# multi_comparer_flat

Fig. 1: multi_comparer_flat, wire density map
The die is cut into 8 by 8 equal tiles; dark blue is low, red is high, scaled to the fullest tile. Values are wire area over tile area, all layers added.
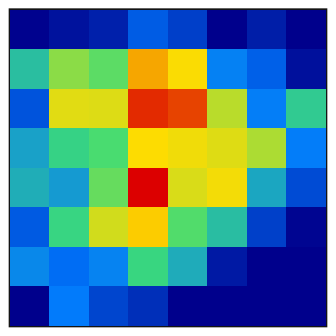
Fig. 2: multi_comparer_flat, power grid
Scale bar: 10 um. Pins as bars on the die edge. Tap cells in grey.
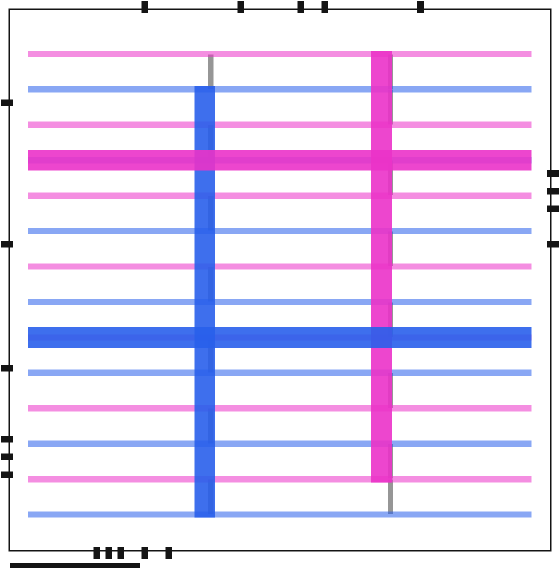
Fig. 3: multi_comparer_flat, cells coloured by class
Fill, decap, tap and diode cells in grey.
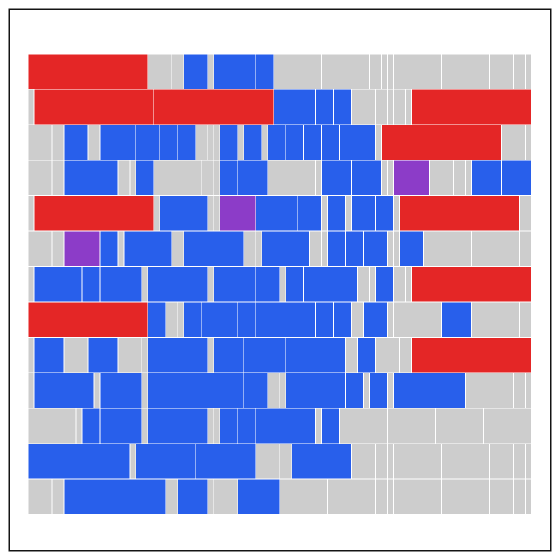
File: src/rtl/multi_comparer_if.sv
// Byte-stream and verdict signals between the sentence front end and multi_comparer.
// The master drives the stream; the slave reports the verdict.
interface multi_comparer_if #(
   parameter int N = 3
);
   localparam int IW = (N > 1) ? $clog2(N) : 1;

   logic          restart;
   logic          load;
   logic [7:0]    data;
   logic [N-1:0]  enable;
   logic          resolve;
   logic          reject;
   logic [IW-1:0] match_id;
   logic          busy;

   modport master (output restart, load, data, enable,
                   input  resolve, reject, match_id, busy);
   modport slave  (input  restart, load, data, enable,
                   output resolve, reject, match_id, busy);
endinterface

File: src/rtl/multi_comparer.sv
// Streaming N-channel matcher: compares incoming bytes against N reference strings of
// length L with optional wildcard and case folding, and reports the lowest matching channel.
module multi_comparer #(
   parameter int             N         = 3,
   parameter int             L         = 5,
   parameter logic [N*L*8-1:0] REFS    = "GPZDAGPGGAGPRMC",
   parameter logic [7:0]     WILDCARD  = "?",
   parameter bit             CASE_FOLD = 1'b0
) (
   input  logic              clock,
   input  logic              reset_n,
   multi_comparer_if.slave   bus
);
   localparam int IW = (N > 1) ? $clog2(N) : 1;
   localparam int PW = (L > 1) ? $clog2(L) : 1;

   typedef enum logic [1:0] {IDLE, COMPARE, RESOLVED, REJECTED} state_t;

   state_t        state_reg, state_next;
   logic [PW-1:0] pos_reg, pos_next;
   logic [N-1:0]  alive_reg, alive_next;
   logic [IW-1:0] id_reg, id_next;
   logic [N-1:0]  match_vec;
   logic [N-1:0]  hit;
   logic [IW-1:0] lowest;

   function automatic logic [7:0] fold(input logic [7:0] b);
      if (CASE_FOLD && b >= 8'h61 && b <= 8'h7A)
         return b - 8'h20;
      return b;
   endfunction

   // pos_reg is 0 whenever the FSM is IDLE, so it always selects the byte under test.
   genvar gi;
   generate
      for (gi = 0; gi < N; gi++) begin : g_chan
         logic [7:0] ref_byte;
         assign ref_byte      = REFS[((N - gi) * L - int'(pos_reg)) * 8 - 1 -: 8];
         assign match_vec[gi] = (ref_byte == WILDCARD) || (fold(ref_byte) == fold(bus.data));
      end
   endgenerate

   assign hit = ((state_reg == IDLE) ? bus.enable : alive_reg) & match_vec;

   always_comb begin
      lowest = '0;
      for (int i = N - 1; i >= 0; i--)
         if (hit[i]) lowest = IW'(i);
   end

   always_comb begin
      state_next = state_reg;
      pos_next   = pos_reg;
      alive_next = alive_reg;
      id_next    = id_reg;
      if (bus.restart) begin
         state_next = IDLE;
         pos_next   = '0;
         alive_next = '0;
         id_next    = '0;
      end else if (bus.load && (state_reg == IDLE || state_reg == COMPARE)) begin
         alive_next = hit;
         if (hit == '0) begin
            state_next = REJECTED;
         end else if (pos_reg == PW'(L - 1)) begin
            state_next = RESOLVED;
            id_next    = lowest;
         end else begin
            state_next = COMPARE;
            pos_next   = pos_reg + PW'(1);
         end
      end
   end

   always_ff @(posedge clock or negedge reset_n) begin
      if (!reset_n) begin
         state_reg <= IDLE;
         pos_reg   <= '0;
         alive_reg <= '0;
         id_reg    <= '0;
      end else begin
         state_reg <= state_next;
         pos_reg   <= pos_next;
         alive_reg <= alive_next;
         id_reg    <= id_next;
      end
   end

   assign bus.resolve  = (state_reg == RESOLVED);
   assign bus.reject   = (state_reg == REJECTED);
   assign bus.busy     = (state_reg == COMPARE);
   assign bus.match_id = id_reg;
endmodule

File: src/flat_wrapper.sv
// flat-port wrapper written by rule: the top's interface ports become plain ports
module multi_comparer_flat 
#(
   parameter int             N         = 3,
   parameter int             L         = 5,
   parameter logic [N*L*8-1:0] REFS    = "               ",
   parameter logic [7:0]     WILDCARD  = " ",
   parameter bit             CASE_FOLD = 1'b0
)
  (clock, reset_n, bus_restart, bus_load, bus_data, bus_enable, bus_resolve, bus_reject, bus_match_id, bus_busy);
  multi_comparer_if #(.N(N)) bus_i ();
  input  logic clock;
  input  logic reset_n;
  input wire logic [$bits(bus_i.restart)-1:0] bus_restart;
  input wire logic [$bits(bus_i.load)-1:0] bus_load;
  input wire logic [$bits(bus_i.data)-1:0] bus_data;
  input wire logic [$bits(bus_i.enable)-1:0] bus_enable;
  output wire logic [$bits(bus_i.resolve)-1:0] bus_resolve;
  output wire logic [$bits(bus_i.reject)-1:0] bus_reject;
  output wire logic [$bits(bus_i.match_id)-1:0] bus_match_id;
  output wire logic [$bits(bus_i.busy)-1:0] bus_busy;
  assign bus_i.restart = bus_restart;
  assign bus_i.load = bus_load;
  assign bus_i.data = bus_data;
  assign bus_i.enable = bus_enable;
  assign bus_resolve = bus_i.resolve;
  assign bus_reject = bus_i.reject;
  assign bus_match_id = bus_i.match_id;
  assign bus_busy = bus_i.busy;
  multi_comparer #(.N(N), .L(L), .REFS(REFS), .WILDCARD(WILDCARD), .CASE_FOLD(CASE_FOLD)) u_core (.clock(clock), .reset_n(reset_n), .bus(bus_i));
endmodule
File: config.mk
export PLATFORM = sky130hd
export DESIGN_NAME = multi_comparer_flat
export DESIGN_NICKNAME = d
export VERILOG_FILES = /design/src/rtl/multi_comparer_if.sv /design/src/rtl/multi_comparer.sv /design/src/flat_wrapper.sv
export SDC_FILE = /design/constraint.sdc
export NUM_CORES = 1
export LEC_CHECK = 0
export CORE_UTILIZATION = 57
export CTS_CLUSTER_SIZE = 16
export DETAILED_ROUTE_END_ITERATION = 8
export DONT_BUFFER_PORTS = 1
export PLACE_DENSITY_LB_ADDON = 0.2
export SLEW_MARGIN = 20
export SYNTH_ARGS = -nofsm -noshare
export SYNTH_HDL_FRONTEND = slang
export SYNTH_SLANG_ARGS = --single-unit
File: constraint.sdc
create_clock -name clock -period 3.7 [get_ports clock]
set_input_delay 0.74 -clock clock [delete_from_list [all_inputs] [get_ports clock]]
set_output_delay 0.74 -clock clock [all_outputs]
set_load 0.05 [all_outputs]
==> GITHUB_STEP_SUMMARY <==
### Yosys + OpenROAD results

| Metric | Value |
|---|---|
| Outcome | `completed` |
| I/O Buffers | `0` |
| DRC viols | `0` |
| Clk. pwr | `0.0702 mW` |
| Simple share | `24.5%` |
| Top cell area share | `28.2%` |
| Sequential share of power | `44.0%` |
| # Cells Yosys | `99` |
| Switching share of power | `35.9%` |
| Crit path buf inv count | `1` |
| Setup_tns | `0 ps` |
| Fin crit share | `76.3%` |
| Adder Area Share | `17.8%` |
| Dpl cell area | `897 um2` |
| Root Buffer | `clkbuf_4` |
## Picture notes: Fig. 1
The densest ninth of the die: middle. The emptiest ninth of the die: bottom right. 33% of the tiles are over half the peak. 17% of the tiles are nearly empty. The fullest tile reaches 0.42. The mean over all tiles is 0.15.
Routed wire per std cell: 14.0 um
Routed WL: 1.61 mm
GRT Util Overall: 19.9%
routed via count: 659

## Picture notes: Fig. 2
VSS: drawn in blue. VDD: drawn in magenta.
20 signal pins sit on the boundary. 2 straps on met5.
CORE AREA: 0.00137 mm2
Die W: 41.5 um
Max VDD drop: 218 uV

## Picture notes: Fig. 3
registers: drawn in red, cells 10, share of their area 28%. clock-net drivers: drawn in purple, cells 3, share of their area 2.5%. remaining logic cells: drawn in blue, cells 87, share of their area 70%.
register share of the cell area: 27.2%
post-route cell area: 920 um2
Finished Core Util: 67.3%
row count: 13


# rr_onehot_arbiter

Fig. 4: rr_onehot_arbiter, placement view
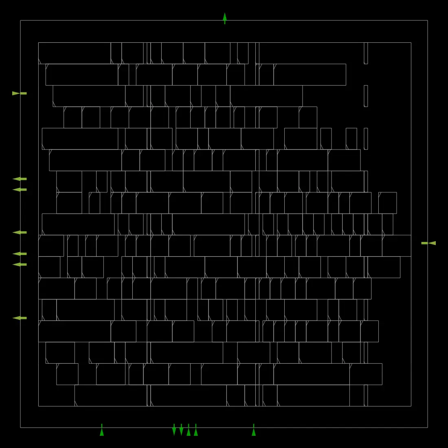
$ cat config.mk
export PLATFORM = sky130hd
export DESIGN_NAME = rr_onehot_arbiter
export DESIGN_NICKNAME = d
export VERILOG_FILES = /design/src/rtl/rr_onehot_arbiter.sv
export SDC_FILE = /design/constraint.sdc
export NUM_CORES = 1
export LEC_CHECK = 0
export ABC_AREA = 1
export CORE_MARGIN = 2
export CORE_UTILIZATION = 49
export DETAILED_ROUTE_END_ITERATION = 7
export PLACE_DENSITY = 0.75
export SYNTH_ARGS = -nofsm -noshare
export SYNTH_HDL_FRONTEND = slang
export SYNTH_SLANG_ARGS = --single-unit
$ cat constraint.sdc
create_clock -name clk -period 1.5 [get_ports clk]
set_clock_uncertainty 0.1 [all_clocks]
set_input_delay 0.225 -clock clk [delete_from_list [all_inputs] [get_ports clk]]
set_output_delay 0.225 -clock clk [all_outputs]
set_load 0.02 [all_outputs]
$ cat src/rtl/rr_onehot_arbiter.sv
// Round-robin arbiter with a registered one-hot grant, a hold-time limit,
// an encoded grant index and a registered one-hot violation flag.
module rr_onehot_arbiter #(
  parameter int N        = 4,
  parameter int MAX_HOLD = 8,
  parameter int IDX_W    = $clog2(N)
) (
  input  logic             clk,
  input  logic             rst_n,
  input  logic [N-1:0]     req,
  output logic [N-1:0]     gnt,
  output logic             gnt_valid,
  output logic [IDX_W-1:0] gnt_idx,
  output logic             onehot_err,
  output logic             dbg_state_o
);

  localparam int HW = $clog2(MAX_HOLD + 1);

  typedef enum logic {
    IDLE  = 1'b0,
    GRANT = 1'b1
  } state_t;

  // Handshake: req is a level; a requester owns the resource for every cycle
  // its gnt bit is high and must keep req high for as long as it wants it.
  state_t           state_q, state_d;
  logic [IDX_W-1:0] ptr_q, ptr_d;
  logic [HW-1:0]    hold_cnt_q, hold_cnt_d;
  logic [N-1:0]     gnt_q, gnt_d;
  logic [IDX_W-1:0] gnt_idx_q, gnt_idx_d;
  logic             onehot_err_q;

  logic [IDX_W-1:0] pick_idx;
  logic             pick_found;
  logic [IDX_W:0]   scan_pos;
  logic             release_now;

  // Circular scan starting at ptr_q: first set request wins.
  always_comb begin
    pick_idx   = '0;
    pick_found = 1'b0;
    scan_pos   = '0;
    for (int i = 0; i < N; i++) begin
      scan_pos = {1'b0, ptr_q} + (IDX_W + 1)'(i);
      if (scan_pos >= (IDX_W + 1)'(N)) begin
        scan_pos = scan_pos - (IDX_W + 1)'(N);
      end
      if (!pick_found && req[scan_pos[IDX_W-1:0]]) begin
        pick_found = 1'b1;
        pick_idx   = scan_pos[IDX_W-1:0];
      end
    end
  end

  assign release_now = !req[gnt_idx_q] ||
                       ((hold_cnt_q == HW'(MAX_HOLD)) && (|(req & ~gnt_q)));

  always_comb begin
    state_d    = state_q;
    ptr_d      = ptr_q;
    hold_cnt_d = hold_cnt_q;
    gnt_d      = gnt_q;
    gnt_idx_d  = gnt_idx_q;
    unique case (state_q)
      IDLE: begin
        if (pick_found) begin
          gnt_d           = '0;
          gnt_d[pick_idx] = 1'b1;
          gnt_idx_d       = pick_idx;
          hold_cnt_d      = HW'(1);
          state_d         = GRANT;
        end
      end
      GRANT: begin
        if (release_now) begin
          gnt_d      = '0;
          gnt_idx_d  = '0;
          hold_cnt_d = '0;
          ptr_d      = (gnt_idx_q == IDX_W'(N - 1)) ? '0 : gnt_idx_q + IDX_W'(1);
          state_d    = IDLE;
        end else if (hold_cnt_q != HW'(MAX_HOLD)) begin
          hold_cnt_d = hold_cnt_q + HW'(1);
        end
      end
      default: state_d = IDLE;
    endcase
  end

  always_ff @(posedge clk or negedge rst_n) begin
    if (!rst_n) begin
      state_q      <= IDLE;
      ptr_q        <= '0;
      hold_cnt_q   <= '0;
      gnt_q        <= '0;
      gnt_idx_q    <= '0;
      onehot_err_q <= 1'b0;
    end else begin
      state_q      <= state_d;
      ptr_q        <= ptr_d;
      hold_cnt_q   <= hold_cnt_d;
      gnt_q        <= gnt_d;
      gnt_idx_q    <= gnt_idx_d;
      onehot_err_q <= ($countones(gnt_q) > 1);
    end
  end

  assign gnt         = gnt_q;
  assign gnt_valid   = |gnt_q;
  assign gnt_idx     = gnt_idx_q;
  assign onehot_err  = onehot_err_q;
  assign dbg_state_o = (state_q == GRANT);

endmodule
==> GITHUB_STEP_SUMMARY <==
### Yosys + OpenROAD results

| Metric | Value |
|---|---|
| Slowest Stage Delay on Critical Path | `480 ps` |
| Setup Viol. Count Final | `11` |
| Final net count | `216` |
| Non-clock buffer count | `40` |
| Flip-flops | `14` |
| Share of cells above drive strength 1 | `43.1%` |
| Met3 wire len | `234 um` |
| Max-cap violations | `0` |
| Largest net degree at the start of global routing | `10` |
| DRC viols | `0` |
| Failing checks | `negative setup slack` |
| Final-report hold violation count | `0` |
| Power share of the combinational group | `72.1%` |
| Yosys Chip Area | `0.00112 mm2` |
| Cell Count, Final, Fillers Out | `232` |
| Post-route antenna net violation count | `0` |
| Top cells excl fill/tap | `nand2_1, buf_4, nand2_2` |
| Post-DP HPWL | `2.05 mm` |
| Compound-Gate Fraction of Synth Area | `8.05%` |
| Top cell excl fill/tap | `nand2_1` |
| Met1 GRT Util | `31.8%` |
| Cell with the most instances after synthesis | `nand2_1` |
| Highest routed layer | `met4` |
| Outcome | `complete, but fails checks` |
| Sequential power | `0.728 mW` |
| Fin worst setup slack | `-185 ps` |
| Htree depth | `1` |
| Setup crit end kind | `flip-flop` |
Notes on Fig. 4 above:
Finished Core Util: 75.6%
row count: 17


# mem_stage

Fig. 5: mem_stage, I/O nets highlighted
Scale bar: 50 um.
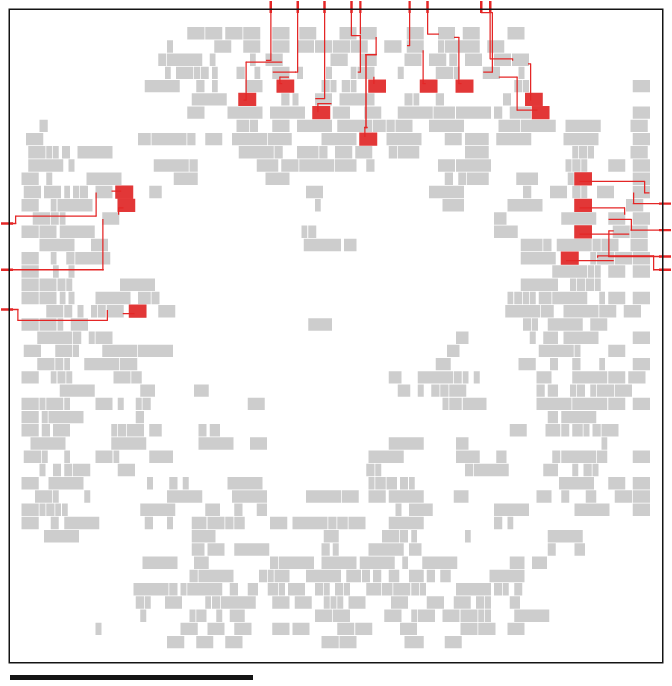
**src/rtl/proc_pkg.sv**
```systemverilog
// Shared widths, MEM-stage FSM encoding and the MEM/WB bubble control value
// for the 16-bit five-stage pipeline.
package proc_pkg;
  localparam int DW = 16;
  localparam int RW = 3;

  typedef enum logic {
    IDLE = 1'b0,
    WAIT = 1'b1
  } state_e;

  typedef struct packed {
    logic regWrite;
    logic halt;
  } wb_ctrl_t;

  localparam wb_ctrl_t WB_BUBBLE = '{regWrite: 1'b0, halt: 1'b0};
endpackage

```
**src/rtl/pipe_reg.sv**
```systemverilog
// Generic pipeline register: synchronous active-high clear, load on enable.
module pipe_reg #(
  parameter int W = 1
) (
  input  logic         clk,
  input  logic         rst,
  input  logic         en_i,
  input  logic [W-1:0] d_i,
  output logic [W-1:0] q_o
);
  logic [W-1:0] q_q;

  always_ff @(posedge clk) begin
    if (rst)       q_q <= '0;
    else if (en_i) q_q <= d_i;
  end

  assign q_o = q_q;
endmodule

```
**src/rtl/mem_stage.sv**
```systemverilog
// Memory-access stage: EX/MEM and MEM/WB registers, handshaked data-memory port
// and upstream stall. Optional misalignment trap under MEM_ALIGN_CHECK_EN.
module mem_stage #(
  parameter int DW = proc_pkg::DW,
  parameter int RW = proc_pkg::RW
) (
  input  logic          clk,
  input  logic          rst,
  input  logic          ex_valid,
  input  logic [DW-1:0] ex_ALURes,
  input  logic [DW-1:0] ex_rt,
  input  logic [DW-1:0] ex_nextPC,
  input  logic          ex_memRead,
  input  logic          ex_memWrite,
  input  logic          ex_memToReg,
  input  logic          ex_regWrite,
  input  logic          ex_halt,
  input  logic [RW-1:0] ex_writeReg,
  output logic [DW-1:0] mem_addr,
  output logic [DW-1:0] mem_wdata,
  output logic          mem_rd,
  output logic          mem_wr,
  input  logic [DW-1:0] mem_rdata,
  input  logic          mem_stall,
  input  logic          mem_done,
  output logic [DW-1:0] exmem_ALURes,
  output logic [DW-1:0] exmem_nextPC,
  output logic          exmem_regWrite,
  output logic [RW-1:0] exmem_writeReg,
  output logic [DW-1:0] memwb_writeBack,
  output logic [DW-1:0] memwb_nextPC,
  output logic          memwb_regWrite,
  output logic [RW-1:0] memwb_writeReg,
  output logic          memwb_halt,
  output logic          stall,
  output logic          err
);
  import proc_pkg::*;

  typedef struct packed {
    logic          v;
    logic [DW-1:0] alu;
    logic [DW-1:0] rt;
    logic [DW-1:0] npc;
    logic          rd;
    logic          wr;
    logic          m2r;
    logic          rw;
    logic          halt;
    logic [RW-1:0] wreg;
  } exmem_t;

  typedef struct packed {
    logic [DW-1:0] wb;
    logic [DW-1:0] npc;
    logic [RW-1:0] wreg;
    wb_ctrl_t      ctrl;
  } memwb_t;

  exmem_t exmem_d, exmem_q;
  memwb_t memwb_d, memwb_q;
  state_e state_d, state_q;
  logic   stall_w, rd_w, wr_w;
  logic   memop, misalign, issue;

  assign exmem_d = '{v: ex_valid, alu: ex_ALURes, rt: ex_rt, npc: ex_nextPC,
                     rd: ex_memRead, wr: ex_memWrite, m2r: ex_memToReg,
                     rw: ex_regWrite, halt: ex_halt, wreg: ex_writeReg};

  pipe_reg #(.W($bits(exmem_t))) u_exmem (
    .clk  (clk),
    .rst  (rst),
    .en_i (~stall_w),
    .d_i  (exmem_d),
    .q_o  (exmem_q)
  );

  assign memop = exmem_q.v & (exmem_q.rd | exmem_q.wr);

`ifdef MEM_ALIGN_CHECK_EN
  logic err_q;

  // An odd address is trapped before it reaches memory; it retires as a halting bubble.
  assign misalign = memop & exmem_q.alu[0] & (state_q == IDLE);

  always_ff @(posedge clk) begin
    if (rst)           err_q <= 1'b0;
    else if (misalign) err_q <= 1'b1;
  end

  assign err = err_q;
`else
  assign misalign = 1'b0;
  assign err      = 1'b0;
`endif

  assign issue = memop & ~misalign;

  always_ff @(posedge clk) begin
    if (rst) state_q <= IDLE;
    else     state_q <= state_d;
  end

  always_comb begin
    state_d = state_q;
    rd_w    = 1'b0;
    wr_w    = 1'b0;
    stall_w = 1'b0;
    case (state_q)
      IDLE: begin
        if (issue) begin
          rd_w = exmem_q.rd;
          wr_w = exmem_q.wr;
          if (mem_stall) begin
            stall_w = 1'b1;
          end else if (!mem_done) begin
            stall_w = 1'b1;
            state_d = WAIT;
          end
        end
      end
      WAIT: begin
        stall_w = ~mem_done;
        if (mem_done) state_d = IDLE;
      end
      default: state_d = IDLE;
    endcase
  end

  // Bubbles keep the data fields so forwarding sources don't glitch while stalled.
  always_comb begin
    memwb_d      = memwb_q;
    memwb_d.ctrl = WB_BUBBLE;
    if (!stall_w && exmem_q.v && !misalign) begin
      memwb_d.wb            = exmem_q.m2r ? mem_rdata : exmem_q.alu;
      memwb_d.npc           = exmem_q.npc;
      memwb_d.wreg          = exmem_q.wreg;
      memwb_d.ctrl.regWrite = exmem_q.rw;
      memwb_d.ctrl.halt     = exmem_q.halt;
    end
    if (misalign) memwb_d.ctrl.halt = 1'b1;
  end

  pipe_reg #(.W($bits(memwb_t))) u_memwb (
    .clk  (clk),
    .rst  (rst),
    .en_i (1'b1),
    .d_i  (memwb_d),
    .q_o  (memwb_q)
  );

  assign mem_addr        = exmem_q.alu;
  assign mem_wdata       = exmem_q.rt;
  assign mem_rd          = rd_w;
  assign mem_wr          = wr_w;
  assign stall           = stall_w;
  assign exmem_ALURes    = exmem_q.alu;
  assign exmem_nextPC    = exmem_q.npc;
  assign exmem_regWrite  = exmem_q.rw;
  assign exmem_writeReg  = exmem_q.wreg;
  assign memwb_writeBack = memwb_q.wb;
  assign memwb_nextPC    = memwb_q.npc;
  assign memwb_regWrite  = memwb_q.ctrl.regWrite;
  assign memwb_writeReg  = memwb_q.wreg;
  assign memwb_halt      = memwb_q.ctrl.halt;
endmodule

```
**config.mk**
```make
export PLATFORM = sky130hd
export DESIGN_NAME = mem_stage
export DESIGN_NICKNAME = d
export VERILOG_FILES = /design/src/rtl/proc_pkg.sv /design/src/rtl/pipe_reg.sv /design/src/rtl/mem_stage.sv
export SDC_FILE = /design/constraint.sdc
export NUM_CORES = 1
export LEC_CHECK = 0
export CAP_MARGIN = 20
export CORE_MARGIN = 2
export CORE_UTILIZATION = 25
export CTS_BUF_LIST = sky130_fd_sc_hd__clkbuf_2 sky130_fd_sc_hd__clkbuf_4 sky130_fd_sc_hd__clkbuf_8
export DETAILED_ROUTE_END_ITERATION = 6
export MAX_ROUTING_LAYER = met4
export SLEW_MARGIN = 30
export SYNTH_ARGS = -nofsm -noshare
export SYNTH_HDL_FRONTEND = slang
export SYNTH_SLANG_ARGS = --single-unit
```
**constraint.sdc**
```tcl
create_clock -name clk -period 3.5 [get_ports clk]
set_input_delay 0.525 -clock clk [delete_from_list [all_inputs] [get_ports clk]]
set_output_delay 0.525 -clock clk [all_outputs]
set_load 0.03 [all_outputs]
```
==> GITHUB_STEP_SUMMARY <==
### Yosys + OpenROAD results

| Metric | Value |
|---|---|
| Outcome | `completed` |
| Post-route antenna net violation count | `0` |
| Number of global-route vias before repair | `3,550` |
| Signal buffers share of area | `31.9%` |
| Sequential power | `1.20 mW` |
| Top cells by count | `nand2_1, dfxtp_1, a21oi_1` |
| Inverters, non-clock | `2` |
| Routed via count | `3,578` |
| Die area | `0.0179 mm2` |
| Register share of the cell area | `32.5%` |
| Cell Count, Final, Fillers Out | `813` |
| Routed wire per std cell | `14.7 um` |
| Highest routed layer | `met4` |
| Fin worst setup slack | `983 ps` |
| Post-synthesis cell count | `494` |
| Clk. pwr | `0.697 mW` |
| Fmax | `397 MHz` |
| GRT Util Overall | `13.8%` |
| Crit path max fanout | `24` |
| CP startpoint | `u_exmem.q_o[56]` |
| Worst r2r path cells | `6` |
| XOR/XNOR Area Share | `0%` |
| GRT busiest layer | `met2` |
| Share of cells above drive strength 1 | `6.59%` |
| Main logic family after synthesis | `simple AND/OR/NAND/NOR gates` |
| Class of the worst hold path | `flip-flop to flip-flop` |
| Worst slew margin | `44.7%` |
| Die height | `134 um` |
| Wire length on met2 | `5.59 mm` |
| Yosys Chip Area | `0.00422 mm2` |
| Tally of OpenROAD warnings | `28` |
| WL met1 | `5.36 mm` |
| Setup crit end kind | `output pin` |
| Post-cts resize count | `0` |
| CP Capture Point | `mem_wr` |
| Power share of the combinational group | `23.3%` |
| Clock share of power | `28.2%` |
About Fig. 5:
mem_rdata: drawn in red, bits 16, direction input, end cells 16, buffers 16, wire 384 um.
Top-Level Pins: 186
I/O Buffers: 184


# mbe_seq_mult_ctrl_flat

Fig. 6: mbe_seq_mult_ctrl_flat, I/O nets highlighted
Scale bar: 100 um.
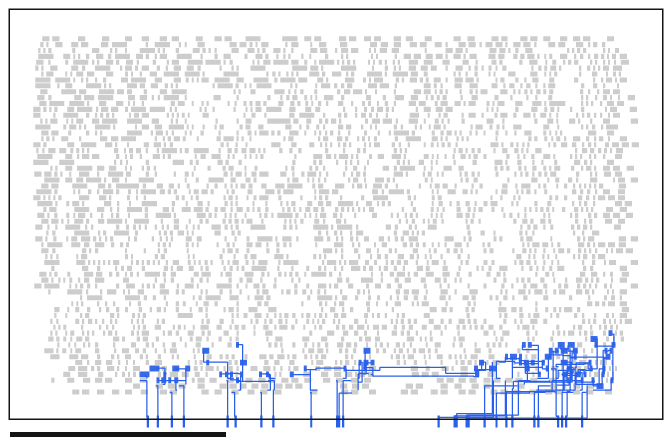
===== config.mk =====
export PLATFORM = sky130hd
export DESIGN_NAME = mbe_seq_mult_ctrl_flat
export DESIGN_NICKNAME = d
export VERILOG_FILES = /design/src/rtl/mbe_seq_mult_ctrl_if.sv /design/src/rtl/mbe_seq_mult_ctrl.sv /design/src/flat_wrapper.sv
export SDC_FILE = /design/constraint.sdc
export NUM_CORES = 1
export LEC_CHECK = 0
export ABC_AREA = 1
export CAP_MARGIN = 20
export CELL_PAD_IN_SITES_DETAIL_PLACEMENT = 1
export CELL_PAD_IN_SITES_GLOBAL_PLACEMENT = 1
export CORE_ASPECT_RATIO = 0.6
export CORE_MARGIN = 10
export CORE_UTILIZATION = 30
export CTS_BUF_LIST = sky130_fd_sc_hd__clkbuf_4 sky130_fd_sc_hd__clkbuf_8
export DETAILED_ROUTE_END_ITERATION = 8
export HOLD_SLACK_MARGIN = 0.02
export PLACE_DENSITY_LB_ADDON = 0.1
export SLEW_MARGIN = 20
export SYNTH_ARGS = -nofsm -noshare
export SYNTH_HDL_FRONTEND = slang
export SYNTH_SLANG_ARGS = --single-unit

===== constraint.sdc =====
create_clock -name clk -period 6.7 [get_ports clk]
set_input_delay 1.34 -clock clk [delete_from_list [all_inputs] [get_ports clk]]
set_output_delay 1.34 -clock clk [all_outputs]
set_load 0.005 [all_outputs]

===== src/rtl/mbe_seq_mult_ctrl_if.sv =====
// Operand, partial-product and result bundle between the MBE sequencer and its environment.
// The environment (operand source, PP generator, result sink) is the master; the sequencer is the slave.
interface mbe_seq_mult_ctrl_if #(
    parameter int INPUT_NBIT   = 24,
    parameter int RES_NBIT     = 27,
    parameter int NUM_PAR_PROD = 9
);
    logic                      in_valid;
    logic                      in_ready;
    logic [INPUT_NBIT-1:0]     X_in;
    logic [INPUT_NBIT-1:0]     Y_in;
    logic [INPUT_NBIT-1:0]     pp_x;
    logic [INPUT_NBIT-1:0]     pp_y;
    logic [RES_NBIT-1:0]       pp0;
    logic [RES_NBIT-1:0]       pp1;
    logic [RES_NBIT-1:0]       pp2;
    logic [RES_NBIT-1:0]       pp3;
    logic [RES_NBIT-1:0]       pp4;
    logic [RES_NBIT-1:0]       pp5;
    logic [RES_NBIT-1:0]       pp6;
    logic [RES_NBIT-1:0]       pp7;
    logic [INPUT_NBIT-1:0]     pp8;
    logic [NUM_PAR_PROD-2:0]   sign_bits;
    logic                      out_valid;
    logic                      out_ready;
    logic [2*INPUT_NBIT-1:0]   product;

    modport master (
        output in_valid, X_in, Y_in,
        output pp0, pp1, pp2, pp3, pp4, pp5, pp6, pp7, pp8, sign_bits,
        output out_ready,
        input  in_ready, pp_x, pp_y, out_valid, product
    );

    modport slave (
        input  in_valid, X_in, Y_in,
        input  pp0, pp1, pp2, pp3, pp4, pp5, pp6, pp7, pp8, sign_bits,
        input  out_ready,
        output in_ready, pp_x, pp_y, out_valid, product
    );
endinterface


===== src/rtl/mbe_seq_mult_ctrl.sv =====
// Sequencer that latches one X*Y pair, then sums one radix-8 MBE partial product per cycle.
// Optional macro MBE_ZERO_SKIP_EN: a zero operand bypasses accumulation and goes straight to DONE.
module mbe_seq_mult_ctrl #(
    parameter int INPUT_NBIT   = 24,
    parameter int RES_NBIT     = 27,
    parameter int NUM_PAR_PROD = 9
) (
    input  logic                clk,
    input  logic                rst,
    mbe_seq_mult_ctrl_if.slave  bus
);
    localparam int ACC_W   = 2 * INPUT_NBIT;
    localparam int NUM_SGN = NUM_PAR_PROD - 1;
    localparam int CNT_W   = $clog2(NUM_PAR_PROD + 1);
    localparam logic [CNT_W-1:0] LAST_CNT = CNT_W'(NUM_PAR_PROD - 1);

    typedef enum logic [1:0] {S_IDLE, S_ACC, S_DONE} state_t;

    state_t              r_state;
    state_t              w_state_next;
    logic [CNT_W-1:0]    r_cnt;
    logic [ACC_W-1:0]    r_acc;
    logic [INPUT_NBIT-1:0] r_pp_x;
    logic [INPUT_NBIT-1:0] r_pp_y;
    logic                w_accept;
    logic                w_skip;
    logic [ACC_W-1:0]    w_term_sel;

    logic [RES_NBIT-1:0] w_pp   [0:NUM_SGN-1];
    logic [ACC_W-1:0]    w_term [0:NUM_PAR_PROD-1];

    assign w_pp[0] = bus.pp0;
    assign w_pp[1] = bus.pp1;
    assign w_pp[2] = bus.pp2;
    assign w_pp[3] = bus.pp3;
    assign w_pp[4] = bus.pp4;
    assign w_pp[5] = bus.pp5;
    assign w_pp[6] = bus.pp6;
    assign w_pp[7] = bus.pp7;

    // Signed PPs arrive ones'-complemented; sign-extend and add the sign bit to finish the negation.
    genvar gi;
    generate
        for (gi = 0; gi < NUM_SGN; gi++) begin : g_term
            logic [ACC_W-1:0] w_ext;
            assign w_ext = {{(ACC_W-RES_NBIT){bus.sign_bits[gi]}}, w_pp[gi]}
                         + {{(ACC_W-1){1'b0}}, bus.sign_bits[gi]};
            assign w_term[gi] = w_ext << (3 * gi);
        end
    endgenerate

    assign w_term[NUM_SGN] = {{(ACC_W-INPUT_NBIT){1'b0}}, bus.pp8} << (3 * NUM_SGN);

    always_comb begin
        w_term_sel = '0;
        for (int k = 0; k < NUM_PAR_PROD; k++) begin
            if (r_cnt == CNT_W'(k)) begin
                w_term_sel = w_term[k];
            end
        end
    end

`ifdef MBE_ZERO_SKIP_EN
    assign w_skip = (bus.X_in == '0) || (bus.Y_in == '0);
`else
    assign w_skip = 1'b0;
`endif

    assign w_accept = (r_state == S_IDLE) && bus.in_valid;

    always_ff @(posedge clk) begin
        if (rst) begin
            r_state <= S_IDLE;
        end else begin
            r_state <= w_state_next;
        end
    end

    always_comb begin
        w_state_next = r_state;
        case (r_state)
            S_IDLE: begin
                if (bus.in_valid) begin
                    w_state_next = w_skip ? S_DONE : S_ACC;
                end
            end
            S_ACC: begin
                if (r_cnt == LAST_CNT) begin
                    w_state_next = S_DONE;
                end
            end
            S_DONE: begin
                if (bus.out_ready) begin
                    w_state_next = S_IDLE;
                end
            end
            default: w_state_next = S_IDLE;
        endcase
    end

    // Operands stay frozen from accept to the next accept so the PP generator is stable throughout.
    always_ff @(posedge clk) begin
        if (rst) begin
            r_cnt  <= '0;
            r_acc  <= '0;
            r_pp_x <= '0;
            r_pp_y <= '0;
        end else if (w_accept) begin
            r_cnt  <= '0;
            r_acc  <= '0;
            r_pp_x <= bus.X_in;
            r_pp_y <= bus.Y_in;
        end else if (r_state == S_ACC) begin
            r_cnt  <= r_cnt + 1'b1;
            r_acc  <= r_acc + w_term_sel;
        end
    end

    always_comb begin
        bus.in_ready  = 1'b0;
        bus.out_valid = 1'b0;
        bus.product   = '0;
        bus.pp_x      = r_pp_x;
        bus.pp_y      = r_pp_y;
        case (r_state)
            S_IDLE: bus.in_ready = 1'b1;
            S_DONE: begin
                bus.out_valid = 1'b1;
                bus.product   = r_acc;
            end
            default: ;
        endcase
    end
endmodule

===== src/flat_wrapper.sv =====
// flat-port wrapper written by rule: the top's interface ports become plain ports
module mbe_seq_mult_ctrl_flat 
#(
    parameter int INPUT_NBIT   = 24,
    parameter int RES_NBIT     = 27,
    parameter int NUM_PAR_PROD = 9
)
  (clk, rst, bus_in_valid, bus_X_in, bus_Y_in, bus_pp0, bus_pp1, bus_pp2, bus_pp3, bus_pp4, bus_pp5, bus_pp6, bus_pp7, bus_pp8, bus_sign_bits, bus_out_ready, bus_in_ready, bus_pp_x, bus_pp_y, bus_out_valid, bus_product);
  mbe_seq_mult_ctrl_if #(.INPUT_NBIT(INPUT_NBIT), .RES_NBIT(RES_NBIT), .NUM_PAR_PROD(NUM_PAR_PROD)) bus_i ();
  input  logic clk;
  input  logic rst;
  input wire logic [$bits(bus_i.in_valid)-1:0] bus_in_valid;
  input wire logic [$bits(bus_i.X_in)-1:0] bus_X_in;
  input wire logic [$bits(bus_i.Y_in)-1:0] bus_Y_in;
  input wire logic [$bits(bus_i.pp0)-1:0] bus_pp0;
  input wire logic [$bits(bus_i.pp1)-1:0] bus_pp1;
  input wire logic [$bits(bus_i.pp2)-1:0] bus_pp2;
  input wire logic [$bits(bus_i.pp3)-1:0] bus_pp3;
  input wire logic [$bits(bus_i.pp4)-1:0] bus_pp4;
  input wire logic [$bits(bus_i.pp5)-1:0] bus_pp5;
  input wire logic [$bits(bus_i.pp6)-1:0] bus_pp6;
  input wire logic [$bits(bus_i.pp7)-1:0] bus_pp7;
  input wire logic [$bits(bus_i.pp8)-1:0] bus_pp8;
  input wire logic [$bits(bus_i.sign_bits)-1:0] bus_sign_bits;
  input wire logic [$bits(bus_i.out_ready)-1:0] bus_out_ready;
  output wire logic [$bits(bus_i.in_ready)-1:0] bus_in_ready;
  output wire logic [$bits(bus_i.pp_x)-1:0] bus_pp_x;
  output wire logic [$bits(bus_i.pp_y)-1:0] bus_pp_y;
  output wire logic [$bits(bus_i.out_valid)-1:0] bus_out_valid;
  output wire logic [$bits(bus_i.product)-1:0] bus_product;
  assign bus_i.in_valid = bus_in_valid;
  assign bus_i.X_in = bus_X_in;
  assign bus_i.Y_in = bus_Y_in;
  assign bus_i.pp0 = bus_pp0;
  assign bus_i.pp1 = bus_pp1;
  assign bus_i.pp2 = bus_pp2;
  assign bus_i.pp3 = bus_pp3;
  assign bus_i.pp4 = bus_pp4;
  assign bus_i.pp5 = bus_pp5;
  assign bus_i.pp6 = bus_pp6;
  assign bus_i.pp7 = bus_pp7;
  assign bus_i.pp8 = bus_pp8;
  assign bus_i.sign_bits = bus_sign_bits;
  assign bus_i.out_ready = bus_out_ready;
  assign bus_in_ready = bus_i.in_ready;
  assign bus_pp_x = bus_i.pp_x;
  assign bus_pp_y = bus_i.pp_y;
  assign bus_out_valid = bus_i.out_valid;
  assign bus_product = bus_i.product;
  mbe_seq_mult_ctrl #(.INPUT_NBIT(INPUT_NBIT), .RES_NBIT(RES_NBIT), .NUM_PAR_PROD(NUM_PAR_PROD)) u_core (.clk(clk), .rst(rst), .bus(bus_i));
endmodule

==> GITHUB_STEP_SUMMARY <==
### Yosys + OpenROAD results

| Metric | Value |
|---|---|
| Adder Area Share | `6.12%` |
| Outcome | `completed` |
| Worst hold start | `u_core.bus.pp_x[19]` |
| CP Capture Point | `u_core.r_acc[42]` |
| CTS tree | `built` |
| Worst-Skew Late Latency | `410 ps` |
| Startpoint Class | `input port` |
| Tapcell Cnt | `630` |
| Post-cts resize count | `0` |
| Dpl cell area | `0.0193 mm2` |
| Cell count along the critical path | `31` |
| Met2 Resource Use GR | `38.6%` |
| Final net count | `3,302` |
| Wire length on met2 | `32.3 mm` |
| Setup_tns | `0 ps` |
| Crit path max fanout | `4` |
| Met1 GRT Util | `38.1%` |
| CTS Buf Count | `9` |
Notes on Fig. 6 above:
bus_pp2: drawn in blue, bits 27, direction input, end cells 73, buffers 29, wire 1,670 um.
I/O Buffers: 397
Top-Level Pins: 398


# alu_arbiter_flat

===== src/rtl/alu_arbiter_if.sv =====
// Requester-side bundle for alu_arbiter: per-requester request channel and the
// shared, one-hot-qualified response bus.
interface alu_arbiter_if #(
    parameter int width = 8,
    parameter int NREQ  = 4
);
    logic [NREQ-1:0]       req_valid;
    logic [NREQ-1:0]       req_ready;
    logic [NREQ*width-1:0] req_a;
    logic [NREQ*width-1:0] req_b;
    logic [NREQ*3-1:0]     req_op;
    logic [NREQ-1:0]       resp_valid;
    logic [NREQ-1:0]       resp_ready;
    logic [width-1:0]      resp_y;
    logic [2:0]            resp_onz;
    logic                  resp_err;

    modport master (
        output req_valid, req_a, req_b, req_op, resp_ready,
        input  req_ready, resp_valid, resp_y, resp_onz, resp_err
    );

    modport slave (
        input  req_valid, req_a, req_b, req_op, resp_ready,
        output req_ready, resp_valid, resp_y, resp_onz, resp_err
    );
endinterface


===== src/rtl/alu_arbiter.sv =====
// Round-robin sequencer sharing one combinational ALU among NREQ requesters:
// IDLE arbitrates, EXEC lets the ALU settle on registered operands, RESP holds the result.
module alu_arbiter #(
    parameter int width = 8,
    parameter int NREQ  = 4,
    parameter int CNTW  = 16
) (
    input  logic             clk,
    input  logic             rst,
    alu_arbiter_if.slave     bus,
    output logic [width-1:0] alu_a,
    output logic [width-1:0] alu_b,
    output logic [2:0]       alu_op,
    input  logic [width-1:0] alu_y,
    input  logic [2:0]       alu_onz,
    output logic [CNTW-1:0]  op_count
);
    localparam int            PW      = (NREQ > 1) ? $clog2(NREQ) : 1;
    localparam logic [PW-1:0] LAST    = PW'(NREQ - 1);
    localparam logic [2:0]    OP_RSVD = 3'b111;

    typedef enum logic [1:0] {IDLE, EXEC, RESP} state_t;

    state_t           state_q, state_d;
    logic [PW-1:0]    rr_ptr_q, rr_ptr_d;
    logic [PW-1:0]    grant_q, grant_d;
    logic [width-1:0] a_q, a_d;
    logic [width-1:0] b_q, b_d;
    logic [2:0]       op_q, op_d;
    logic [width-1:0] y_q, y_d;
    logic [2:0]       onz_q, onz_d;
    logic             err_q, err_d;
    logic [CNTW-1:0]  cnt_q, cnt_d;

    logic [NREQ-1:0]  ready_c;
    logic [NREQ-1:0]  resp_c;
    logic             win_found;
    logic [PW-1:0]    win_idx;

    function automatic logic [PW-1:0] nxt_ptr(input logic [PW-1:0] p);
        return (p == LAST) ? '0 : p + 1'b1;
    endfunction

    function automatic logic is_reserved(input logic [2:0] op);
        return op == OP_RSVD;
    endfunction

    // First valid requester at or after rr_ptr, wrapping; the just-served one lands last.
    always_comb begin
        int cand;
        cand      = 0;
        win_found = 1'b0;
        win_idx   = rr_ptr_q;
        for (int k = 0; k < NREQ; k++) begin
            cand = int'(rr_ptr_q) + k;
            if (cand >= NREQ) cand = cand - NREQ;
            if (!win_found && bus.req_valid[cand]) begin
                win_found = 1'b1;
                win_idx   = PW'(cand);
            end
        end
    end

    always_comb begin
        state_d  = state_q;
        rr_ptr_d = rr_ptr_q;
        grant_d  = grant_q;
        a_d      = a_q;
        b_d      = b_q;
        op_d     = op_q;
        y_d      = y_q;
        onz_d    = onz_q;
        err_d    = err_q;
        cnt_d    = cnt_q;
        ready_c  = '0;
        resp_c   = '0;
        case (state_q)
            IDLE: begin
                if (win_found) begin
                    ready_c[win_idx] = 1'b1;
                    a_d     = bus.req_a[int'(win_idx)*width +: width];
                    b_d     = bus.req_b[int'(win_idx)*3*0 + int'(win_idx)*width +: width];
                    op_d    = bus.req_op[int'(win_idx)*3 +: 3];
                    grant_d = win_idx;
                    state_d = EXEC;
                end
            end
            EXEC: begin
                // Reserved opcodes never expose whatever the ALU drives for them.
                if (is_reserved(op_q)) begin
                    y_d   = '0;
                    onz_d = '0;
                    err_d = 1'b1;
                end else begin
                    y_d   = alu_y;
                    onz_d = alu_onz;
                    err_d = 1'b0;
                end
                state_d = RESP;
            end
            RESP: begin
                resp_c[grant_q] = 1'b1;
                if (bus.resp_ready[grant_q]) begin
                    cnt_d    = cnt_q + CNTW'(1);
                    rr_ptr_d = nxt_ptr(grant_q);
                    state_d  = IDLE;
                end
            end
            default: state_d = IDLE;
        endcase
    end

    always_ff @(posedge clk or posedge rst) begin
        if (rst) begin
            state_q  <= IDLE;
            rr_ptr_q <= '0;
            grant_q  <= '0;
            a_q      <= '0;
            b_q      <= '0;
            op_q     <= '0;
            y_q      <= '0;
            onz_q    <= '0;
            err_q    <= 1'b0;
            cnt_q    <= '0;
        end else begin
            state_q  <= state_d;
            rr_ptr_q <= rr_ptr_d;
            grant_q  <= grant_d;
            a_q      <= a_d;
            b_q      <= b_d;
            op_q     <= op_d;
            y_q      <= y_d;
            onz_q    <= onz_d;
            err_q    <= err_d;
            cnt_q    <= cnt_d;
        end
    end

    // req_ready is combinational from req_valid, so it must be masked while reset is held.
    assign bus.req_ready  = rst ? '0 : ready_c;
    assign bus.resp_valid = resp_c;
    assign bus.resp_y     = y_q;
    assign bus.resp_onz   = onz_q;
    assign bus.resp_err   = err_q;
    assign alu_a          = a_q;
    assign alu_b          = b_q;
    assign alu_op         = op_q;
    assign op_count       = cnt_q;

    a_ready_onehot: assert property (@(posedge clk) disable iff (rst)
        $onehot0(bus.req_ready));
    a_resp_onehot: assert property (@(posedge clk) disable iff (rst)
        $onehot0(bus.resp_valid));
    a_no_overlap: assert property (@(posedge clk) disable iff (rst)
        !((|bus.req_ready) && (|bus.resp_valid)));
endmodule


===== src/flat_wrapper.sv =====
// flat-port wrapper written by rule: the top's interface ports become plain ports
module alu_arbiter_flat 
#(
    parameter int width = 8,
    parameter int NREQ  = 4,
    parameter int CNTW  = 16
)
  (clk, rst, alu_a, alu_b, alu_op, alu_y, alu_onz, op_count, bus_req_valid, bus_req_a, bus_req_b, bus_req_op, bus_resp_ready, bus_req_ready, bus_resp_valid, bus_resp_y, bus_resp_onz, bus_resp_err);
  alu_arbiter_if #(.width(width), .NREQ(NREQ)) bus_i ();
  input  logic clk;
  input  logic rst;
  output logic [width-1:0] alu_a;
  output logic [width-1:0] alu_b;
  output logic [2:0] alu_op;
  input  logic [width-1:0] alu_y;
  input  logic [2:0] alu_onz;
  output logic [CNTW-1:0] op_count;
  input wire logic [$bits(bus_i.req_valid)-1:0] bus_req_valid;
  input wire logic [$bits(bus_i.req_a)-1:0] bus_req_a;
  input wire logic [$bits(bus_i.req_b)-1:0] bus_req_b;
  input wire logic [$bits(bus_i.req_op)-1:0] bus_req_op;
  input wire logic [$bits(bus_i.resp_ready)-1:0] bus_resp_ready;
  output wire logic [$bits(bus_i.req_ready)-1:0] bus_req_ready;
  output wire logic [$bits(bus_i.resp_valid)-1:0] bus_resp_valid;
  output wire logic [$bits(bus_i.resp_y)-1:0] bus_resp_y;
  output wire logic [$bits(bus_i.resp_onz)-1:0] bus_resp_onz;
  output wire logic [$bits(bus_i.resp_err)-1:0] bus_resp_err;
  assign bus_i.req_valid = bus_req_valid;
  assign bus_i.req_a = bus_req_a;
  assign bus_i.req_b = bus_req_b;
  assign bus_i.req_op = bus_req_op;
  assign bus_i.resp_ready = bus_resp_ready;
  assign bus_req_ready = bus_i.req_ready;
  assign bus_resp_valid = bus_i.resp_valid;
  assign bus_resp_y = bus_i.resp_y;
  assign bus_resp_onz = bus_i.resp_onz;
  assign bus_resp_err = bus_i.resp_err;
  alu_arbiter #(.width(width), .NREQ(NREQ), .CNTW(CNTW)) u_core (.clk(clk), .rst(rst), .bus(bus_i), .alu_a(alu_a), .alu_b(alu_b), .alu_op(alu_op), .alu_y(alu_y), .alu_onz(alu_onz), .op_count(op_count));
endmodule

===== config.mk =====
export PLATFORM = sky130hd
export DESIGN_NAME = alu_arbiter_flat
export DESIGN_NICKNAME = d
export VERILOG_FILES = /design/src/rtl/alu_arbiter_if.sv /design/src/rtl/alu_arbiter.sv /design/src/flat_wrapper.sv
export SDC_FILE = /design/constraint.sdc
export NUM_CORES = 1
export LEC_CHECK = 0
export CAP_MARGIN = 20
export CORE_MARGIN = 5
export CORE_UTILIZATION = 38
export DETAILED_ROUTE_END_ITERATION = 10
export PLACE_DENSITY = 0.78
export SYNTH_ARGS = -nofsm -noshare
export SYNTH_HDL_FRONTEND = slang
export SYNTH_SLANG_ARGS = --single-unit

===== constraint.sdc =====
create_clock -name clk -period 3.2 [get_ports clk]
set_input_delay 0.96 -clock clk [delete_from_list [all_inputs] [get_ports clk]]
set_output_delay 0.96 -clock clk [all_outputs]
set_load 0.005 [all_outputs]

==> GITHUB_STEP_SUMMARY <==
### Yosys + OpenROAD results

| Metric | Value |
|---|---|
| Outcome | `completed` |
| GR Overflow Total | `0` |
| FF+latch area | `0.00133 mm2` |
| Fin. max-slew vios | `0` |
| Initial DRT Pass Iterations | `4` |
| Post-cts resize count | `37` |
| Class of the worst hold path | `flip-flop to flip-flop` |
| Mux cell area share | `0.688%` |
| Commonest flop | `dfrtp_1` |
| Clock-cell share of area | `2.19%` |
| Routed via count | `3,326` |
| Fp_density | `39.5%` |
| Critical R2R Launch | `u_core.rr_ptr_q[0]` |
| Wire length on met2 | `5.60 mm` |
| Switching share of power | `37.7%` |
| Post-synth top area cell | `dfrtp_1` |
| RR Endpoint | `u_core.alu_a[0]` |
| Clock share of power | `12.5%` |
| Logic area | `0.00179 mm2` |
| XOR/XNOR Area Share | `4.01%` |
| # Cells Yosys | `326` |
| Tally of OpenROAD warnings | `30` |
| RePlAce Congestion | `0.852` |
| Top cell area share | `40.5%` |
Fig. 7: alu_arbiter_flat, power grid
Scale bar: 20 um. Pins as bars on the die edge. Tap cells in grey.
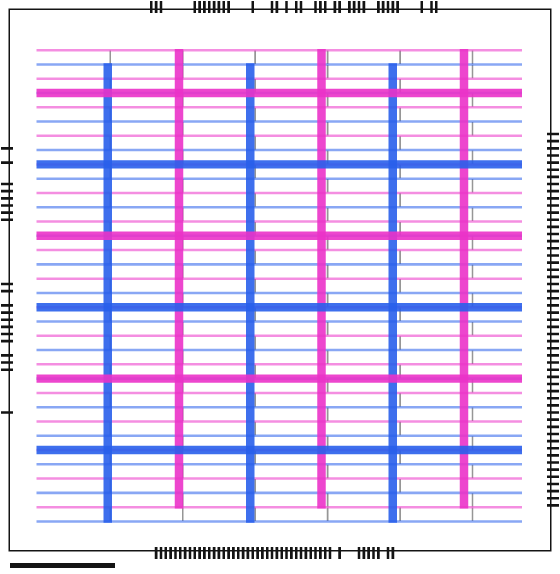
VDD: drawn in magenta. VSS: drawn in blue.
152 signal pins sit on the boundary. 105 tap cells. 34 met1 rails follow the rows. 6 straps on met4. The core has 33 rows.
die height: 103 um
CORE AREA: 0.00830 mm2
Max VDD drop: 392 uV

Fig. 8: alu_arbiter_flat, cells coloured by class
Fill, decap, tap and diode cells in grey.
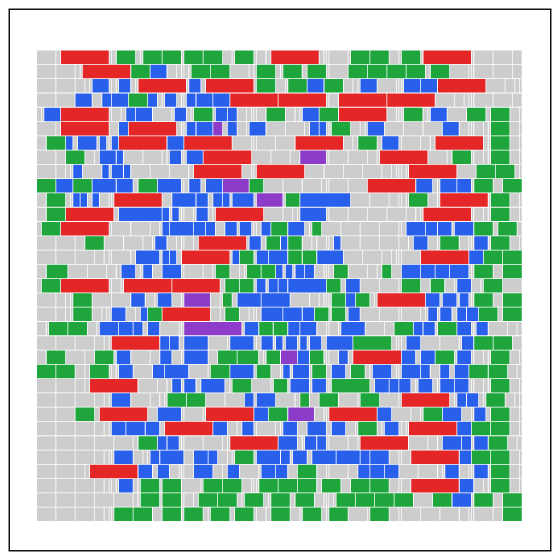
remaining logic cells: drawn in blue, cells 241, share of their area 36%. remaining buffers and delay cells: drawn in green, cells 181, share of their area 35%. clock drivers and dummy loads: drawn in purple, cells 8, share of their area 2.3%. registers: drawn in red, cells 53, share of their area 27%.
row count: 33
post-route cell area: 0.00514 mm2
register share of the cell area: 25.8%
Finished Core Util: 61.9%


# id_exe_reg

Fig. 9: id_exe_reg, I/O nets highlighted
Scale bar: 50 um.
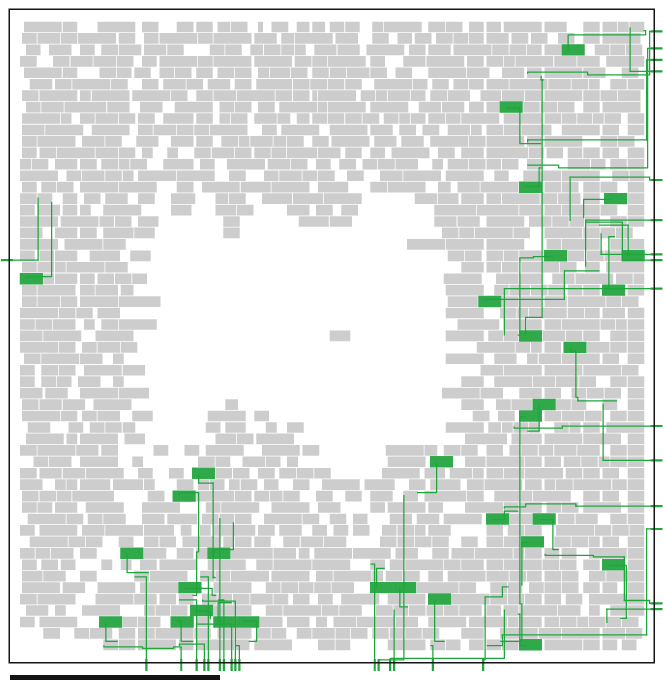
Fig. 10: id_exe_reg, power grid
Scale bar: 50 um. Pins as bars on the die edge. Tap cells in grey.
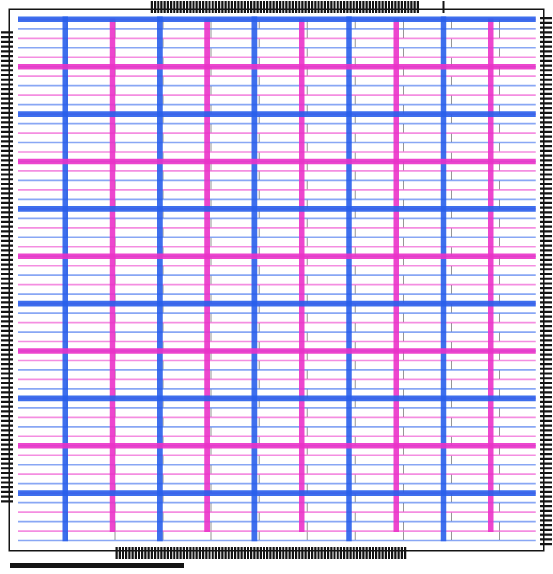
Fig. 11: id_exe_reg, cells coloured by class
Fill, decap, tap and diode cells in grey.
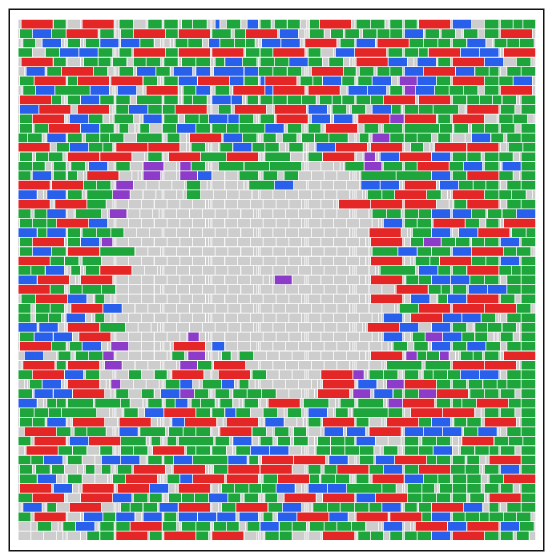
==> src/rtl/id_exe_reg.sv <==
// id_exe_reg: decode -> execute pipeline register for the ARM-subset core.
// Priority per edge: flush (bubble) > freeze (hold) > hazard (bubble) > load.
// A loaded instruction whose condition failed keeps its data but loses all
// side-effect controls and its valid bit.
// Optional macro ID_EXE_PERF_CNT_EN adds bubble/squash/stall counters.
module id_exe_reg #(
   parameter int DATA_W = 32,
   parameter int REG_W  = 4
) (
   input  logic              clk,
   input  logic              rst,
   input  logic              flush,
   input  logic              freeze,
   input  logic              hazard,
   input  logic              valid_in,
   input  logic              cond_ok_in,
   input  logic              WB_EN_in,
   input  logic              MEM_R_EN_in,
   input  logic              MEM_W_EN_in,
   input  logic              B_in,
   input  logic              S_in,
   input  logic [3:0]        EXE_CMD_in,
   input  logic [DATA_W-1:0] PC_in,
   input  logic [DATA_W-1:0] Val_Rn_in,
   input  logic [DATA_W-1:0] Val_Rm_in,
   input  logic [DATA_W-1:0] imm_in,
   input  logic [11:0]       Shift_operand_in,
   input  logic [23:0]       Signed_imm_24_in,
   input  logic [REG_W-1:0]  Dest_in,
   input  logic [REG_W-1:0]  src1_in,
   input  logic [REG_W-1:0]  src2_in,
   input  logic              Two_src_in,
   input  logic [3:0]        SR_in,
   output logic              WB_EN_out,
   output logic              MEM_R_EN_out,
   output logic              MEM_W_EN_out,
   output logic              B_out,
   output logic              S_out,
   output logic [3:0]        EXE_CMD_out,
   output logic [DATA_W-1:0] PC_out,
   output logic [DATA_W-1:0] Val_Rn_out,
   output logic [DATA_W-1:0] Val_Rm_out,
   output logic [DATA_W-1:0] imm_out,
   output logic [11:0]       Shift_operand_out,
   output logic [23:0]       Signed_imm_24_out,
   output logic [REG_W-1:0]  Dest_out,
   output logic [REG_W-1:0]  src1_out,
   output logic [REG_W-1:0]  src2_out,
   output logic              Two_src_out,
   output logic [3:0]        SR_out,
`ifdef ID_EXE_PERF_CNT_EN
   output logic [31:0]       bubble_cnt,
   output logic [31:0]       squash_cnt,
   output logic [31:0]       stall_cnt,
`endif
   output logic              valid_out
);

   // flush wins over freeze so a killed branch shadow never survives a stall
   logic bubble, hold, live;
   assign bubble = flush || (!freeze && hazard);
   assign hold   = !flush && freeze;
   assign live   = valid_in && cond_ok_in;

   // pipeline register: data always follows inputs unless held; controls gated
   always_ff @(posedge clk or negedge rst) begin
      if (!rst) begin
         valid_out         <= 1'b0;
         WB_EN_out         <= 1'b0;
         MEM_R_EN_out      <= 1'b0;
         MEM_W_EN_out      <= 1'b0;
         B_out             <= 1'b0;
         S_out             <= 1'b0;
         Two_src_out       <= 1'b0;
         EXE_CMD_out       <= '0;
         PC_out            <= '0;
         Val_Rn_out        <= '0;
         Val_Rm_out        <= '0;
         imm_out           <= '0;
         Shift_operand_out <= '0;
         Signed_imm_24_out <= '0;
         Dest_out          <= '0;
         src1_out          <= '0;
         src2_out          <= '0;
         SR_out            <= '0;
      end else if (!hold) begin
         // data fields, tags and flags load on both bubble and load
         PC_out            <= PC_in;
         Val_Rn_out        <= Val_Rn_in;
         Val_Rm_out        <= Val_Rm_in;
         imm_out           <= imm_in;
         Shift_operand_out <= Shift_operand_in;
         Signed_imm_24_out <= Signed_imm_24_in;
         Dest_out          <= Dest_in;
         src1_out          <= src1_in;
         src2_out          <= src2_in;
         SR_out            <= SR_in;
         if (bubble) begin
            valid_out    <= 1'b0;
            WB_EN_out    <= 1'b0;
            MEM_R_EN_out <= 1'b0;
            MEM_W_EN_out <= 1'b0;
            B_out        <= 1'b0;
            S_out        <= 1'b0;
            Two_src_out  <= 1'b0;
            EXE_CMD_out  <= 4'b0000;
         end else begin
            valid_out    <= live;
            WB_EN_out    <= WB_EN_in    && live;
            MEM_R_EN_out <= MEM_R_EN_in && live;
            MEM_W_EN_out <= MEM_W_EN_in && live;
            B_out        <= B_in        && live;
            S_out        <= S_in        && live;
            Two_src_out  <= Two_src_in  && live;
            EXE_CMD_out  <= EXE_CMD_in;
         end
      end
   end

`ifdef ID_EXE_PERF_CNT_EN
   // event counters, free-running and wrapping at 2^32
   always_ff @(posedge clk or negedge rst) begin
      if (!rst) begin
         bubble_cnt <= '0;
         squash_cnt <= '0;
         stall_cnt  <= '0;
      end else begin
         if (bubble) bubble_cnt <= bubble_cnt + 32'd1;
         if (hold)   stall_cnt  <= stall_cnt + 32'd1;
         if (!bubble && !hold && valid_in && !cond_ok_in)
            squash_cnt <= squash_cnt + 32'd1;
      end
   end
`endif

endmodule

==> config.mk <==
export PLATFORM = sky130hd
export DESIGN_NAME = id_exe_reg
export DESIGN_NICKNAME = d
export VERILOG_FILES = /design/src/rtl/id_exe_reg.sv
export SDC_FILE = /design/constraint.sdc
export NUM_CORES = 1
export LEC_CHECK = 0
export ABC_AREA = 0
export CORE_AREA = 2 2 151 153
export CTS_BUF_LIST = sky130_fd_sc_hd__clkbuf_4 sky130_fd_sc_hd__clkbuf_8
export DETAILED_ROUTE_END_ITERATION = 6
export DIE_AREA = 0 0 153 155
export PLACE_DENSITY = 0.8
export SETUP_SLACK_MARGIN = 0.15
export SKIP_LAST_GASP = 1
export SLEW_MARGIN = 0
export SYNTH_ARGS = -nofsm -noshare
export SYNTH_HDL_FRONTEND = slang
export SYNTH_SLANG_ARGS = --single-unit
==> constraint.sdc <==
create_clock -name clk -period 0.8 [get_ports clk]
set_input_delay 0.16 -clock clk [delete_from_list [all_inputs] [get_ports clk]]
set_output_delay 0.16 -clock clk [all_outputs]
set_load 0.02 [all_outputs]
==> GITHUB_STEP_SUMMARY <==
### Yosys + OpenROAD results

| Metric | Value |
|---|---|
| Final-report hold violation count | `193` |
| P_sw | `7.71 mW` |
| Fmax | `809 MHz` |
| GRT Util Overall | `21.7%` |
| Post-Place Worst Slack | `-940 ps` |
| GRT busiest layer | `met2` |
| Main logic family after synthesis | `multiplexers` |
| Post-cts resize count | `1,329` |
| Setup Viol. Count Final | `379` |
| Critical path class | `flip-flop to output pin` |
| Leading power group | `registers` |
| Worst r2r path cells | `4` |
| Worst reg-to-reg setup slack | `-380 ps` |
| RSZ-0062 raised after global routing | `true` |
| Post-synth cell types | `13` |
| Post-synthesis cell count | `414` |
| Clock share of power | `24.9%` |
| Wire length on met2 | `15.9 mm` |
| Max-cap violations | `0` |
| Clk pin slew, worst setup/hold paths | `120 ps` |
| Clock Sink Count | `191` |
| Slowest Stage Delay on Critical Path | `450 ps` |
| Outcome | `complete, but fails checks` |
| Fp_density | `34.3%` |
| GR Overflow Total | `0` |
| Mux cell area share | `32.5%` |
| Signal buffers share of area | `47.0%` |
| Post-route antenna net violation count | `0` |
| Yosys synthesis warning count | `0` |
| Non-clock buffer count | `667` |
| Routed WL | `30.3 mm` |
| # Cells Yosys | `414` |
| Worst slew margin | `76.3%` |
| Yosys Chip Area | `0.00763 mm2` |
| Fin worst setup slack | `-437 ps` |
| Critical-path cell list | `buf_6` |
| Crit path max fanout | `2` |
| Slowest cell on crit path | `dfrtp_1` |
| Top cell excl fill/tap | `buf_6` |
| Final net count | `1,275` |
| Cell with the most instances after synthesis | `dfrtp_1` |
| Pint | `18.3 mW` |
| Failing checks | `negative hold slack, negative setup slack` |
| Worst slew pin tran | `355 ps` |
| Crit path buf inv count | `1` |
| Clock-cell share of area | `2.41%` |
| Fin crit share | `155%` |
| Power share of the combinational group | `32.1%` |
| Worst hold slack | `-394 ps` |
| Logic area | `0.00291 mm2` |
Notes on Fig. 9 above:
Val_Rn_in: drawn in green, bits 32, direction input, end cells 32, buffers 32, wire 1,430 um.
I/O Buffers: 387
Top-Level Pins: 388

Notes on Fig. 10 above:
VSS: drawn in blue. VDD: drawn in magenta.
285 tap cells. 388 signal pins sit on the boundary. The core has 55 rows.
Max VDD drop: 1000 uV
CORE AREA: 0.0222 mm2

Notes on Fig. 11 above:
registers: drawn in red, cells 191, share of their area 31%. remaining logic cells: drawn in blue, cells 201, share of their area 19%. clock drivers and dummy loads: drawn in purple, cells 32, share of their area 2.5%. remaining buffers and delay cells: drawn in green, cells 667, share of their area 48%.
register share of the cell area: 30.0%
post-route cell area: 0.0159 mm2
row count: 55
Finished Core Util: 71.6%


# fft_result_reader_flat

Fig. 12: fft_result_reader_flat, I/O nets highlighted
Scale bar: 50 um.
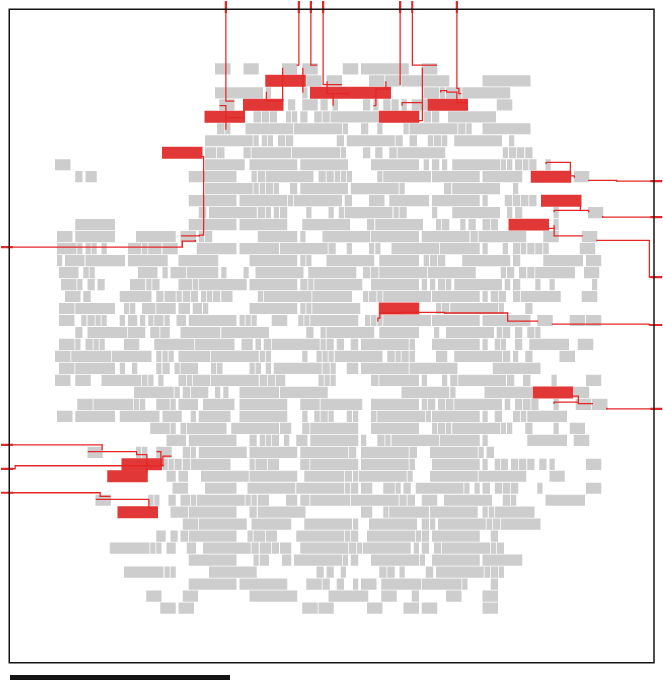
--- src/rtl/fft_result_reader_if.sv ---
// Output stream of fft_result_reader: one complex FFT bin per valid/ready handshake.
interface fft_result_reader_if #(
  parameter int DATA_WIDTH = 16,
  parameter int IDX_W      = 3
) ();
  logic                         out_valid;
  logic                         out_ready;
  logic signed [DATA_WIDTH-1:0] out_re;
  logic signed [DATA_WIDTH-1:0] out_im;
  logic        [IDX_W-1:0]      out_index;
  logic                         out_last;

  modport master (output out_valid, out_re, out_im, out_index, out_last, input out_ready);
  modport slave  (input out_valid, out_re, out_im, out_index, out_last, output out_ready);
endinterface

--- src/rtl/fft_result_reader.sv ---
// Streams the N result bins of the FFT out of the result bank in natural order,
// credit-limited reads through a 1-cycle-latency RAM port into a small skid FIFO.
module fft_result_reader #(
  parameter int N          = 8,
  parameter int DATA_WIDTH = 16,
  parameter int BITREV     = 0,
  parameter int FIFO_DEPTH = 4
) (
  input  logic                    clk,
  input  logic                    rst_n,
  input  logic                    finish,
  output logic                    bank_sel,
  output logic                    rd_en,
  output logic [$clog2(N)-1:0]    rd_addr,
  input  logic [2*DATA_WIDTH-1:0] rd_data,
  fft_result_reader_if.master     out_if,
  output logic                    busy,
  output logic                    done
);

  localparam int LOG2N = $clog2(N);
  localparam int PTR_W = $clog2(FIFO_DEPTH);
  localparam int CNT_W = $clog2(FIFO_DEPTH + 1);
  localparam int ENT_W = LOG2N + 2*DATA_WIDTH;
  localparam logic [LOG2N-1:0] LAST_K = LOG2N'(N - 1);

  typedef enum logic [1:0] {S_IDLE, S_STREAM, S_DRAIN} state_e;

  function automatic logic [LOG2N-1:0] bitrev(input logic [LOG2N-1:0] v);
    logic [LOG2N-1:0] r;
    for (int i = 0; i < LOG2N; i++) r[i] = v[LOG2N-1-i];
    return r;
  endfunction

  function automatic logic [PTR_W-1:0] ptr_inc(input logic [PTR_W-1:0] p);
    return (p == PTR_W'(FIFO_DEPTH - 1)) ? '0 : p + PTR_W'(1);
  endfunction

  state_e                       state_q, state_d;
  logic [LOG2N-1:0]             rk_q, rk_d, cap_idx_q;
  logic                         inflight_q;
  logic [ENT_W-1:0]             fifo_mem_q [FIFO_DEPTH];
  logic [PTR_W-1:0]             wr_ptr_q, wr_ptr_d, rd_ptr_q, rd_ptr_d;
  logic [CNT_W-1:0]             cnt_q, cnt_d;
  logic                         out_valid_q, out_valid_d;
  logic                         out_last_q, out_last_d;
  logic signed [DATA_WIDTH-1:0] out_re_q, out_re_d, out_im_q, out_im_d;
  logic [LOG2N-1:0]             out_index_q, out_index_d;
  logic                         done_q, done_d;
  logic [CNT_W:0]               credit_used;
  logic                         hs, push, pop, load;
  logic [ENT_W-1:0]             cap_word, load_word;

  // The output register counts as a FIFO slot, so the credit check covers it too.
  assign credit_used = (CNT_W+1)'(cnt_q) + (CNT_W+1)'(out_valid_q) + (CNT_W+1)'(inflight_q);
  assign hs          = out_valid_q && out_if.out_ready;
  assign cap_word    = {cap_idx_q, rd_data};
  assign done_d      = (state_q == S_DRAIN) && hs && out_last_q;
  assign rk_d        = rd_en ? rk_q + LOG2N'(1) : rk_q;

  always_ff @(posedge clk or negedge rst_n) begin
    if (!rst_n) state_q <= S_IDLE;
    else        state_q <= state_d;
  end

  always_comb begin
    state_d = state_q;
    case (state_q)
      S_IDLE:   if (finish) state_d = S_STREAM;
      S_STREAM: if (rd_en && rk_q == LAST_K) state_d = S_DRAIN;
      S_DRAIN:  if (hs && out_last_q) state_d = S_IDLE;
      default:  state_d = S_IDLE;
    endcase
  end

  always_comb begin
    busy  = (state_q != S_IDLE);
    rd_en = (state_q == S_STREAM) && (credit_used < (CNT_W+1)'(FIFO_DEPTH));
  end

  // Refill the output register from the FIFO head, or straight from the RAM
  // when the FIFO is empty, so the first bin appears without an extra bubble.
  always_comb begin
    push        = 1'b0;
    pop         = 1'b0;
    load        = 1'b0;
    load_word   = fifo_mem_q[rd_ptr_q];
    out_valid_d = out_valid_q;
    out_re_d    = out_re_q;
    out_im_d    = out_im_q;
    out_index_d = out_index_q;
    out_last_d  = out_last_q;
    if (!out_valid_q || hs) begin
      if (cnt_q != '0) begin
        load = 1'b1;
        pop  = 1'b1;
        push = inflight_q;
      end else if (inflight_q) begin
        load      = 1'b1;
        load_word = cap_word;
      end else begin
        out_valid_d = 1'b0;
      end
    end else begin
      push = inflight_q;
    end
    if (load) begin
      out_valid_d = 1'b1;
      out_index_d = load_word[ENT_W-1 -: LOG2N];
      out_re_d    = $signed(load_word[2*DATA_WIDTH-1 -: DATA_WIDTH]);
      out_im_d    = $signed(load_word[DATA_WIDTH-1:0]);
      out_last_d  = (load_word[ENT_W-1 -: LOG2N] == LAST_K);
    end
    wr_ptr_d = push ? ptr_inc(wr_ptr_q) : wr_ptr_q;
    rd_ptr_d = pop  ? ptr_inc(rd_ptr_q) : rd_ptr_q;
    case ({push, pop})
      2'b10:   cnt_d = cnt_q + CNT_W'(1);
      2'b01:   cnt_d = cnt_q - CNT_W'(1);
      default: cnt_d = cnt_q;
    endcase
  end

  always_ff @(posedge clk or negedge rst_n) begin
    if (!rst_n) begin
      rk_q        <= '0;
      cap_idx_q   <= '0;
      inflight_q  <= 1'b0;
      wr_ptr_q    <= '0;
      rd_ptr_q    <= '0;
      cnt_q       <= '0;
      out_valid_q <= 1'b0;
      out_re_q    <= '0;
      out_im_q    <= '0;
      out_index_q <= '0;
      out_last_q  <= 1'b0;
      done_q      <= 1'b0;
    end else begin
      rk_q        <= rk_d;
      cap_idx_q   <= rk_q;
      inflight_q  <= rd_en;
      wr_ptr_q    <= wr_ptr_d;
      rd_ptr_q    <= rd_ptr_d;
      cnt_q       <= cnt_d;
      out_valid_q <= out_valid_d;
      out_re_q    <= out_re_d;
      out_im_q    <= out_im_d;
      out_index_q <= out_index_d;
      out_last_q  <= out_last_d;
      done_q      <= done_d;
    end
  end

  always_ff @(posedge clk) begin
    if (push) fifo_mem_q[wr_ptr_q] <= cap_word;
  end

  // The last butterfly stage lands in mem1 when LOG2N-1 is even.
  assign bank_sel         = ((LOG2N - 1) % 2 == 0) ? 1'b1 : 1'b0;
  assign rd_addr          = (BITREV != 0) ? bitrev(rk_q) : rk_q;
  assign done             = done_q;
  assign out_if.out_valid = out_valid_q;
  assign out_if.out_re    = out_re_q;
  assign out_if.out_im    = out_im_q;
  assign out_if.out_index = out_index_q;
  assign out_if.out_last  = out_last_q;

endmodule

--- src/flat_wrapper.sv ---
// flat-port wrapper written by rule: the top's interface ports become plain ports
module fft_result_reader_flat 
#(
  parameter int N          = 8,
  parameter int DATA_WIDTH = 16,
  parameter int BITREV     = 0,
  parameter int FIFO_DEPTH = 4
)
  (clk, rst_n, finish, bank_sel, rd_en, rd_addr, rd_data, busy, done, out_if_out_valid, out_if_out_re, out_if_out_im, out_if_out_index, out_if_out_last, out_if_out_ready);
  fft_result_reader_if #(.DATA_WIDTH(DATA_WIDTH), .IDX_W(3)) out_if_i ();
  input  logic clk;
  input  logic rst_n;
  input  logic finish;
  output logic bank_sel;
  output logic rd_en;
  output logic [$clog2(N)-1:0] rd_addr;
  input  logic [2*DATA_WIDTH-1:0] rd_data;
  output logic busy;
  output logic done;
  output wire logic [$bits(out_if_i.out_valid)-1:0] out_if_out_valid;
  output wire logic [$bits(out_if_i.out_re)-1:0] out_if_out_re;
  output wire logic [$bits(out_if_i.out_im)-1:0] out_if_out_im;
  output wire logic [$bits(out_if_i.out_index)-1:0] out_if_out_index;
  output wire logic [$bits(out_if_i.out_last)-1:0] out_if_out_last;
  input wire logic [$bits(out_if_i.out_ready)-1:0] out_if_out_ready;
  assign out_if_out_valid = out_if_i.out_valid;
  assign out_if_out_re = out_if_i.out_re;
  assign out_if_out_im = out_if_i.out_im;
  assign out_if_out_index = out_if_i.out_index;
  assign out_if_out_last = out_if_i.out_last;
  assign out_if_i.out_ready = out_if_out_ready;
  fft_result_reader #(.N(N), .DATA_WIDTH(DATA_WIDTH), .BITREV(BITREV), .FIFO_DEPTH(FIFO_DEPTH)) u_core (.clk(clk), .rst_n(rst_n), .finish(finish), .bank_sel(bank_sel), .rd_en(rd_en), .rd_addr(rd_addr), .rd_data(rd_data), .out_if(out_if_i), .busy(busy), .done(done));
endmodule
--- config.mk ---
export PLATFORM = sky130hd
export DESIGN_NAME = fft_result_reader_flat
export DESIGN_NICKNAME = d
export VERILOG_FILES = /design/src/rtl/fft_result_reader_if.sv /design/src/rtl/fft_result_reader.sv /design/src/flat_wrapper.sv
export SDC_FILE = /design/constraint.sdc
export NUM_CORES = 1
export LEC_CHECK = 0
export ABC_AREA = 1
export CORE_AREA = 10 10 136 138
export CTS_CLUSTER_SIZE = 20
export DETAILED_ROUTE_END_ITERATION = 8
export DIE_AREA = 0 0 146 148
export PLACE_DENSITY = 0.79
export SLEW_MARGIN = 25
export SYNTH_ARGS = -nofsm -noshare
export SYNTH_HDL_FRONTEND = slang
export SYNTH_SLANG_ARGS = --single-unit
--- constraint.sdc ---
create_clock -name clk -period 2.8 [get_ports clk]
set_clock_uncertainty 0.1 [all_clocks]
set_input_delay 0.28 -clock clk [delete_from_list [all_inputs] [get_ports clk]]
set_output_delay 0.28 -clock clk [all_outputs]
set_load 0.01 [all_outputs]
==> GITHUB_STEP_SUMMARY <==
### Yosys + OpenROAD results

| Metric | Value |
|---|---|
| Outcome | `completed` |
| Top cell excl fill/tap | `nand2_1` |
| Final net count | `805` |
| Switching share of power | `35.7%` |
| Area of the mapped netlist | `0.00788 mm2` |
| Worst hold slack | `330 ps` |
| Tally of OpenROAD warnings | `30` |
| Logic area | `0.00204 mm2` |
| Post-synth cell types | `32` |
| Main logic family after synthesis | `simple AND/OR/NAND/NOR gates` |
| Crit path max fanout | `6` |
| P_sw | `3.78 mW` |
| Critical R2R Launch | `u_core.rd_ptr_q[0]` |
| Fmax | `437 MHz` |
| CTS hold repair buffers | `1` |
| CLK BUF | `19` |
| Finished Core Util | `60.4%` |
| Adder Area Share | `1.68%` |
| Power share of the combinational group | `37.2%` |
| CTS tree | `built` |
| Postcts setup bufs | `0` |
| Setup_tns | `0 ps` |
| Routed WL | `17.0 mm` |
| EDFF count, synth | `140` |
| Slowest cell on crit path | `dfrtp_1` |
| CTS Buf Count | `17` |
| Worst hold start | `finish` |
| Asr flop ratio synth | `27.8%` |
| Worst hold endpoint | `u_core.state_q[0]` |
| Crit path max-delay family | `flip-flops` |
| Critical Path RT | `2420 ps` |
| RePlAce Congestion | `0.786` |
| Top cells excl fill/tap | `nand2_1, edfxtp_1, clkdlybuf4s50_1` |
| Number of global-route vias before repair | `5,227` |
| Vias per cell | `5.24` |
| Most frequent CP cell | `inv_1` |
| Register share of the cell area | `58.5%` |
| Routed via count | `5,187` |
| DRC viols | `0` |
| FF+latch area | `0.00556 mm2` |
| Crit path buf inv count | `3` |
| RR Endpoint | `u_core.out_if.out_im[7]` |
| Fp_density | `50.2%` |
| Top cells by count | `nand2_1, edfxtp_1, nand3_1` |
| Cell with the most instances after synthesis | `nand2_1` |
| Wire length on met2 | `8.37 mm` |
| Cell Count, Final, Fillers Out | `989` |
| Post-synthesis cell count | `683` |
| Yosys synthesis warning count | `0` |
| CP startpoint | `u_core.inflight_q` |
| Highest routed layer | `met4` |
| Dpl cell area | `0.00892 mm2` |
| Placed instance count | `955` |
| Syn Area/Cell | `11.5 um2` |
| Compound-Gate Fraction of Synth Area | `7.29%` |
| Met3 wire len | `1.16 mm` |
| Clk. pwr | `2.28 mW` |
| Post-route cell area | `0.00949 mm2` |
| Combinational Gates | `417` |
| Cell count along the critical path | `7` |
| Post-synth top area cell | `edfxtp_1` |
| Sequential share of power | `41.3%` |
| XOR/XNOR Area Share | `0.333%` |
| Largest net degree at the start of global routing | `55` |
| Top cells, area | `edfxtp_1, dfrtp_1, nand2_1, nand3_1, a21oi_1` |
| Die height | `148 um` |
| Iteration-0 DRC Markers | `395` |
| Startpoint Class | `flip-flop` |
| Filler cells | `1,203` |
| Htree depth | `4` |
About Fig. 12:
out_if_out_re: drawn in red, bits 16, direction output, end cells 16, buffers 16, wire 553 um.
I/O Buffers: 78
Top-Level Pins: 80


# jb_aes_mode_ctrl

Fig. 13: jb_aes_mode_ctrl, cells coloured by class
Fill, decap, tap and diode cells in grey.
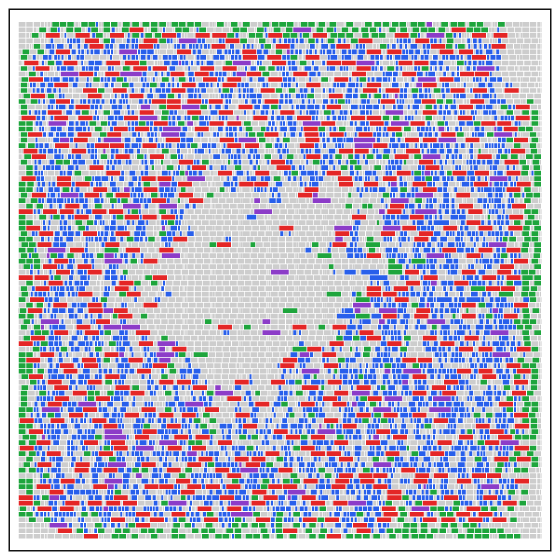
--- config.mk ---
export PLATFORM = sky130hd
export DESIGN_NAME = jb_aes_mode_ctrl
export DESIGN_NICKNAME = d
export VERILOG_FILES = /design/src/rtl/jb_aes_mode_ctrl.sv
export SDC_FILE = /design/constraint.sdc
export NUM_CORES = 2
export LEC_CHECK = 0
export ABC_CLOCK_PERIOD_IN_PS = 5400
export CAP_MARGIN = 20
export CORE_MARGIN = 4
export CORE_UTILIZATION = 45
export CTS_CLUSTER_DIAMETER = 50
export DETAILED_ROUTE_END_ITERATION = 10
export GPL_TIMING_DRIVEN = 1
export PLACE_DENSITY = 0.73
export RECOVER_POWER = 100
export SLEW_MARGIN = 20
export SYNTH_ARGS = -nofsm -noshare
export SYNTH_HDL_FRONTEND = slang
export SYNTH_SLANG_ARGS = --single-unit
export TNS_END_PERCENT = 10
--- constraint.sdc ---
create_clock -name clk -period 5.4 [get_ports clk]
set_clock_uncertainty 0.05 [all_clocks]
set_input_delay 1.62 -clock clk [delete_from_list [all_inputs] [get_ports clk]]
set_output_delay 1.62 -clock clk [all_outputs]
set_load 0.005 [all_outputs]
--- src/rtl/jb_aes_mode_ctrl.sv ---
`default_nettype none
// ----------------------------------------------------------------------------
// jb_aes_mode_ctrl : ECB/CBC/CTR chaining sequencer for a single-block AES core
// Revision 1.0
// ----------------------------------------------------------------------------
module jb_aes_mode_ctrl #(
  parameter int BLOCK_WIDTH = 128,
  parameter int CTR_WIDTH   = 32,
  parameter int CNT_WIDTH   = 16
) (
  input  logic                   clk,
  input  logic                   rst,
  input  logic                   cfg_valid_i,
  output logic                   cfg_ready_o,
  input  logic [1:0]             cfg_mode_i,
  input  logic                   cfg_dir_i,
  input  logic [BLOCK_WIDTH-1:0] cfg_iv_i,
  output logic                   cfg_err_o,
  input  logic                   in_valid_i,
  output logic                   in_ready_o,
  input  logic [BLOCK_WIDTH-1:0] in_data_i,
  output logic                   out_valid_o,
  input  logic                   out_ready_i,
  output logic [BLOCK_WIDTH-1:0] out_data_o,
  output logic                   core_start_o,
  output logic                   core_dir_o,
  output logic [BLOCK_WIDTH-1:0] core_in_o,
  input  logic                   core_done_i,
  input  logic [BLOCK_WIDTH-1:0] core_out_i,
  output logic [CNT_WIDTH-1:0]   blk_count_o
);

  localparam logic [1:0] ST_IDLE  = 2'd0;
  localparam logic [1:0] ST_START = 2'd1;
  localparam logic [1:0] ST_WAIT  = 2'd2;
  localparam logic [1:0] ST_OUT   = 2'd3;

  localparam logic [1:0] MODE_ECB = 2'b00;
  localparam logic [1:0] MODE_CBC = 2'b01;
  localparam logic [1:0] MODE_CTR = 2'b10;
  localparam logic [1:0] MODE_RSV = 2'b11;

  // Only the low CTR_WIDTH bits of the counter block advance; upper bits are fixed.
  localparam logic [BLOCK_WIDTH-1:0] CTR_MASK = BLOCK_WIDTH'({CTR_WIDTH{1'b1}});

  logic [1:0]             state_q, state_d;
  logic [1:0]             mode_q, mode_d;
  logic                   dir_q, dir_d;
  logic                   loaded_q, loaded_d;
  logic                   cfg_err_q, cfg_err_d;
  logic [BLOCK_WIDTH-1:0] chain_q, chain_d;
  logic [BLOCK_WIDTH-1:0] save_q, save_d;
  logic [BLOCK_WIDTH-1:0] core_in_q, core_in_d;
  logic [BLOCK_WIDTH-1:0] out_data_q, out_data_d;
  logic [CNT_WIDTH-1:0]   cnt_q, cnt_d;

  logic w_idle;
  logic w_cfg_take;
  logic w_in_take;

  assign w_idle     = (state_q == ST_IDLE);
  assign w_cfg_take = w_idle && cfg_valid_i;
  assign w_in_take  = w_idle && loaded_q && !cfg_valid_i && in_valid_i;

  always_comb begin
    state_d    = state_q;
    mode_d     = mode_q;
    dir_d      = dir_q;
    loaded_d   = loaded_q;
    cfg_err_d  = 1'b0;
    chain_d    = chain_q;
    save_d     = save_q;
    core_in_d  = core_in_q;
    out_data_d = out_data_q;
    cnt_d      = cnt_q;
    case (state_q)
      ST_IDLE: begin
        if (w_cfg_take) begin
          if (cfg_mode_i == MODE_RSV) begin
            cfg_err_d = 1'b1;
          end else begin
            mode_d   = cfg_mode_i;
            dir_d    = cfg_dir_i;
            chain_d  = cfg_iv_i;
            cnt_d    = '0;
            loaded_d = 1'b1;
          end
        end else if (w_in_take) begin
          state_d = ST_START;
          save_d  = in_data_i;
          case (mode_q)
            MODE_CBC: core_in_d = dir_q ? in_data_i : (in_data_i ^ chain_q);
            MODE_CTR: core_in_d = chain_q;
            default:  core_in_d = in_data_i;
          endcase
        end
      end
      ST_START: state_d = ST_WAIT;
      ST_WAIT: begin
        if (core_done_i) begin
          state_d = ST_OUT;
          case (mode_q)
            MODE_CBC: begin
              if (dir_q) begin
                out_data_d = core_out_i ^ chain_q;
                chain_d    = save_q;
              end else begin
                out_data_d = core_out_i;
                chain_d    = core_out_i;
              end
            end
            MODE_CTR: begin
              out_data_d = save_q ^ core_out_i;
              chain_d    = (chain_q & ~CTR_MASK) | ((chain_q + BLOCK_WIDTH'(1)) & CTR_MASK);
            end
            default: out_data_d = core_out_i;
          endcase
        end
      end
      ST_OUT: begin
        if (out_ready_i) begin
          state_d = ST_IDLE;
          cnt_d   = cnt_q + CNT_WIDTH'(1);
        end
      end
      default: state_d = ST_IDLE;
    endcase
  end

  always_ff @(posedge clk) begin
    if (rst) begin
      state_q    <= ST_IDLE;
      mode_q     <= MODE_ECB;
      dir_q      <= 1'b0;
      loaded_q   <= 1'b0;
      cfg_err_q  <= 1'b0;
      chain_q    <= '0;
      save_q     <= '0;
      core_in_q  <= '0;
      out_data_q <= '0;
      cnt_q      <= '0;
    end else begin
      state_q    <= state_d;
      mode_q     <= mode_d;
      dir_q      <= dir_d;
      loaded_q   <= loaded_d;
      cfg_err_q  <= cfg_err_d;
      chain_q    <= chain_d;
      save_q     <= save_d;
      core_in_q  <= core_in_d;
      out_data_q <= out_data_d;
      cnt_q      <= cnt_d;
    end
  end

  assign cfg_ready_o  = w_idle;
  assign cfg_err_o    = cfg_err_q;
  assign in_ready_o   = w_idle && loaded_q && !cfg_valid_i;
  assign out_valid_o  = (state_q == ST_OUT);
  assign out_data_o   = out_data_q;
  assign core_start_o = (state_q == ST_START);
  // Counter mode always runs the core forward, whatever direction was configured.
  assign core_dir_o   = dir_q && (mode_q != MODE_CTR);
  assign core_in_o    = core_in_q;
  assign blk_count_o  = cnt_q;

endmodule
`default_nettype wire

==> GITHUB_STEP_SUMMARY <==
### Yosys + OpenROAD results

| Metric | Value |
|---|---|
| Cell with the most instances after synthesis | `dfxtp_1` |
| Yosys Chip Area | `0.0302 mm2` |
| Failing checks | `max-capacitance violations, max-slew violations` |
| Inverters, non-clock | `218` |
| Startpoint Class | `input port` |
| CTS hold repair buffers | `0` |
| Top cells by count | `dfxtp_1, o21ai_0, nand2_1` |
| Critical-path cell list | `dlygate4sd3_1 -> and3b_1 -> dlygate4sd3_1` |
| Final-report hold violation count | `0` |
| Most frequent CP cell | `dlygate4sd3_1` |
| Initial antenna violation count | `43` |
| XOR/XNOR Area Share | `0.552%` |
| Worst hold slack | `395 ps` |
| Clock-cell share of area | `6.48%` |
| Switching share of power | `38.5%` |
| Register share of the cell area | `27.1%` |
| Max-cap violations | `10` |
| Critical Path RT | `3730 ps` |
| Filler cells | `6,001` |
| Cell Count, Final, Fillers Out | `5,460` |
| Outcome | `complete, but fails checks` |
| Sequential share of power | `35.4%` |
| Adder Area Share | `0.373%` |
| Number of global-route vias before repair | `31,200` |
| Tally of OpenROAD warnings | `46` |
| Routed via count | `34,500` |
| Pleak | `13.8 nW` |
| GRT busiest layer | `met2` |
| Fin crit share | `89.3%` |
| Crit path buf inv count | `2` |
| Fin. max-slew vios | `426` |
| Post-synth cell types | `66` |
| Logic share of the area | `43.0%` |
| Leading power group | `registers` |
| Setup_tns | `0 ps` |
| Post-synth top area cell | `dfxtp_1` |
| Top-Level Pins | `671` |
| P per Cell Area | `397 mW/mm2` |
| Tapcell Cnt | `864` |
| Sequential power | `5.55 mW` |
| # Cells Yosys | `4,123` |
| Worst r2r path cells | `7` |
| Flip-flops | `535` |
| Clock share of power | `32.6%` |
| Post-cts resize count | `0` |
| CLK BUF | `94` |
| Design Power | `15.7 mW` |
| Critical R2R Launch | `dir_q` |
| Syn Area/Cell | `7.32 um2` |
| FF+latch area | `0.0107 mm2` |
About Fig. 13:
remaining buffers and delay cells: drawn in green, cells 725, share of their area 19%. registers: drawn in red, cells 535, share of their area 28%. remaining logic cells: drawn in blue, cells 3,161, share of their area 46%. clock drivers and dummy loads: drawn in purple, cells 137, share of their area 6.7%.
post-route cell area: 0.0395 mm2
Finished Core Util: 59.7%


# switch_input_conditioner

Fig. 14: switch_input_conditioner, placement view
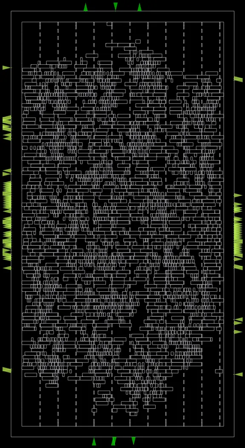
$ cat config.mk
export PLATFORM = sky130hd
export DESIGN_NAME = switch_input_conditioner
export DESIGN_NICKNAME = d
export VERILOG_FILES = /design/src/rtl/switch_input_conditioner.sv
export SDC_FILE = /design/constraint.sdc
export NUM_CORES = 1
export LEC_CHECK = 0
export ABC_AREA = 1
export CORE_ASPECT_RATIO = 2
export CORE_MARGIN = 8
export CORE_UTILIZATION = 40
export DETAILED_ROUTE_END_ITERATION = 6
export SYNTH_ARGS = -nofsm -noshare
export SYNTH_HDL_FRONTEND = slang
export SYNTH_SLANG_ARGS = --single-unit
$ cat constraint.sdc
create_clock -name clock -period 4.8 [get_ports clock]
set_clock_uncertainty 0.2 [all_clocks]
set_input_delay 0.96 -clock clock [delete_from_list [all_inputs] [get_ports clock]]
set_output_delay 0.96 -clock clock [all_outputs]
set_load 0.02 [all_outputs]
$ cat src/rtl/switch_input_conditioner.sv
// Slide-switch front end: per-bit 2-flop synchronizer and debounce counter, followed by
// change pulses, sticky change flags and a saturating change-event counter.
module switch_input_conditioner #(
    parameter int WIDTH           = 18,
    parameter int DEBOUNCE_CYCLES = 50000,
    parameter int CNT_W           = 16
) (
    input  logic             clock,
    input  logic             reset,
    input  logic [WIDTH-1:0] switches_raw,
    input  logic             clear_changes,
    output logic [WIDTH-1:0] switches_clean,
    output logic [WIDTH-1:0] switch_changed,
    output logic [WIDTH-1:0] sticky_changed,
    output logic             any_change,
    output logic [15:0]      event_count
);

    localparam logic [CNT_W-1:0] LAST = CNT_W'(DEBOUNCE_CYCLES - 1);
    localparam logic [CNT_W-1:0] ONE  = {{(CNT_W-1){1'b0}}, 1'b1};

    logic [WIDTH-1:0] sync1;
    logic [WIDTH-1:0] sync2;
    logic [CNT_W-1:0] cnt     [WIDTH];
    logic [CNT_W-1:0] cnt_nxt [WIDTH];
    logic [WIDTH-1:0] clean_nxt;
    logic [WIDTH-1:0] changed_nxt;

    // Each bit counts consecutive mismatch cycles; any agreement restarts the count.
    always_comb begin
        clean_nxt   = switches_clean;
        changed_nxt = '0;
        for (int i = 0; i < WIDTH; i++) begin
            cnt_nxt[i] = '0;
            if (sync2[i] != switches_clean[i]) begin
                if (cnt[i] == LAST) begin
                    clean_nxt[i]   = sync2[i];
                    changed_nxt[i] = 1'b1;
                end else begin
                    cnt_nxt[i] = cnt[i] + ONE;
                end
            end
        end
    end

    always_ff @(posedge clock or negedge reset) begin
        if (!reset) begin
            sync1          <= '0;
            sync2          <= '0;
            switches_clean <= '0;
            switch_changed <= '0;
            for (int i = 0; i < WIDTH; i++) begin
                cnt[i] <= '0;
            end
        end else begin
            sync1          <= switches_raw;
            sync2          <= sync1;
            switches_clean <= clean_nxt;
            switch_changed <= changed_nxt;
            for (int i = 0; i < WIDTH; i++) begin
                cnt[i] <= cnt_nxt[i];
            end
        end
    end

    assign any_change = |switch_changed;

    // A change pulse coinciding with a clear survives it, for flags and counter alike.
    always_ff @(posedge clock or negedge reset) begin
        if (!reset) begin
            sticky_changed <= '0;
            event_count    <= '0;
        end else begin
            sticky_changed <= (clear_changes ? '0 : sticky_changed) | switch_changed;
            if (clear_changes) begin
                event_count <= any_change ? 16'd1 : 16'd0;
            end else if (any_change && (event_count != 16'hFFFF)) begin
                event_count <= event_count + 16'd1;
            end
        end
    end

endmodule

==> GITHUB_STEP_SUMMARY <==
### Yosys + OpenROAD results

| Metric | Value |
|---|---|
| Non-clock buffer count | `97` |
| Postcts setup bufs | `0` |
| P_sw | `1.50 mW` |
| Floorplan net count | `2,430` |
| Htree depth | `2` |
| Fin worst setup slack | `1350 ps` |
| CTS Buf Count | `39` |
| Leading power group | `registers` |
| Compound-Gate Fraction of Synth Area | `2.41%` |
| Yosys synthesis warning count | `0` |
| Sequential power | `3.41 mW` |
| Worst hold endpoint | `sync2[14]` |
| Seq share, synth | `51.1%` |
| Met3 Resource Use GR | `3.33%` |
| CP startpoint | `switch_changed[2]` |
| Finished Core Util | `46.5%` |
| Cell with the most instances after synthesis | `nor2_1` |
| Worst-Skew Late Latency | `540 ps` |
| Top-Level Pins | `92` |
| Tally of OpenROAD warnings | `26` |
| XOR/XNOR Area Share | `5.99%` |
| Most frequent CP cell | `nor2_1` |
| Flip-flops | `394` |
| Dominant kind of cell | `sequential cells` |
| Area of the mapped netlist | `0.0193 mm2` |
| GR Overflow Total | `0` |
| Yosys Chip Area | `0.0193 mm2` |
| First-pass GRT wire length | `72.9 mm` |
| Outcome | `completed` |
| Crit path max-delay family | `simple AND/OR/NAND/NOR gates` |
| Logic area | `0.00834 mm2` |
| EDFF count, synth | `0` |
| Logic share of the area | `37.3%` |
| Wire length on met2 | `18.4 mm` |
| Flops & latches, synth | `394` |
| Clock Sink Count | `394` |
| Clk. pwr | `3.12 mW` |
| DRC viols | `0` |
| Root Buffer | `clkbuf_16` |
| Routed WL | `42.2 mm` |
| CP Capture Point | `any_change` |
| Slowest Stage Delay on Critical Path | `620 ps` |
| Slowest cell on crit path | `clkdlybuf4s50_1` |
| Iteration-0 DRC Markers | `1,011` |
| Critical R2R Launch | `cnt[224]` |
| Setup crit end kind | `output pin` |
| Fin crit share | `72.0%` |
| Worst hold stages | `0` |
| Fmax | `290 MHz` |
| GRT Util Overall | `15.5%` |
| Filler cells | `4,716` |
| Pint | `5.27 mW` |
| Power share of the combinational group | `3.4%` |
| Pleak | `9.53 nW` |
| Critical Path RT | `3640 ps` |
| Clock share of power | `46.2%` |
| Tapcell Cnt | `638` |
| Worst r2r path cells | `6` |
| Clock-cell share of area | `5.82%` |
| Vias per cell | `4.90` |
| Post-synth cell types | `37` |
| Die height | `327 um` |
| Number of global-route vias before repair | `15,400` |
About Fig. 14:
register share of the cell area: 44.1%
row count: 114


# alu_sched_flat

Fig. 15: alu_sched_flat, I/O nets highlighted
Scale bar: 50 um.
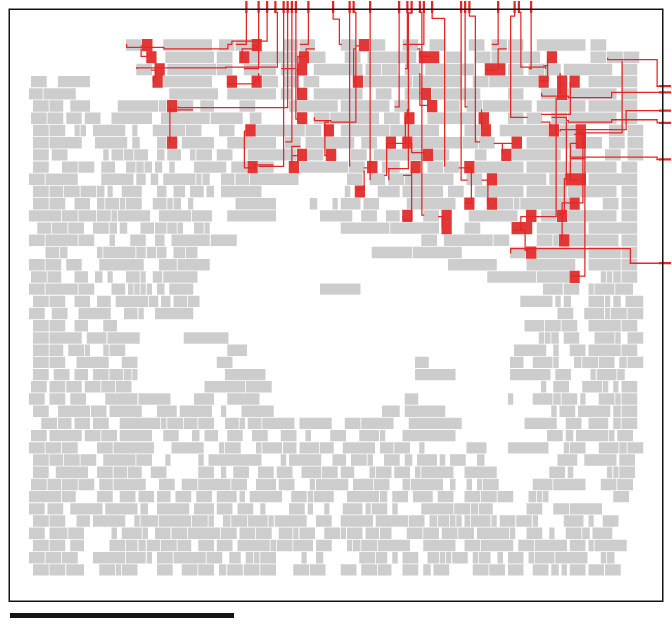
Fig. 16: alu_sched_flat, power grid
Scale bar: 50 um. Pins as bars on the die edge. Tap cells in grey.
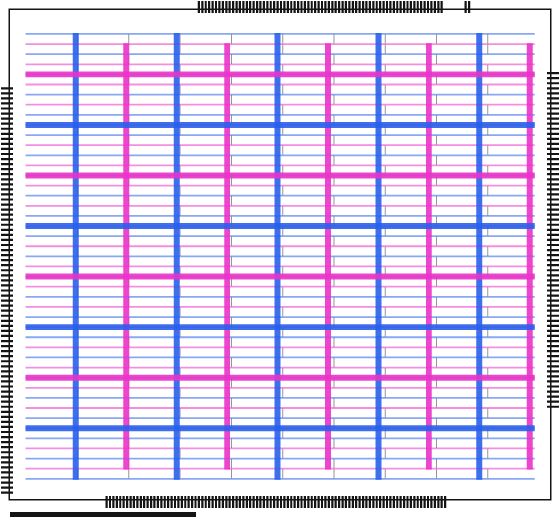
$ cat src/rtl/alu_sched_if.sv
// Bundle of the two requester ports plus the drive/return path of the shared ALU.
// The slave modport is the scheduler's view; master is the requester/ALU side.
interface alu_sched_if;
  logic        req0_valid;
  logic [31:0] req0_a;
  logic [31:0] req0_b;
  logic [3:0]  req0_aluc;
  logic        req0_ready;
  logic        rsp0_valid;
  logic [31:0] rsp0_res;
  logic        rsp0_zero;
  logic        rsp0_ready;

  logic        req1_valid;
  logic [31:0] req1_a;
  logic [31:0] req1_b;
  logic [3:0]  req1_aluc;
  logic        req1_ready;
  logic        rsp1_valid;
  logic [31:0] rsp1_res;
  logic        rsp1_zero;
  logic        rsp1_ready;

  logic [31:0] alu_a;
  logic [31:0] alu_b;
  logic [3:0]  alu_aluc;
  logic [31:0] alu_res;
  logic        alu_zero;

  modport slave (
    input  req0_valid, req0_a, req0_b, req0_aluc, rsp0_ready,
    input  req1_valid, req1_a, req1_b, req1_aluc, rsp1_ready,
    output req0_ready, rsp0_valid, rsp0_res, rsp0_zero,
    output req1_ready, rsp1_valid, rsp1_res, rsp1_zero,
    output alu_a, alu_b, alu_aluc,
    input  alu_res, alu_zero
  );

  modport master (
    output req0_valid, req0_a, req0_b, req0_aluc, rsp0_ready,
    output req1_valid, req1_a, req1_b, req1_aluc, rsp1_ready,
    input  req0_ready, rsp0_valid, rsp0_res, rsp0_zero,
    input  req1_ready, rsp1_valid, rsp1_res, rsp1_zero,
    input  alu_a, alu_b, alu_aluc,
    output alu_res, alu_zero
  );
endinterface

$ cat src/rtl/alu_sched.sv
// Two-port scheduler sharing one combinational ALU: IDLE -> EXEC -> RESP per operation.
// Define ALU_SCHED_FIXED_PRIO_EN for fixed port-0 priority; default is round-robin.
module alu_sched (
  input  logic       clk,
  input  logic       rst,
  alu_sched_if.slave bus,
  output logic       busy,
  output logic [7:0] ops_done
);
  typedef enum logic [1:0] {
    IDLE = 2'd0,
    EXEC = 2'd1,
    RESP = 2'd2
  } state_t;

  state_t      state_reg, state_next;

  logic [1:0]  req_valid;
  logic [1:0]  req_ready;
  logic [1:0]  rsp_ready;
  logic [1:0]  rsp_valid;
  logic [31:0] req_a    [2];
  logic [31:0] req_b    [2];
  logic [3:0]  req_aluc [2];

  logic [31:0] rsp_res_reg [2];
  logic [1:0]  rsp_zero_reg;

  logic        grant;
  logic        accept;
  logic        rsp_done;
  logic        owner_reg;
  logic [31:0] alu_a_reg;
  logic [31:0] alu_b_reg;
  logic [3:0]  alu_aluc_reg;
  logic [7:0]  ops_done_reg;

  assign req_valid   = {bus.req1_valid, bus.req0_valid};
  assign rsp_ready   = {bus.rsp1_ready, bus.rsp0_ready};
  assign req_a[0]    = bus.req0_a;
  assign req_a[1]    = bus.req1_a;
  assign req_b[0]    = bus.req0_b;
  assign req_b[1]    = bus.req1_b;
  assign req_aluc[0] = bus.req0_aluc;
  assign req_aluc[1] = bus.req1_aluc;

`ifdef ALU_SCHED_FIXED_PRIO_EN
  // Port 0 wins whenever it is valid.
  assign grant = ~req_valid[0];
`else
  logic last_reg;

  always_comb begin
    grant = ~req_valid[0];
    if (req_valid[0] && req_valid[1]) begin
      grant = ~last_reg;
    end
  end
`endif

  assign accept   = (state_reg == IDLE) && !rst && req_valid[grant];
  assign rsp_done = (state_reg == RESP) && rsp_ready[owner_reg];

  generate
    for (genvar gi = 0; gi < 2; gi++) begin : g_port
      assign req_ready[gi] = accept && (grant == 1'(gi));
      assign rsp_valid[gi] = (state_reg == RESP) && (owner_reg == 1'(gi));

      // Result is captured only for the owner, so the other port's response holds.
      always_ff @(posedge clk) begin
        if (rst) begin
          rsp_res_reg[gi]  <= 32'd0;
          rsp_zero_reg[gi] <= 1'b0;
        end else if ((state_reg == EXEC) && (owner_reg == 1'(gi))) begin
          rsp_res_reg[gi]  <= bus.alu_res;
          rsp_zero_reg[gi] <= bus.alu_zero;
        end
      end
    end
  endgenerate

  always_ff @(posedge clk) begin
    if (rst) begin
      state_reg <= IDLE;
    end else begin
      state_reg <= state_next;
    end
  end

  always_comb begin
    state_next = state_reg;
    case (state_reg)
      IDLE:    if (accept) state_next = EXEC;
      EXEC:    state_next = RESP;
      RESP:    if (rsp_done) state_next = IDLE;
      default: state_next = IDLE;
    endcase
  end

  always_ff @(posedge clk) begin
    if (rst) begin
      alu_a_reg    <= 32'd0;
      alu_b_reg    <= 32'd0;
      alu_aluc_reg <= 4'd0;
      owner_reg    <= 1'b0;
      ops_done_reg <= 8'd0;
`ifndef ALU_SCHED_FIXED_PRIO_EN
      last_reg     <= 1'b1;
`endif
    end else begin
      if (accept) begin
        alu_a_reg    <= req_a[grant];
        alu_b_reg    <= req_b[grant];
        alu_aluc_reg <= req_aluc[grant];
        owner_reg    <= grant;
`ifndef ALU_SCHED_FIXED_PRIO_EN
        last_reg     <= grant;
`endif
      end
      if (rsp_done) begin
        ops_done_reg <= ops_done_reg + 8'd1;
      end
    end
  end

  assign bus.req0_ready = req_ready[0];
  assign bus.req1_ready = req_ready[1];
  assign bus.rsp0_valid = rsp_valid[0];
  assign bus.rsp1_valid = rsp_valid[1];
  assign bus.rsp0_res   = rsp_res_reg[0];
  assign bus.rsp1_res   = rsp_res_reg[1];
  assign bus.rsp0_zero  = rsp_zero_reg[0];
  assign bus.rsp1_zero  = rsp_zero_reg[1];
  assign bus.alu_a      = alu_a_reg;
  assign bus.alu_b      = alu_b_reg;
  assign bus.alu_aluc   = alu_aluc_reg;

  assign busy     = (state_reg != IDLE);
  assign ops_done = ops_done_reg;
endmodule

$ cat src/flat_wrapper.sv
// flat-port wrapper written by rule: the top's interface ports become plain ports
module alu_sched_flat 
  (clk, rst, busy, ops_done, bus_req0_valid, bus_req0_a, bus_req0_b, bus_req0_aluc, bus_rsp0_ready, bus_req1_valid, bus_req1_a, bus_req1_b, bus_req1_aluc, bus_rsp1_ready, bus_req0_ready, bus_rsp0_valid, bus_rsp0_res, bus_rsp0_zero, bus_req1_ready, bus_rsp1_valid, bus_rsp1_res, bus_rsp1_zero, bus_alu_a, bus_alu_b, bus_alu_aluc, bus_alu_res, bus_alu_zero);
  alu_sched_if bus_i ();
  input  logic clk;
  input  logic rst;
  output logic busy;
  output logic [7:0] ops_done;
  input wire logic [$bits(bus_i.req0_valid)-1:0] bus_req0_valid;
  input wire logic [$bits(bus_i.req0_a)-1:0] bus_req0_a;
  input wire logic [$bits(bus_i.req0_b)-1:0] bus_req0_b;
  input wire logic [$bits(bus_i.req0_aluc)-1:0] bus_req0_aluc;
  input wire logic [$bits(bus_i.rsp0_ready)-1:0] bus_rsp0_ready;
  input wire logic [$bits(bus_i.req1_valid)-1:0] bus_req1_valid;
  input wire logic [$bits(bus_i.req1_a)-1:0] bus_req1_a;
  input wire logic [$bits(bus_i.req1_b)-1:0] bus_req1_b;
  input wire logic [$bits(bus_i.req1_aluc)-1:0] bus_req1_aluc;
  input wire logic [$bits(bus_i.rsp1_ready)-1:0] bus_rsp1_ready;
  output wire logic [$bits(bus_i.req0_ready)-1:0] bus_req0_ready;
  output wire logic [$bits(bus_i.rsp0_valid)-1:0] bus_rsp0_valid;
  output wire logic [$bits(bus_i.rsp0_res)-1:0] bus_rsp0_res;
  output wire logic [$bits(bus_i.rsp0_zero)-1:0] bus_rsp0_zero;
  output wire logic [$bits(bus_i.req1_ready)-1:0] bus_req1_ready;
  output wire logic [$bits(bus_i.rsp1_valid)-1:0] bus_rsp1_valid;
  output wire logic [$bits(bus_i.rsp1_res)-1:0] bus_rsp1_res;
  output wire logic [$bits(bus_i.rsp1_zero)-1:0] bus_rsp1_zero;
  output wire logic [$bits(bus_i.alu_a)-1:0] bus_alu_a;
  output wire logic [$bits(bus_i.alu_b)-1:0] bus_alu_b;
  output wire logic [$bits(bus_i.alu_aluc)-1:0] bus_alu_aluc;
  input wire logic [$bits(bus_i.alu_res)-1:0] bus_alu_res;
  input wire logic [$bits(bus_i.alu_zero)-1:0] bus_alu_zero;
  assign bus_i.req0_valid = bus_req0_valid;
  assign bus_i.req0_a = bus_req0_a;
  assign bus_i.req0_b = bus_req0_b;
  assign bus_i.req0_aluc = bus_req0_aluc;
  assign bus_i.rsp0_ready = bus_rsp0_ready;
  assign bus_i.req1_valid = bus_req1_valid;
  assign bus_i.req1_a = bus_req1_a;
  assign bus_i.req1_b = bus_req1_b;
  assign bus_i.req1_aluc = bus_req1_aluc;
  assign bus_i.rsp1_ready = bus_rsp1_ready;
  assign bus_req0_ready = bus_i.req0_ready;
  assign bus_rsp0_valid = bus_i.rsp0_valid;
  assign bus_rsp0_res = bus_i.rsp0_res;
  assign bus_rsp0_zero = bus_i.rsp0_zero;
  assign bus_req1_ready = bus_i.req1_ready;
  assign bus_rsp1_valid = bus_i.rsp1_valid;
  assign bus_rsp1_res = bus_i.rsp1_res;
  assign bus_rsp1_zero = bus_i.rsp1_zero;
  assign bus_alu_a = bus_i.alu_a;
  assign bus_alu_b = bus_i.alu_b;
  assign bus_alu_aluc = bus_i.alu_aluc;
  assign bus_i.alu_res = bus_alu_res;
  assign bus_i.alu_zero = bus_alu_zero;
  alu_sched u_core (.clk(clk), .rst(rst), .bus(bus_i), .busy(busy), .ops_done(ops_done));
endmodule
$ cat config.mk
export PLATFORM = sky130hd
export DESIGN_NAME = alu_sched_flat
export DESIGN_NICKNAME = d
export VERILOG_FILES = /design/src/rtl/alu_sched_if.sv /design/src/rtl/alu_sched.sv /design/src/flat_wrapper.sv
export SDC_FILE = /design/constraint.sdc
export NUM_CORES = 1
export LEC_CHECK = 0
export CORE_ASPECT_RATIO = 0.9
export CORE_MARGIN = 4
export CORE_UTILIZATION = 36
export CTS_CLUSTER_DIAMETER = 50
export DETAILED_ROUTE_END_ITERATION = 16
export GPL_TIMING_DRIVEN = 0
export MAX_ROUTING_LAYER = met4
export PLACE_DENSITY = 0.85
export REMOVE_ABC_BUFFERS = 1
export SLEW_MARGIN = 20
export SYNTH_ARGS = -nofsm -noshare
export SYNTH_HDL_FRONTEND = slang
export SYNTH_SLANG_ARGS = --single-unit
$ cat constraint.sdc
create_clock -name clk -period 2 [get_ports clk]
set_clock_uncertainty 0.05 [all_clocks]
set_input_delay 0.4 -clock clk [delete_from_list [all_inputs] [get_ports clk]]
set_output_delay 0.4 -clock clk [all_outputs]
set_load 0.01 [all_outputs]
==> GITHUB_STEP_SUMMARY <==
### Yosys + OpenROAD results

| Metric | Value |
|---|---|
| Outcome | `complete, but fails checks` |
| Failing checks | `negative setup slack` |
| Combinational Gates | `359` |
| CP startpoint | `u_core.state_reg[0]` |
| EDFF count, synth | `64` |
| Setup Viol. Count Final | `2` |
| Clock Sink Count | `146` |
| Cell with the most instances after synthesis | `dfxtp_1` |
| Fp_density | `37.2%` |
| Worst-Skew Late Latency | `410 ps` |
| Slowest cell on crit path | `or4_4` |
| Clock share of power | `35.8%` |
| Fin worst setup slack | `-143 ps` |
| CTS tree | `built` |
| GRT Util Overall | `20.8%` |
| Startpoint Class | `flip-flop` |
| Cell Count, Final, Fillers Out | `1,090` |
| WL met1 | `8.38 mm` |
| RR Endpoint | `u_core.bus.alu_a[31]` |
| Worst slew pin tran | `480 ps` |
Notes on Fig. 15 above:
bus_alu_res: drawn in red, bits 32, direction input, end cells 64, buffers 32, wire 1,270 um.
I/O Buffers: 321
Top-Level Pins: 322

Notes on Fig. 16 above:
VDD: drawn in magenta. VSS: drawn in blue.
8 straps on met5. 10 straps on met4. The core has 44 rows.
Max VDD drop: 555 uV
CORE AREA: 0.0164 mm2
die height: 132 um
Die W: 145 um


# ascii_tile_sched

Fig. 17: ascii_tile_sched, cells coloured by class
Fill, decap, tap and diode cells in grey.
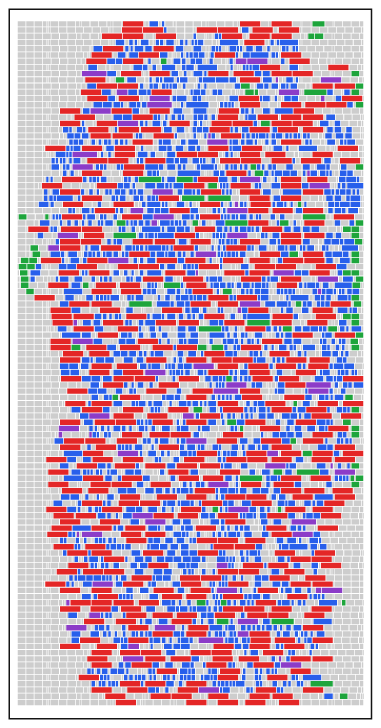
Fig. 18: ascii_tile_sched, wire density map
The die is cut into 16 by 31 equal tiles; dark blue is low, red is high, scaled to the fullest tile. Values are wire area over tile area, all layers added.
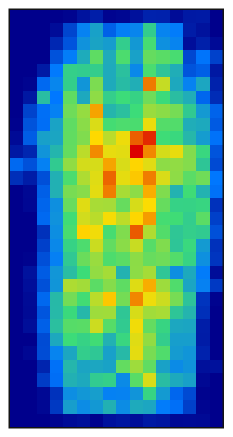
Fig. 19: ascii_tile_sched, I/O nets highlighted
Scale bar: 50 um.
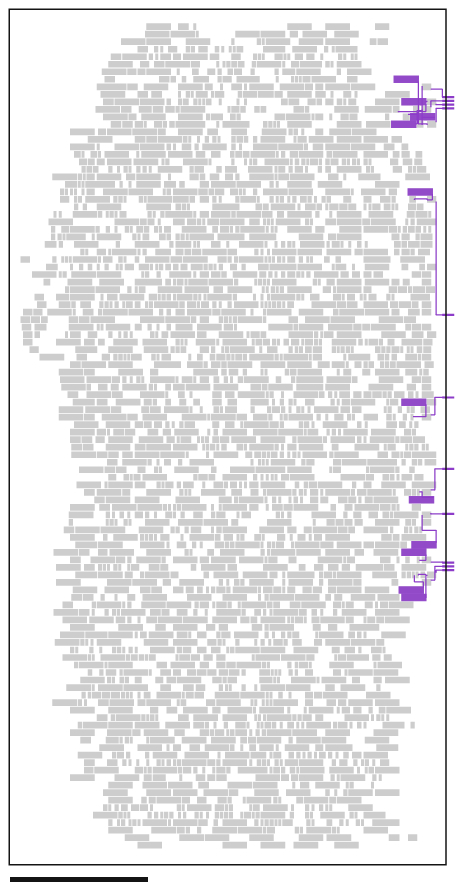
[config.mk]
export PLATFORM = sky130hd
export DESIGN_NAME = ascii_tile_sched
export DESIGN_NICKNAME = d
export VERILOG_FILES = /design/src/rtl/ascii_pkg.sv /design/src/rtl/char_wr_fifo.sv /design/src/rtl/ascii_tile_sched.sv
export SDC_FILE = /design/constraint.sdc
export NUM_CORES = 1
export LEC_CHECK = 0
export CAP_MARGIN = 20
export CORE_ASPECT_RATIO = 2
export CORE_MARGIN = 3
export CORE_UTILIZATION = 55
export DETAILED_ROUTE_END_ITERATION = 12
export GPL_TIMING_DRIVEN = 0
export PLACE_DENSITY = 0.75
export REMOVE_ABC_BUFFERS = 1
export SLEW_MARGIN = 20
export SYNTH_ARGS = -nofsm -noshare
export SYNTH_HDL_FRONTEND = slang
export SYNTH_SLANG_ARGS = --single-unit
[constraint.sdc]
create_clock -name vga_clk -period 32.3 [get_ports vga_clk]
set_input_delay 6.46 -clock vga_clk [delete_from_list [all_inputs] [get_ports vga_clk]]
set_output_delay 6.46 -clock vga_clk [all_outputs]
set_load 0.02 [all_outputs]
[src/rtl/ascii_pkg.sv]
// ascii_pkg: shared constants and types for the ASCII-art tile scheduler.
//   H_ACTIVE / V_ACTIVE / TILE_LOG2 : default raster and tile geometry
//   TILES_X / TILES_Y               : tile grid dimensions (40 x 30)
//   TILE_ADDR_W / ACC_W             : tile address and tile-sum widths
//   state_e                         : scheduler FSM states
//   char_entry_t                    : one character-map write {addr, data}
//   tile_avg()                      : tile sum -> 0..15 glyph select
package ascii_pkg;

  localparam int H_ACTIVE    = 640;
  localparam int V_ACTIVE    = 480;
  localparam int TILE_LOG2   = 4;
  localparam int TILE        = 1 << TILE_LOG2;
  localparam int TILES_X     = H_ACTIVE / TILE;
  localparam int TILES_Y     = V_ACTIVE / TILE;
  localparam int TILE_ADDR_W = $clog2(TILES_X * TILES_Y);
  // 256 pixels of up to 15 each: 3840 fits in 12 bits without saturation.
  localparam int ACC_W       = 2 * TILE_LOG2 + 4;

  typedef enum logic [0:0] {
    WAIT_SOF = 1'b0,
    RUN      = 1'b1
  } state_e;

  typedef struct packed {
    logic [TILE_ADDR_W-1:0] addr;
    logic [3:0]             data;
  } char_entry_t;

  // Average over a full tile is sum / 256, i.e. the top four bits of the sum.
  function automatic logic [3:0] tile_avg(input logic [ACC_W-1:0] sum);
    return sum[ACC_W-1 -: 4];
  endfunction

endpackage

[src/rtl/char_wr_fifo.sv]
// char_wr_fifo: two-entry FIFO between the tile scheduler and the
// character-map writer. Slot 0 is always the head, so the read port is a
// plain register output.
//   vga_clk, rst             : clock, asynchronous active-high reset
//   push, push_addr/data     : new entry; ignored when full with no pop
//   rd_valid/rd_ready        : valid/ready read handshake
//   rd_addr, rd_data         : head entry
//   full                     : both slots occupied
module char_wr_fifo
  import ascii_pkg::*;
(
  input  logic                   vga_clk,
  input  logic                   rst,
  input  logic                   push,
  input  logic [TILE_ADDR_W-1:0] push_addr,
  input  logic [3:0]             push_data,
  output logic                   rd_valid,
  input  logic                   rd_ready,
  output logic [TILE_ADDR_W-1:0] rd_addr,
  output logic [3:0]             rd_data,
  output logic                   full
);

  char_entry_t slot_q [2];
  char_entry_t slot_d [2];
  char_entry_t new_e;
  logic [1:0]  count_q, count_d;
  logic        pop;

  always_comb begin
    new_e   = '{addr: push_addr, data: push_data};
    pop     = (count_q != 2'd0) && rd_ready;
    slot_d  = slot_q;
    count_d = count_q;
    case ({push, pop})
      2'b11: begin
        // Pop frees the head first, so a push into a full FIFO still lands.
        if (count_q == 2'd2) begin
          slot_d[0] = slot_q[1];
          slot_d[1] = new_e;
        end else begin
          slot_d[0] = new_e;
        end
      end
      2'b10: begin
        if (count_q == 2'd0) begin
          slot_d[0] = new_e;
          count_d   = 2'd1;
        end else if (count_q == 2'd1) begin
          slot_d[1] = new_e;
          count_d   = 2'd2;
        end
      end
      2'b01: begin
        slot_d[0] = slot_q[1];
        count_d   = count_q - 2'd1;
      end
      default: ;
    endcase
  end

  always_ff @(posedge vga_clk or posedge rst) begin
    if (rst) begin
      slot_q[0] <= '0;
      slot_q[1] <= '0;
      count_q   <= 2'd0;
    end else begin
      slot_q  <= slot_d;
      count_q <= count_d;
    end
  end

  assign rd_valid = (count_q != 2'd0);
  assign rd_addr  = slot_q[0].addr;
  assign rd_data  = slot_q[0].data;
  assign full     = (count_q == 2'd2);

endmodule

[src/rtl/ascii_tile_sched.sv]
// ascii_tile_sched: walks the active raster in TILE x TILE tiles, sums each
// tile's 4-bit pixels and emits {tile address, tile average} to the
// character-map writer.
//   vga_clk, rst                    : pixel clock, async active-high reset
//   pix_val, video_on               : pixel value, active-region qualifier
//   pixel_row, pixel_column         : raster coordinates of pix_val
//   char_wr_valid/ready/addr/data   : tile result handshake
//   frame_done                      : pulse when the last tile is pushed
//   overflow                        : sticky, a tile result was dropped
module ascii_tile_sched #(
  parameter int H_ACTIVE  = ascii_pkg::H_ACTIVE,
  parameter int V_ACTIVE  = ascii_pkg::V_ACTIVE,
  parameter int TILE_LOG2 = ascii_pkg::TILE_LOG2
) (
  input  logic        vga_clk,
  input  logic        rst,
  input  logic [3:0]  pix_val,
  input  logic        video_on,
  input  logic [11:0] pixel_row,
  input  logic [11:0] pixel_column,
  output logic        char_wr_valid,
  input  logic        char_wr_ready,
  output logic [10:0] char_wr_addr,
  output logic [3:0]  char_wr_data,
  output logic        frame_done,
  output logic        overflow
);

  import ascii_pkg::*;

  localparam int TX    = H_ACTIVE >> TILE_LOG2;
  localparam int TY    = V_ACTIVE >> TILE_LOG2;
  localparam int COL_W = (TX > 1) ? $clog2(TX) : 1;
  localparam int ROW_W = (TY > 1) ? $clog2(TY) : 1;
  localparam logic [TILE_ADDR_W-1:0] LAST_ADDR = TILE_ADDR_W'(TX * TY - 1);
  localparam logic [TILE_LOG2-1:0]   SUB_LAST  = '1;

  state_e                 state_q, state_d;
  logic [7:0]             strip_q, strip_d;
  logic [ACC_W-1:0]       acc_q [TX];
  logic [ACC_W-1:0]       acc_d [TX];
  logic                   overflow_q, overflow_d;
  logic                   frame_done_q, frame_done_d;

  logic                   sof, active;
  logic [TILE_LOG2-1:0]   sx, sy;
  logic [COL_W-1:0]       tile_col;
  logic [ROW_W-1:0]       tile_row;
  logic [7:0]             full_strip;
  logic [ACC_W-1:0]       acc_sum;
  logic                   push, pop, push_drop, fifo_full;
  logic [TILE_ADDR_W-1:0] push_addr;
  logic [3:0]             push_data;

  always_comb begin
    sof      = video_on && (pixel_row == 12'd0) && (pixel_column == 12'd0);
    // The SOF pixel itself is processed even though the FSM is still waiting.
    active   = video_on && ((state_q == RUN) || sof);
    sx       = pixel_column[TILE_LOG2-1:0];
    sy       = pixel_row[TILE_LOG2-1:0];
    tile_col = pixel_column[TILE_LOG2 +: COL_W];
    tile_row = pixel_row[TILE_LOG2 +: ROW_W];

    full_strip = strip_q + {4'b0000, pix_val};
    acc_sum    = acc_q[tile_col] + ACC_W'(full_strip);
    push_addr  = TILE_ADDR_W'(tile_row) * TILE_ADDR_W'(TX) + TILE_ADDR_W'(tile_col);
    push_data  = tile_avg(acc_sum);
    push       = active && (sx == SUB_LAST) && (sy == SUB_LAST);
    pop        = char_wr_valid && char_wr_ready;
    push_drop  = push && fifo_full && !pop;

    state_d      = state_q;
    strip_d      = strip_q;
    acc_d        = acc_q;
    overflow_d   = overflow_q;
    frame_done_d = push && (push_addr == LAST_ADDR);

    if (sof) begin
      state_d = RUN;
    end

    if (active) begin
      strip_d = (sx == '0) ? {4'b0000, pix_val} : full_strip;
      // The first line of a band overwrites the column, so a partial band
      // left by a resync or reset never leaks into the next tile.
      if (sx == SUB_LAST) begin
        acc_d[tile_col] = (sy == '0) ? ACC_W'(full_strip) : acc_sum;
      end
    end

    if (sof) begin
      overflow_d = 1'b0;
    end else if (push_drop) begin
      overflow_d = 1'b1;
    end
  end

  always_ff @(posedge vga_clk or posedge rst) begin
    if (rst) begin
      state_q      <= WAIT_SOF;
      strip_q      <= 8'd0;
      overflow_q   <= 1'b0;
      frame_done_q <= 1'b0;
      for (int i = 0; i < TX; i++) begin
        acc_q[i] <= '0;
      end
    end else begin
      state_q      <= state_d;
      strip_q      <= strip_d;
      overflow_q   <= overflow_d;
      frame_done_q <= frame_done_d;
      acc_q        <= acc_d;
    end
  end

  char_wr_fifo u_fifo (
    .vga_clk   (vga_clk),
    .rst       (rst),
    .push      (push),
    .push_addr (push_addr),
    .push_data (push_data),
    .rd_valid  (char_wr_valid),
    .rd_ready  (char_wr_ready),
    .rd_addr   (char_wr_addr),
    .rd_data   (char_wr_data),
    .full      (fifo_full)
  );

  assign frame_done = frame_done_q;
  assign overflow   = overflow_q;

endmodule
==> GITHUB_STEP_SUMMARY <==
### Yosys + OpenROAD results

| Metric | Value |
|---|---|
| Met3 wire len | `6.15 mm` |
| Worst r2r path cells | `20` |
| First-pass GRT wire length | `124 mm` |
| Cell Count, Final, Fillers Out | `3,011` |
| Initial antenna violation count | `1` |
| Sequential power | `0.701 mW` |
| Vias per cell | `6.83` |
| Worst hold stages | `2` |
| Top cells excl fill/tap | `dfrtp_1, nand2_1, o21ai_0` |
| Comb. pwr | `0.456 mW` |
| Simple share | `11.9%` |
| Met1 GRT Util | `38.4%` |
| CP Capture Point | `acc_q[20]` |
| Design Power | `1.75 mW` |
| Worst hold endpoint | `acc_q[437]` |
| Logic share of the area | `40.6%` |
| Critical path class | `input port to flip-flop` |
| Pint | `1.17 mW` |
| P per Cell Area | `61.9 mW/mm2` |
| Adder Area Share | `1.60%` |
| Iteration-0 DRC Markers | `2,132` |
| Die area | `0.0488 mm2` |
| Post-cts resize count | `0` |
| CTS Buf Count | `45` |
| Leading power group | `registers` |
| Dominant kind of cell | `sequential cells` |
| Max VDD drop | `40.6 uV` |
| Post-synth top area cell | `dfrtp_1` |
| # Cells Yosys | `2,443` |
| XOR/XNOR Area Share | `0.762%` |
| Outcome | `completed` |
| Startpoint Class | `input port` |
| Row count | `110` |
| Clock share of power | `33.8%` |
| Met2 Resource Use GR | `54.3%` |
| Fin. max-slew vios | `0` |
| Main logic family after synthesis | `AND-OR/OR-AND gates` |
| Asr flop ratio synth | `100%` |
| Met3 Resource Use GR | `5.61%` |
| Critical R2R Launch | `acc_q[446]` |
| Worst slew margin | `15.3%` |
| Fin crit share | `39.6%` |
| Pleak | `12.6 nW` |
| WL met1 | `27.4 mm` |
| EDFF count, synth | `0` |
| CTS tree | `built` |
| Tapcell Cnt | `560` |
| Seq share, synth | `51.7%` |
| Combinational Gates | `1,713` |
| Fin worst setup slack | `19,510 ps` |
| Switching share of power | `33.0%` |
About Fig. 17:
remaining buffers and delay cells: drawn in green, cells 102, share of their area 4.6%. clock drivers and dummy loads: drawn in purple, cells 80, share of their area 5.7%. remaining logic cells: drawn in blue, cells 1,746, share of their area 42%. registers: drawn in red, cells 523, share of their area 48%.
CORE AREA: 0.0453 mm2
Finished Core Util: 62.3%

About Fig. 18:
The densest ninth of the die: middle. The fullest tile reaches 0.82. The mean over all tiles is 0.29. 15% of the tiles are nearly empty. 33% of the tiles are over half the peak.
GRT Util Overall: 33.4%
routed via count: 20,600

About Fig. 19:
char_wr_addr: drawn in purple, bits 11, direction output, end cells 11, buffers 11, wire 242 um.
Top-Level Pins: 50
I/O Buffers: 49



==> notes/layouts.md <==
Pictures saved along the way, in no particular order.

Power grid.
panel A
Scale bar: 50 um. Pins as bars on the die edge. Tap cells in grey.
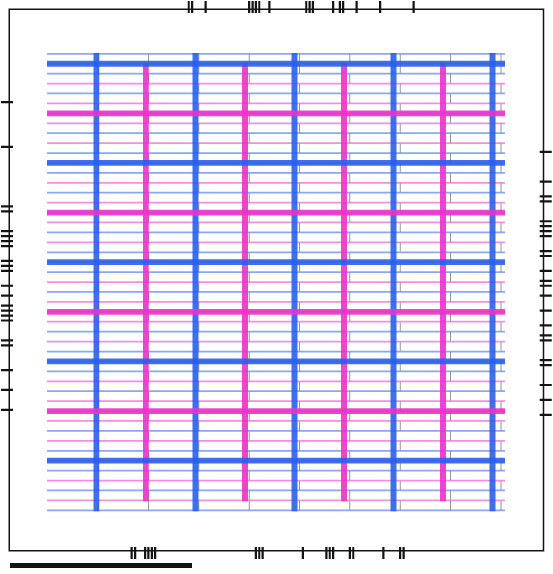
panel B
Scale bar: 100 um. Pins as bars on the die edge. Tap cells in grey.
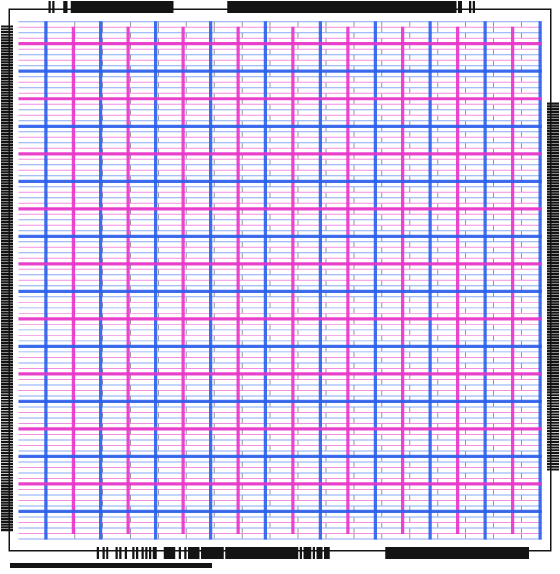
panel C
Scale bar: 100 um. Pins as bars on the die edge. Tap cells in grey.
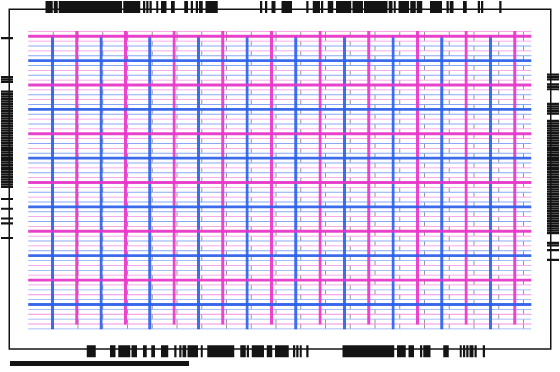
panel D
Scale bar: 50 um. Pins as bars on the die edge. Tap cells in grey.
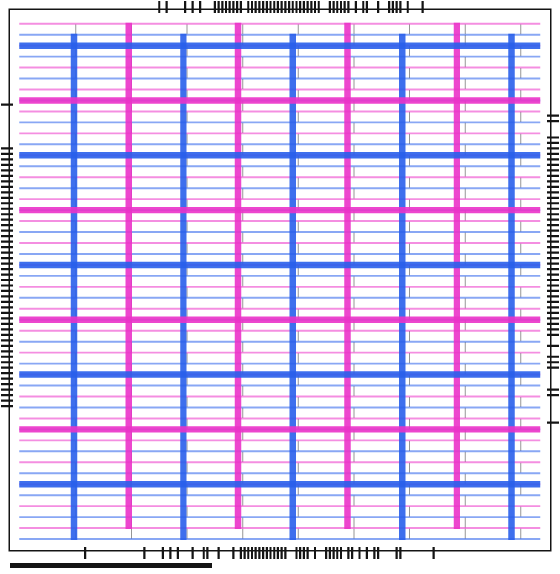
panel E
Scale bar: 50 um. Pins as bars on the die edge. Tap cells in grey.
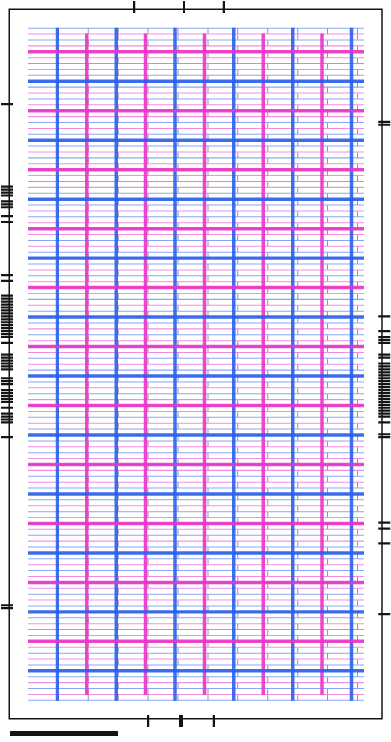
panel F
Scale bar: 20 um. Pins as bars on the die edge. Tap cells in grey.
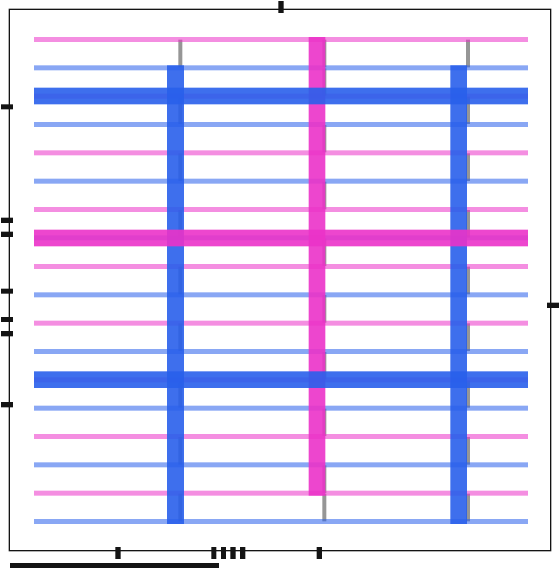
panel C -> mbe_seq_mult_ctrl_flat
panel D -> mem_stage
panel F -> rr_onehot_arbiter
panel A -> fft_result_reader_flat
panel B -> jb_aes_mode_ctrl
panel E -> switch_input_conditioner
The one with the smallest die is panel F.
The one with the largest die is panel B.


==> layout pictures side by side <==
Cells coloured by class.
Fill, decap, tap and diode cells in grey.
(a)
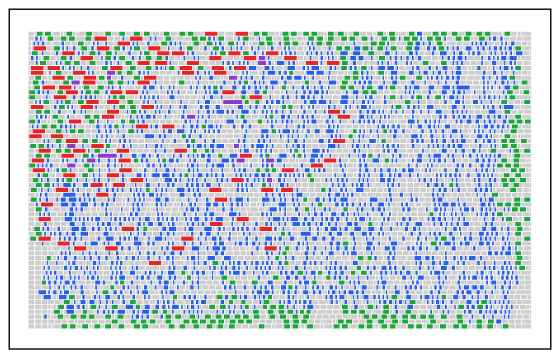
(b)
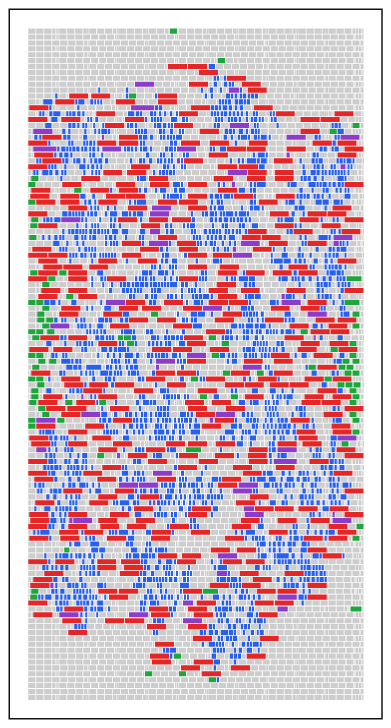
(c)
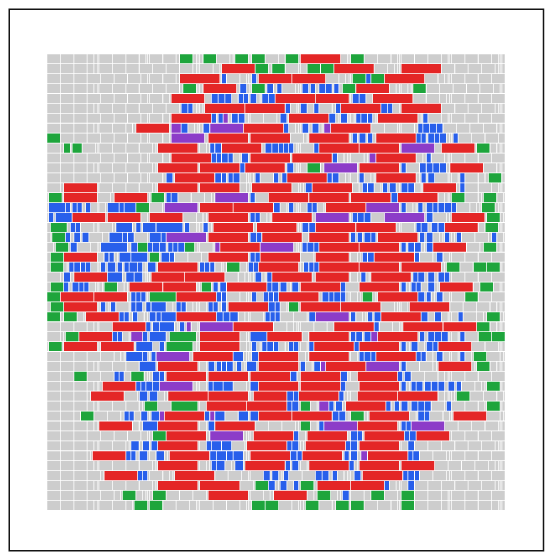
(d)
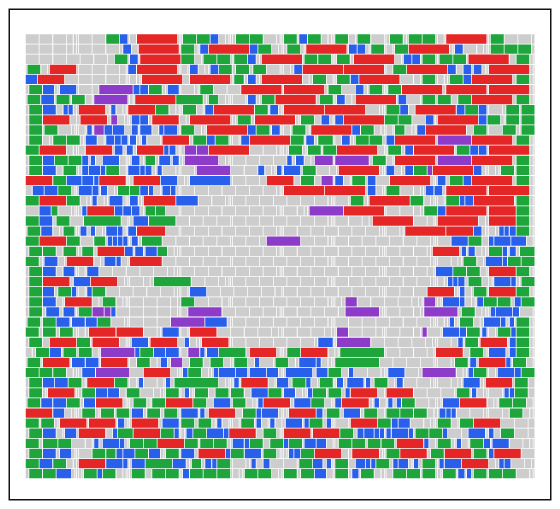
(e)
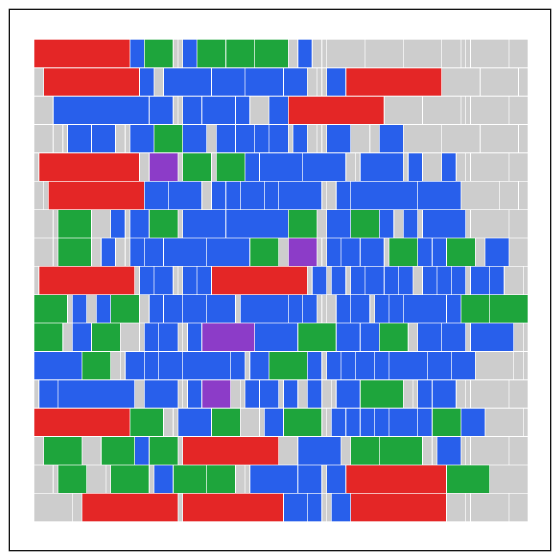
(f)
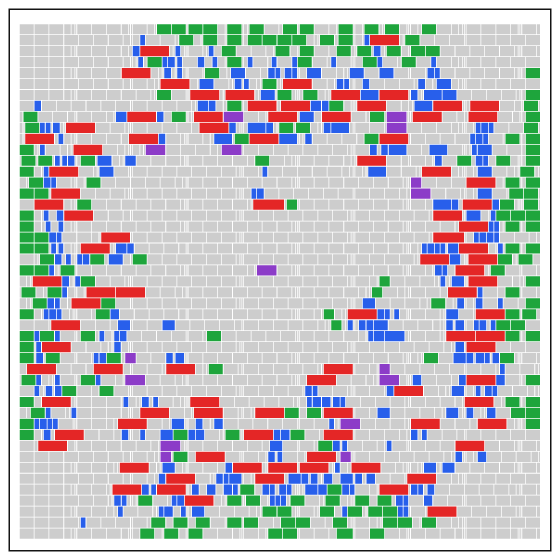
- fewest cells: (e)
alu_sched_flat is (d).
fft_result_reader_flat is (c).
rr_onehot_arbiter is (e).
switch_input_conditioner is (b).
mem_stage is (f).
mbe_seq_mult_ctrl_flat is (a).

Power figures rest on the tool's default switching activity, not on a simulated workload.
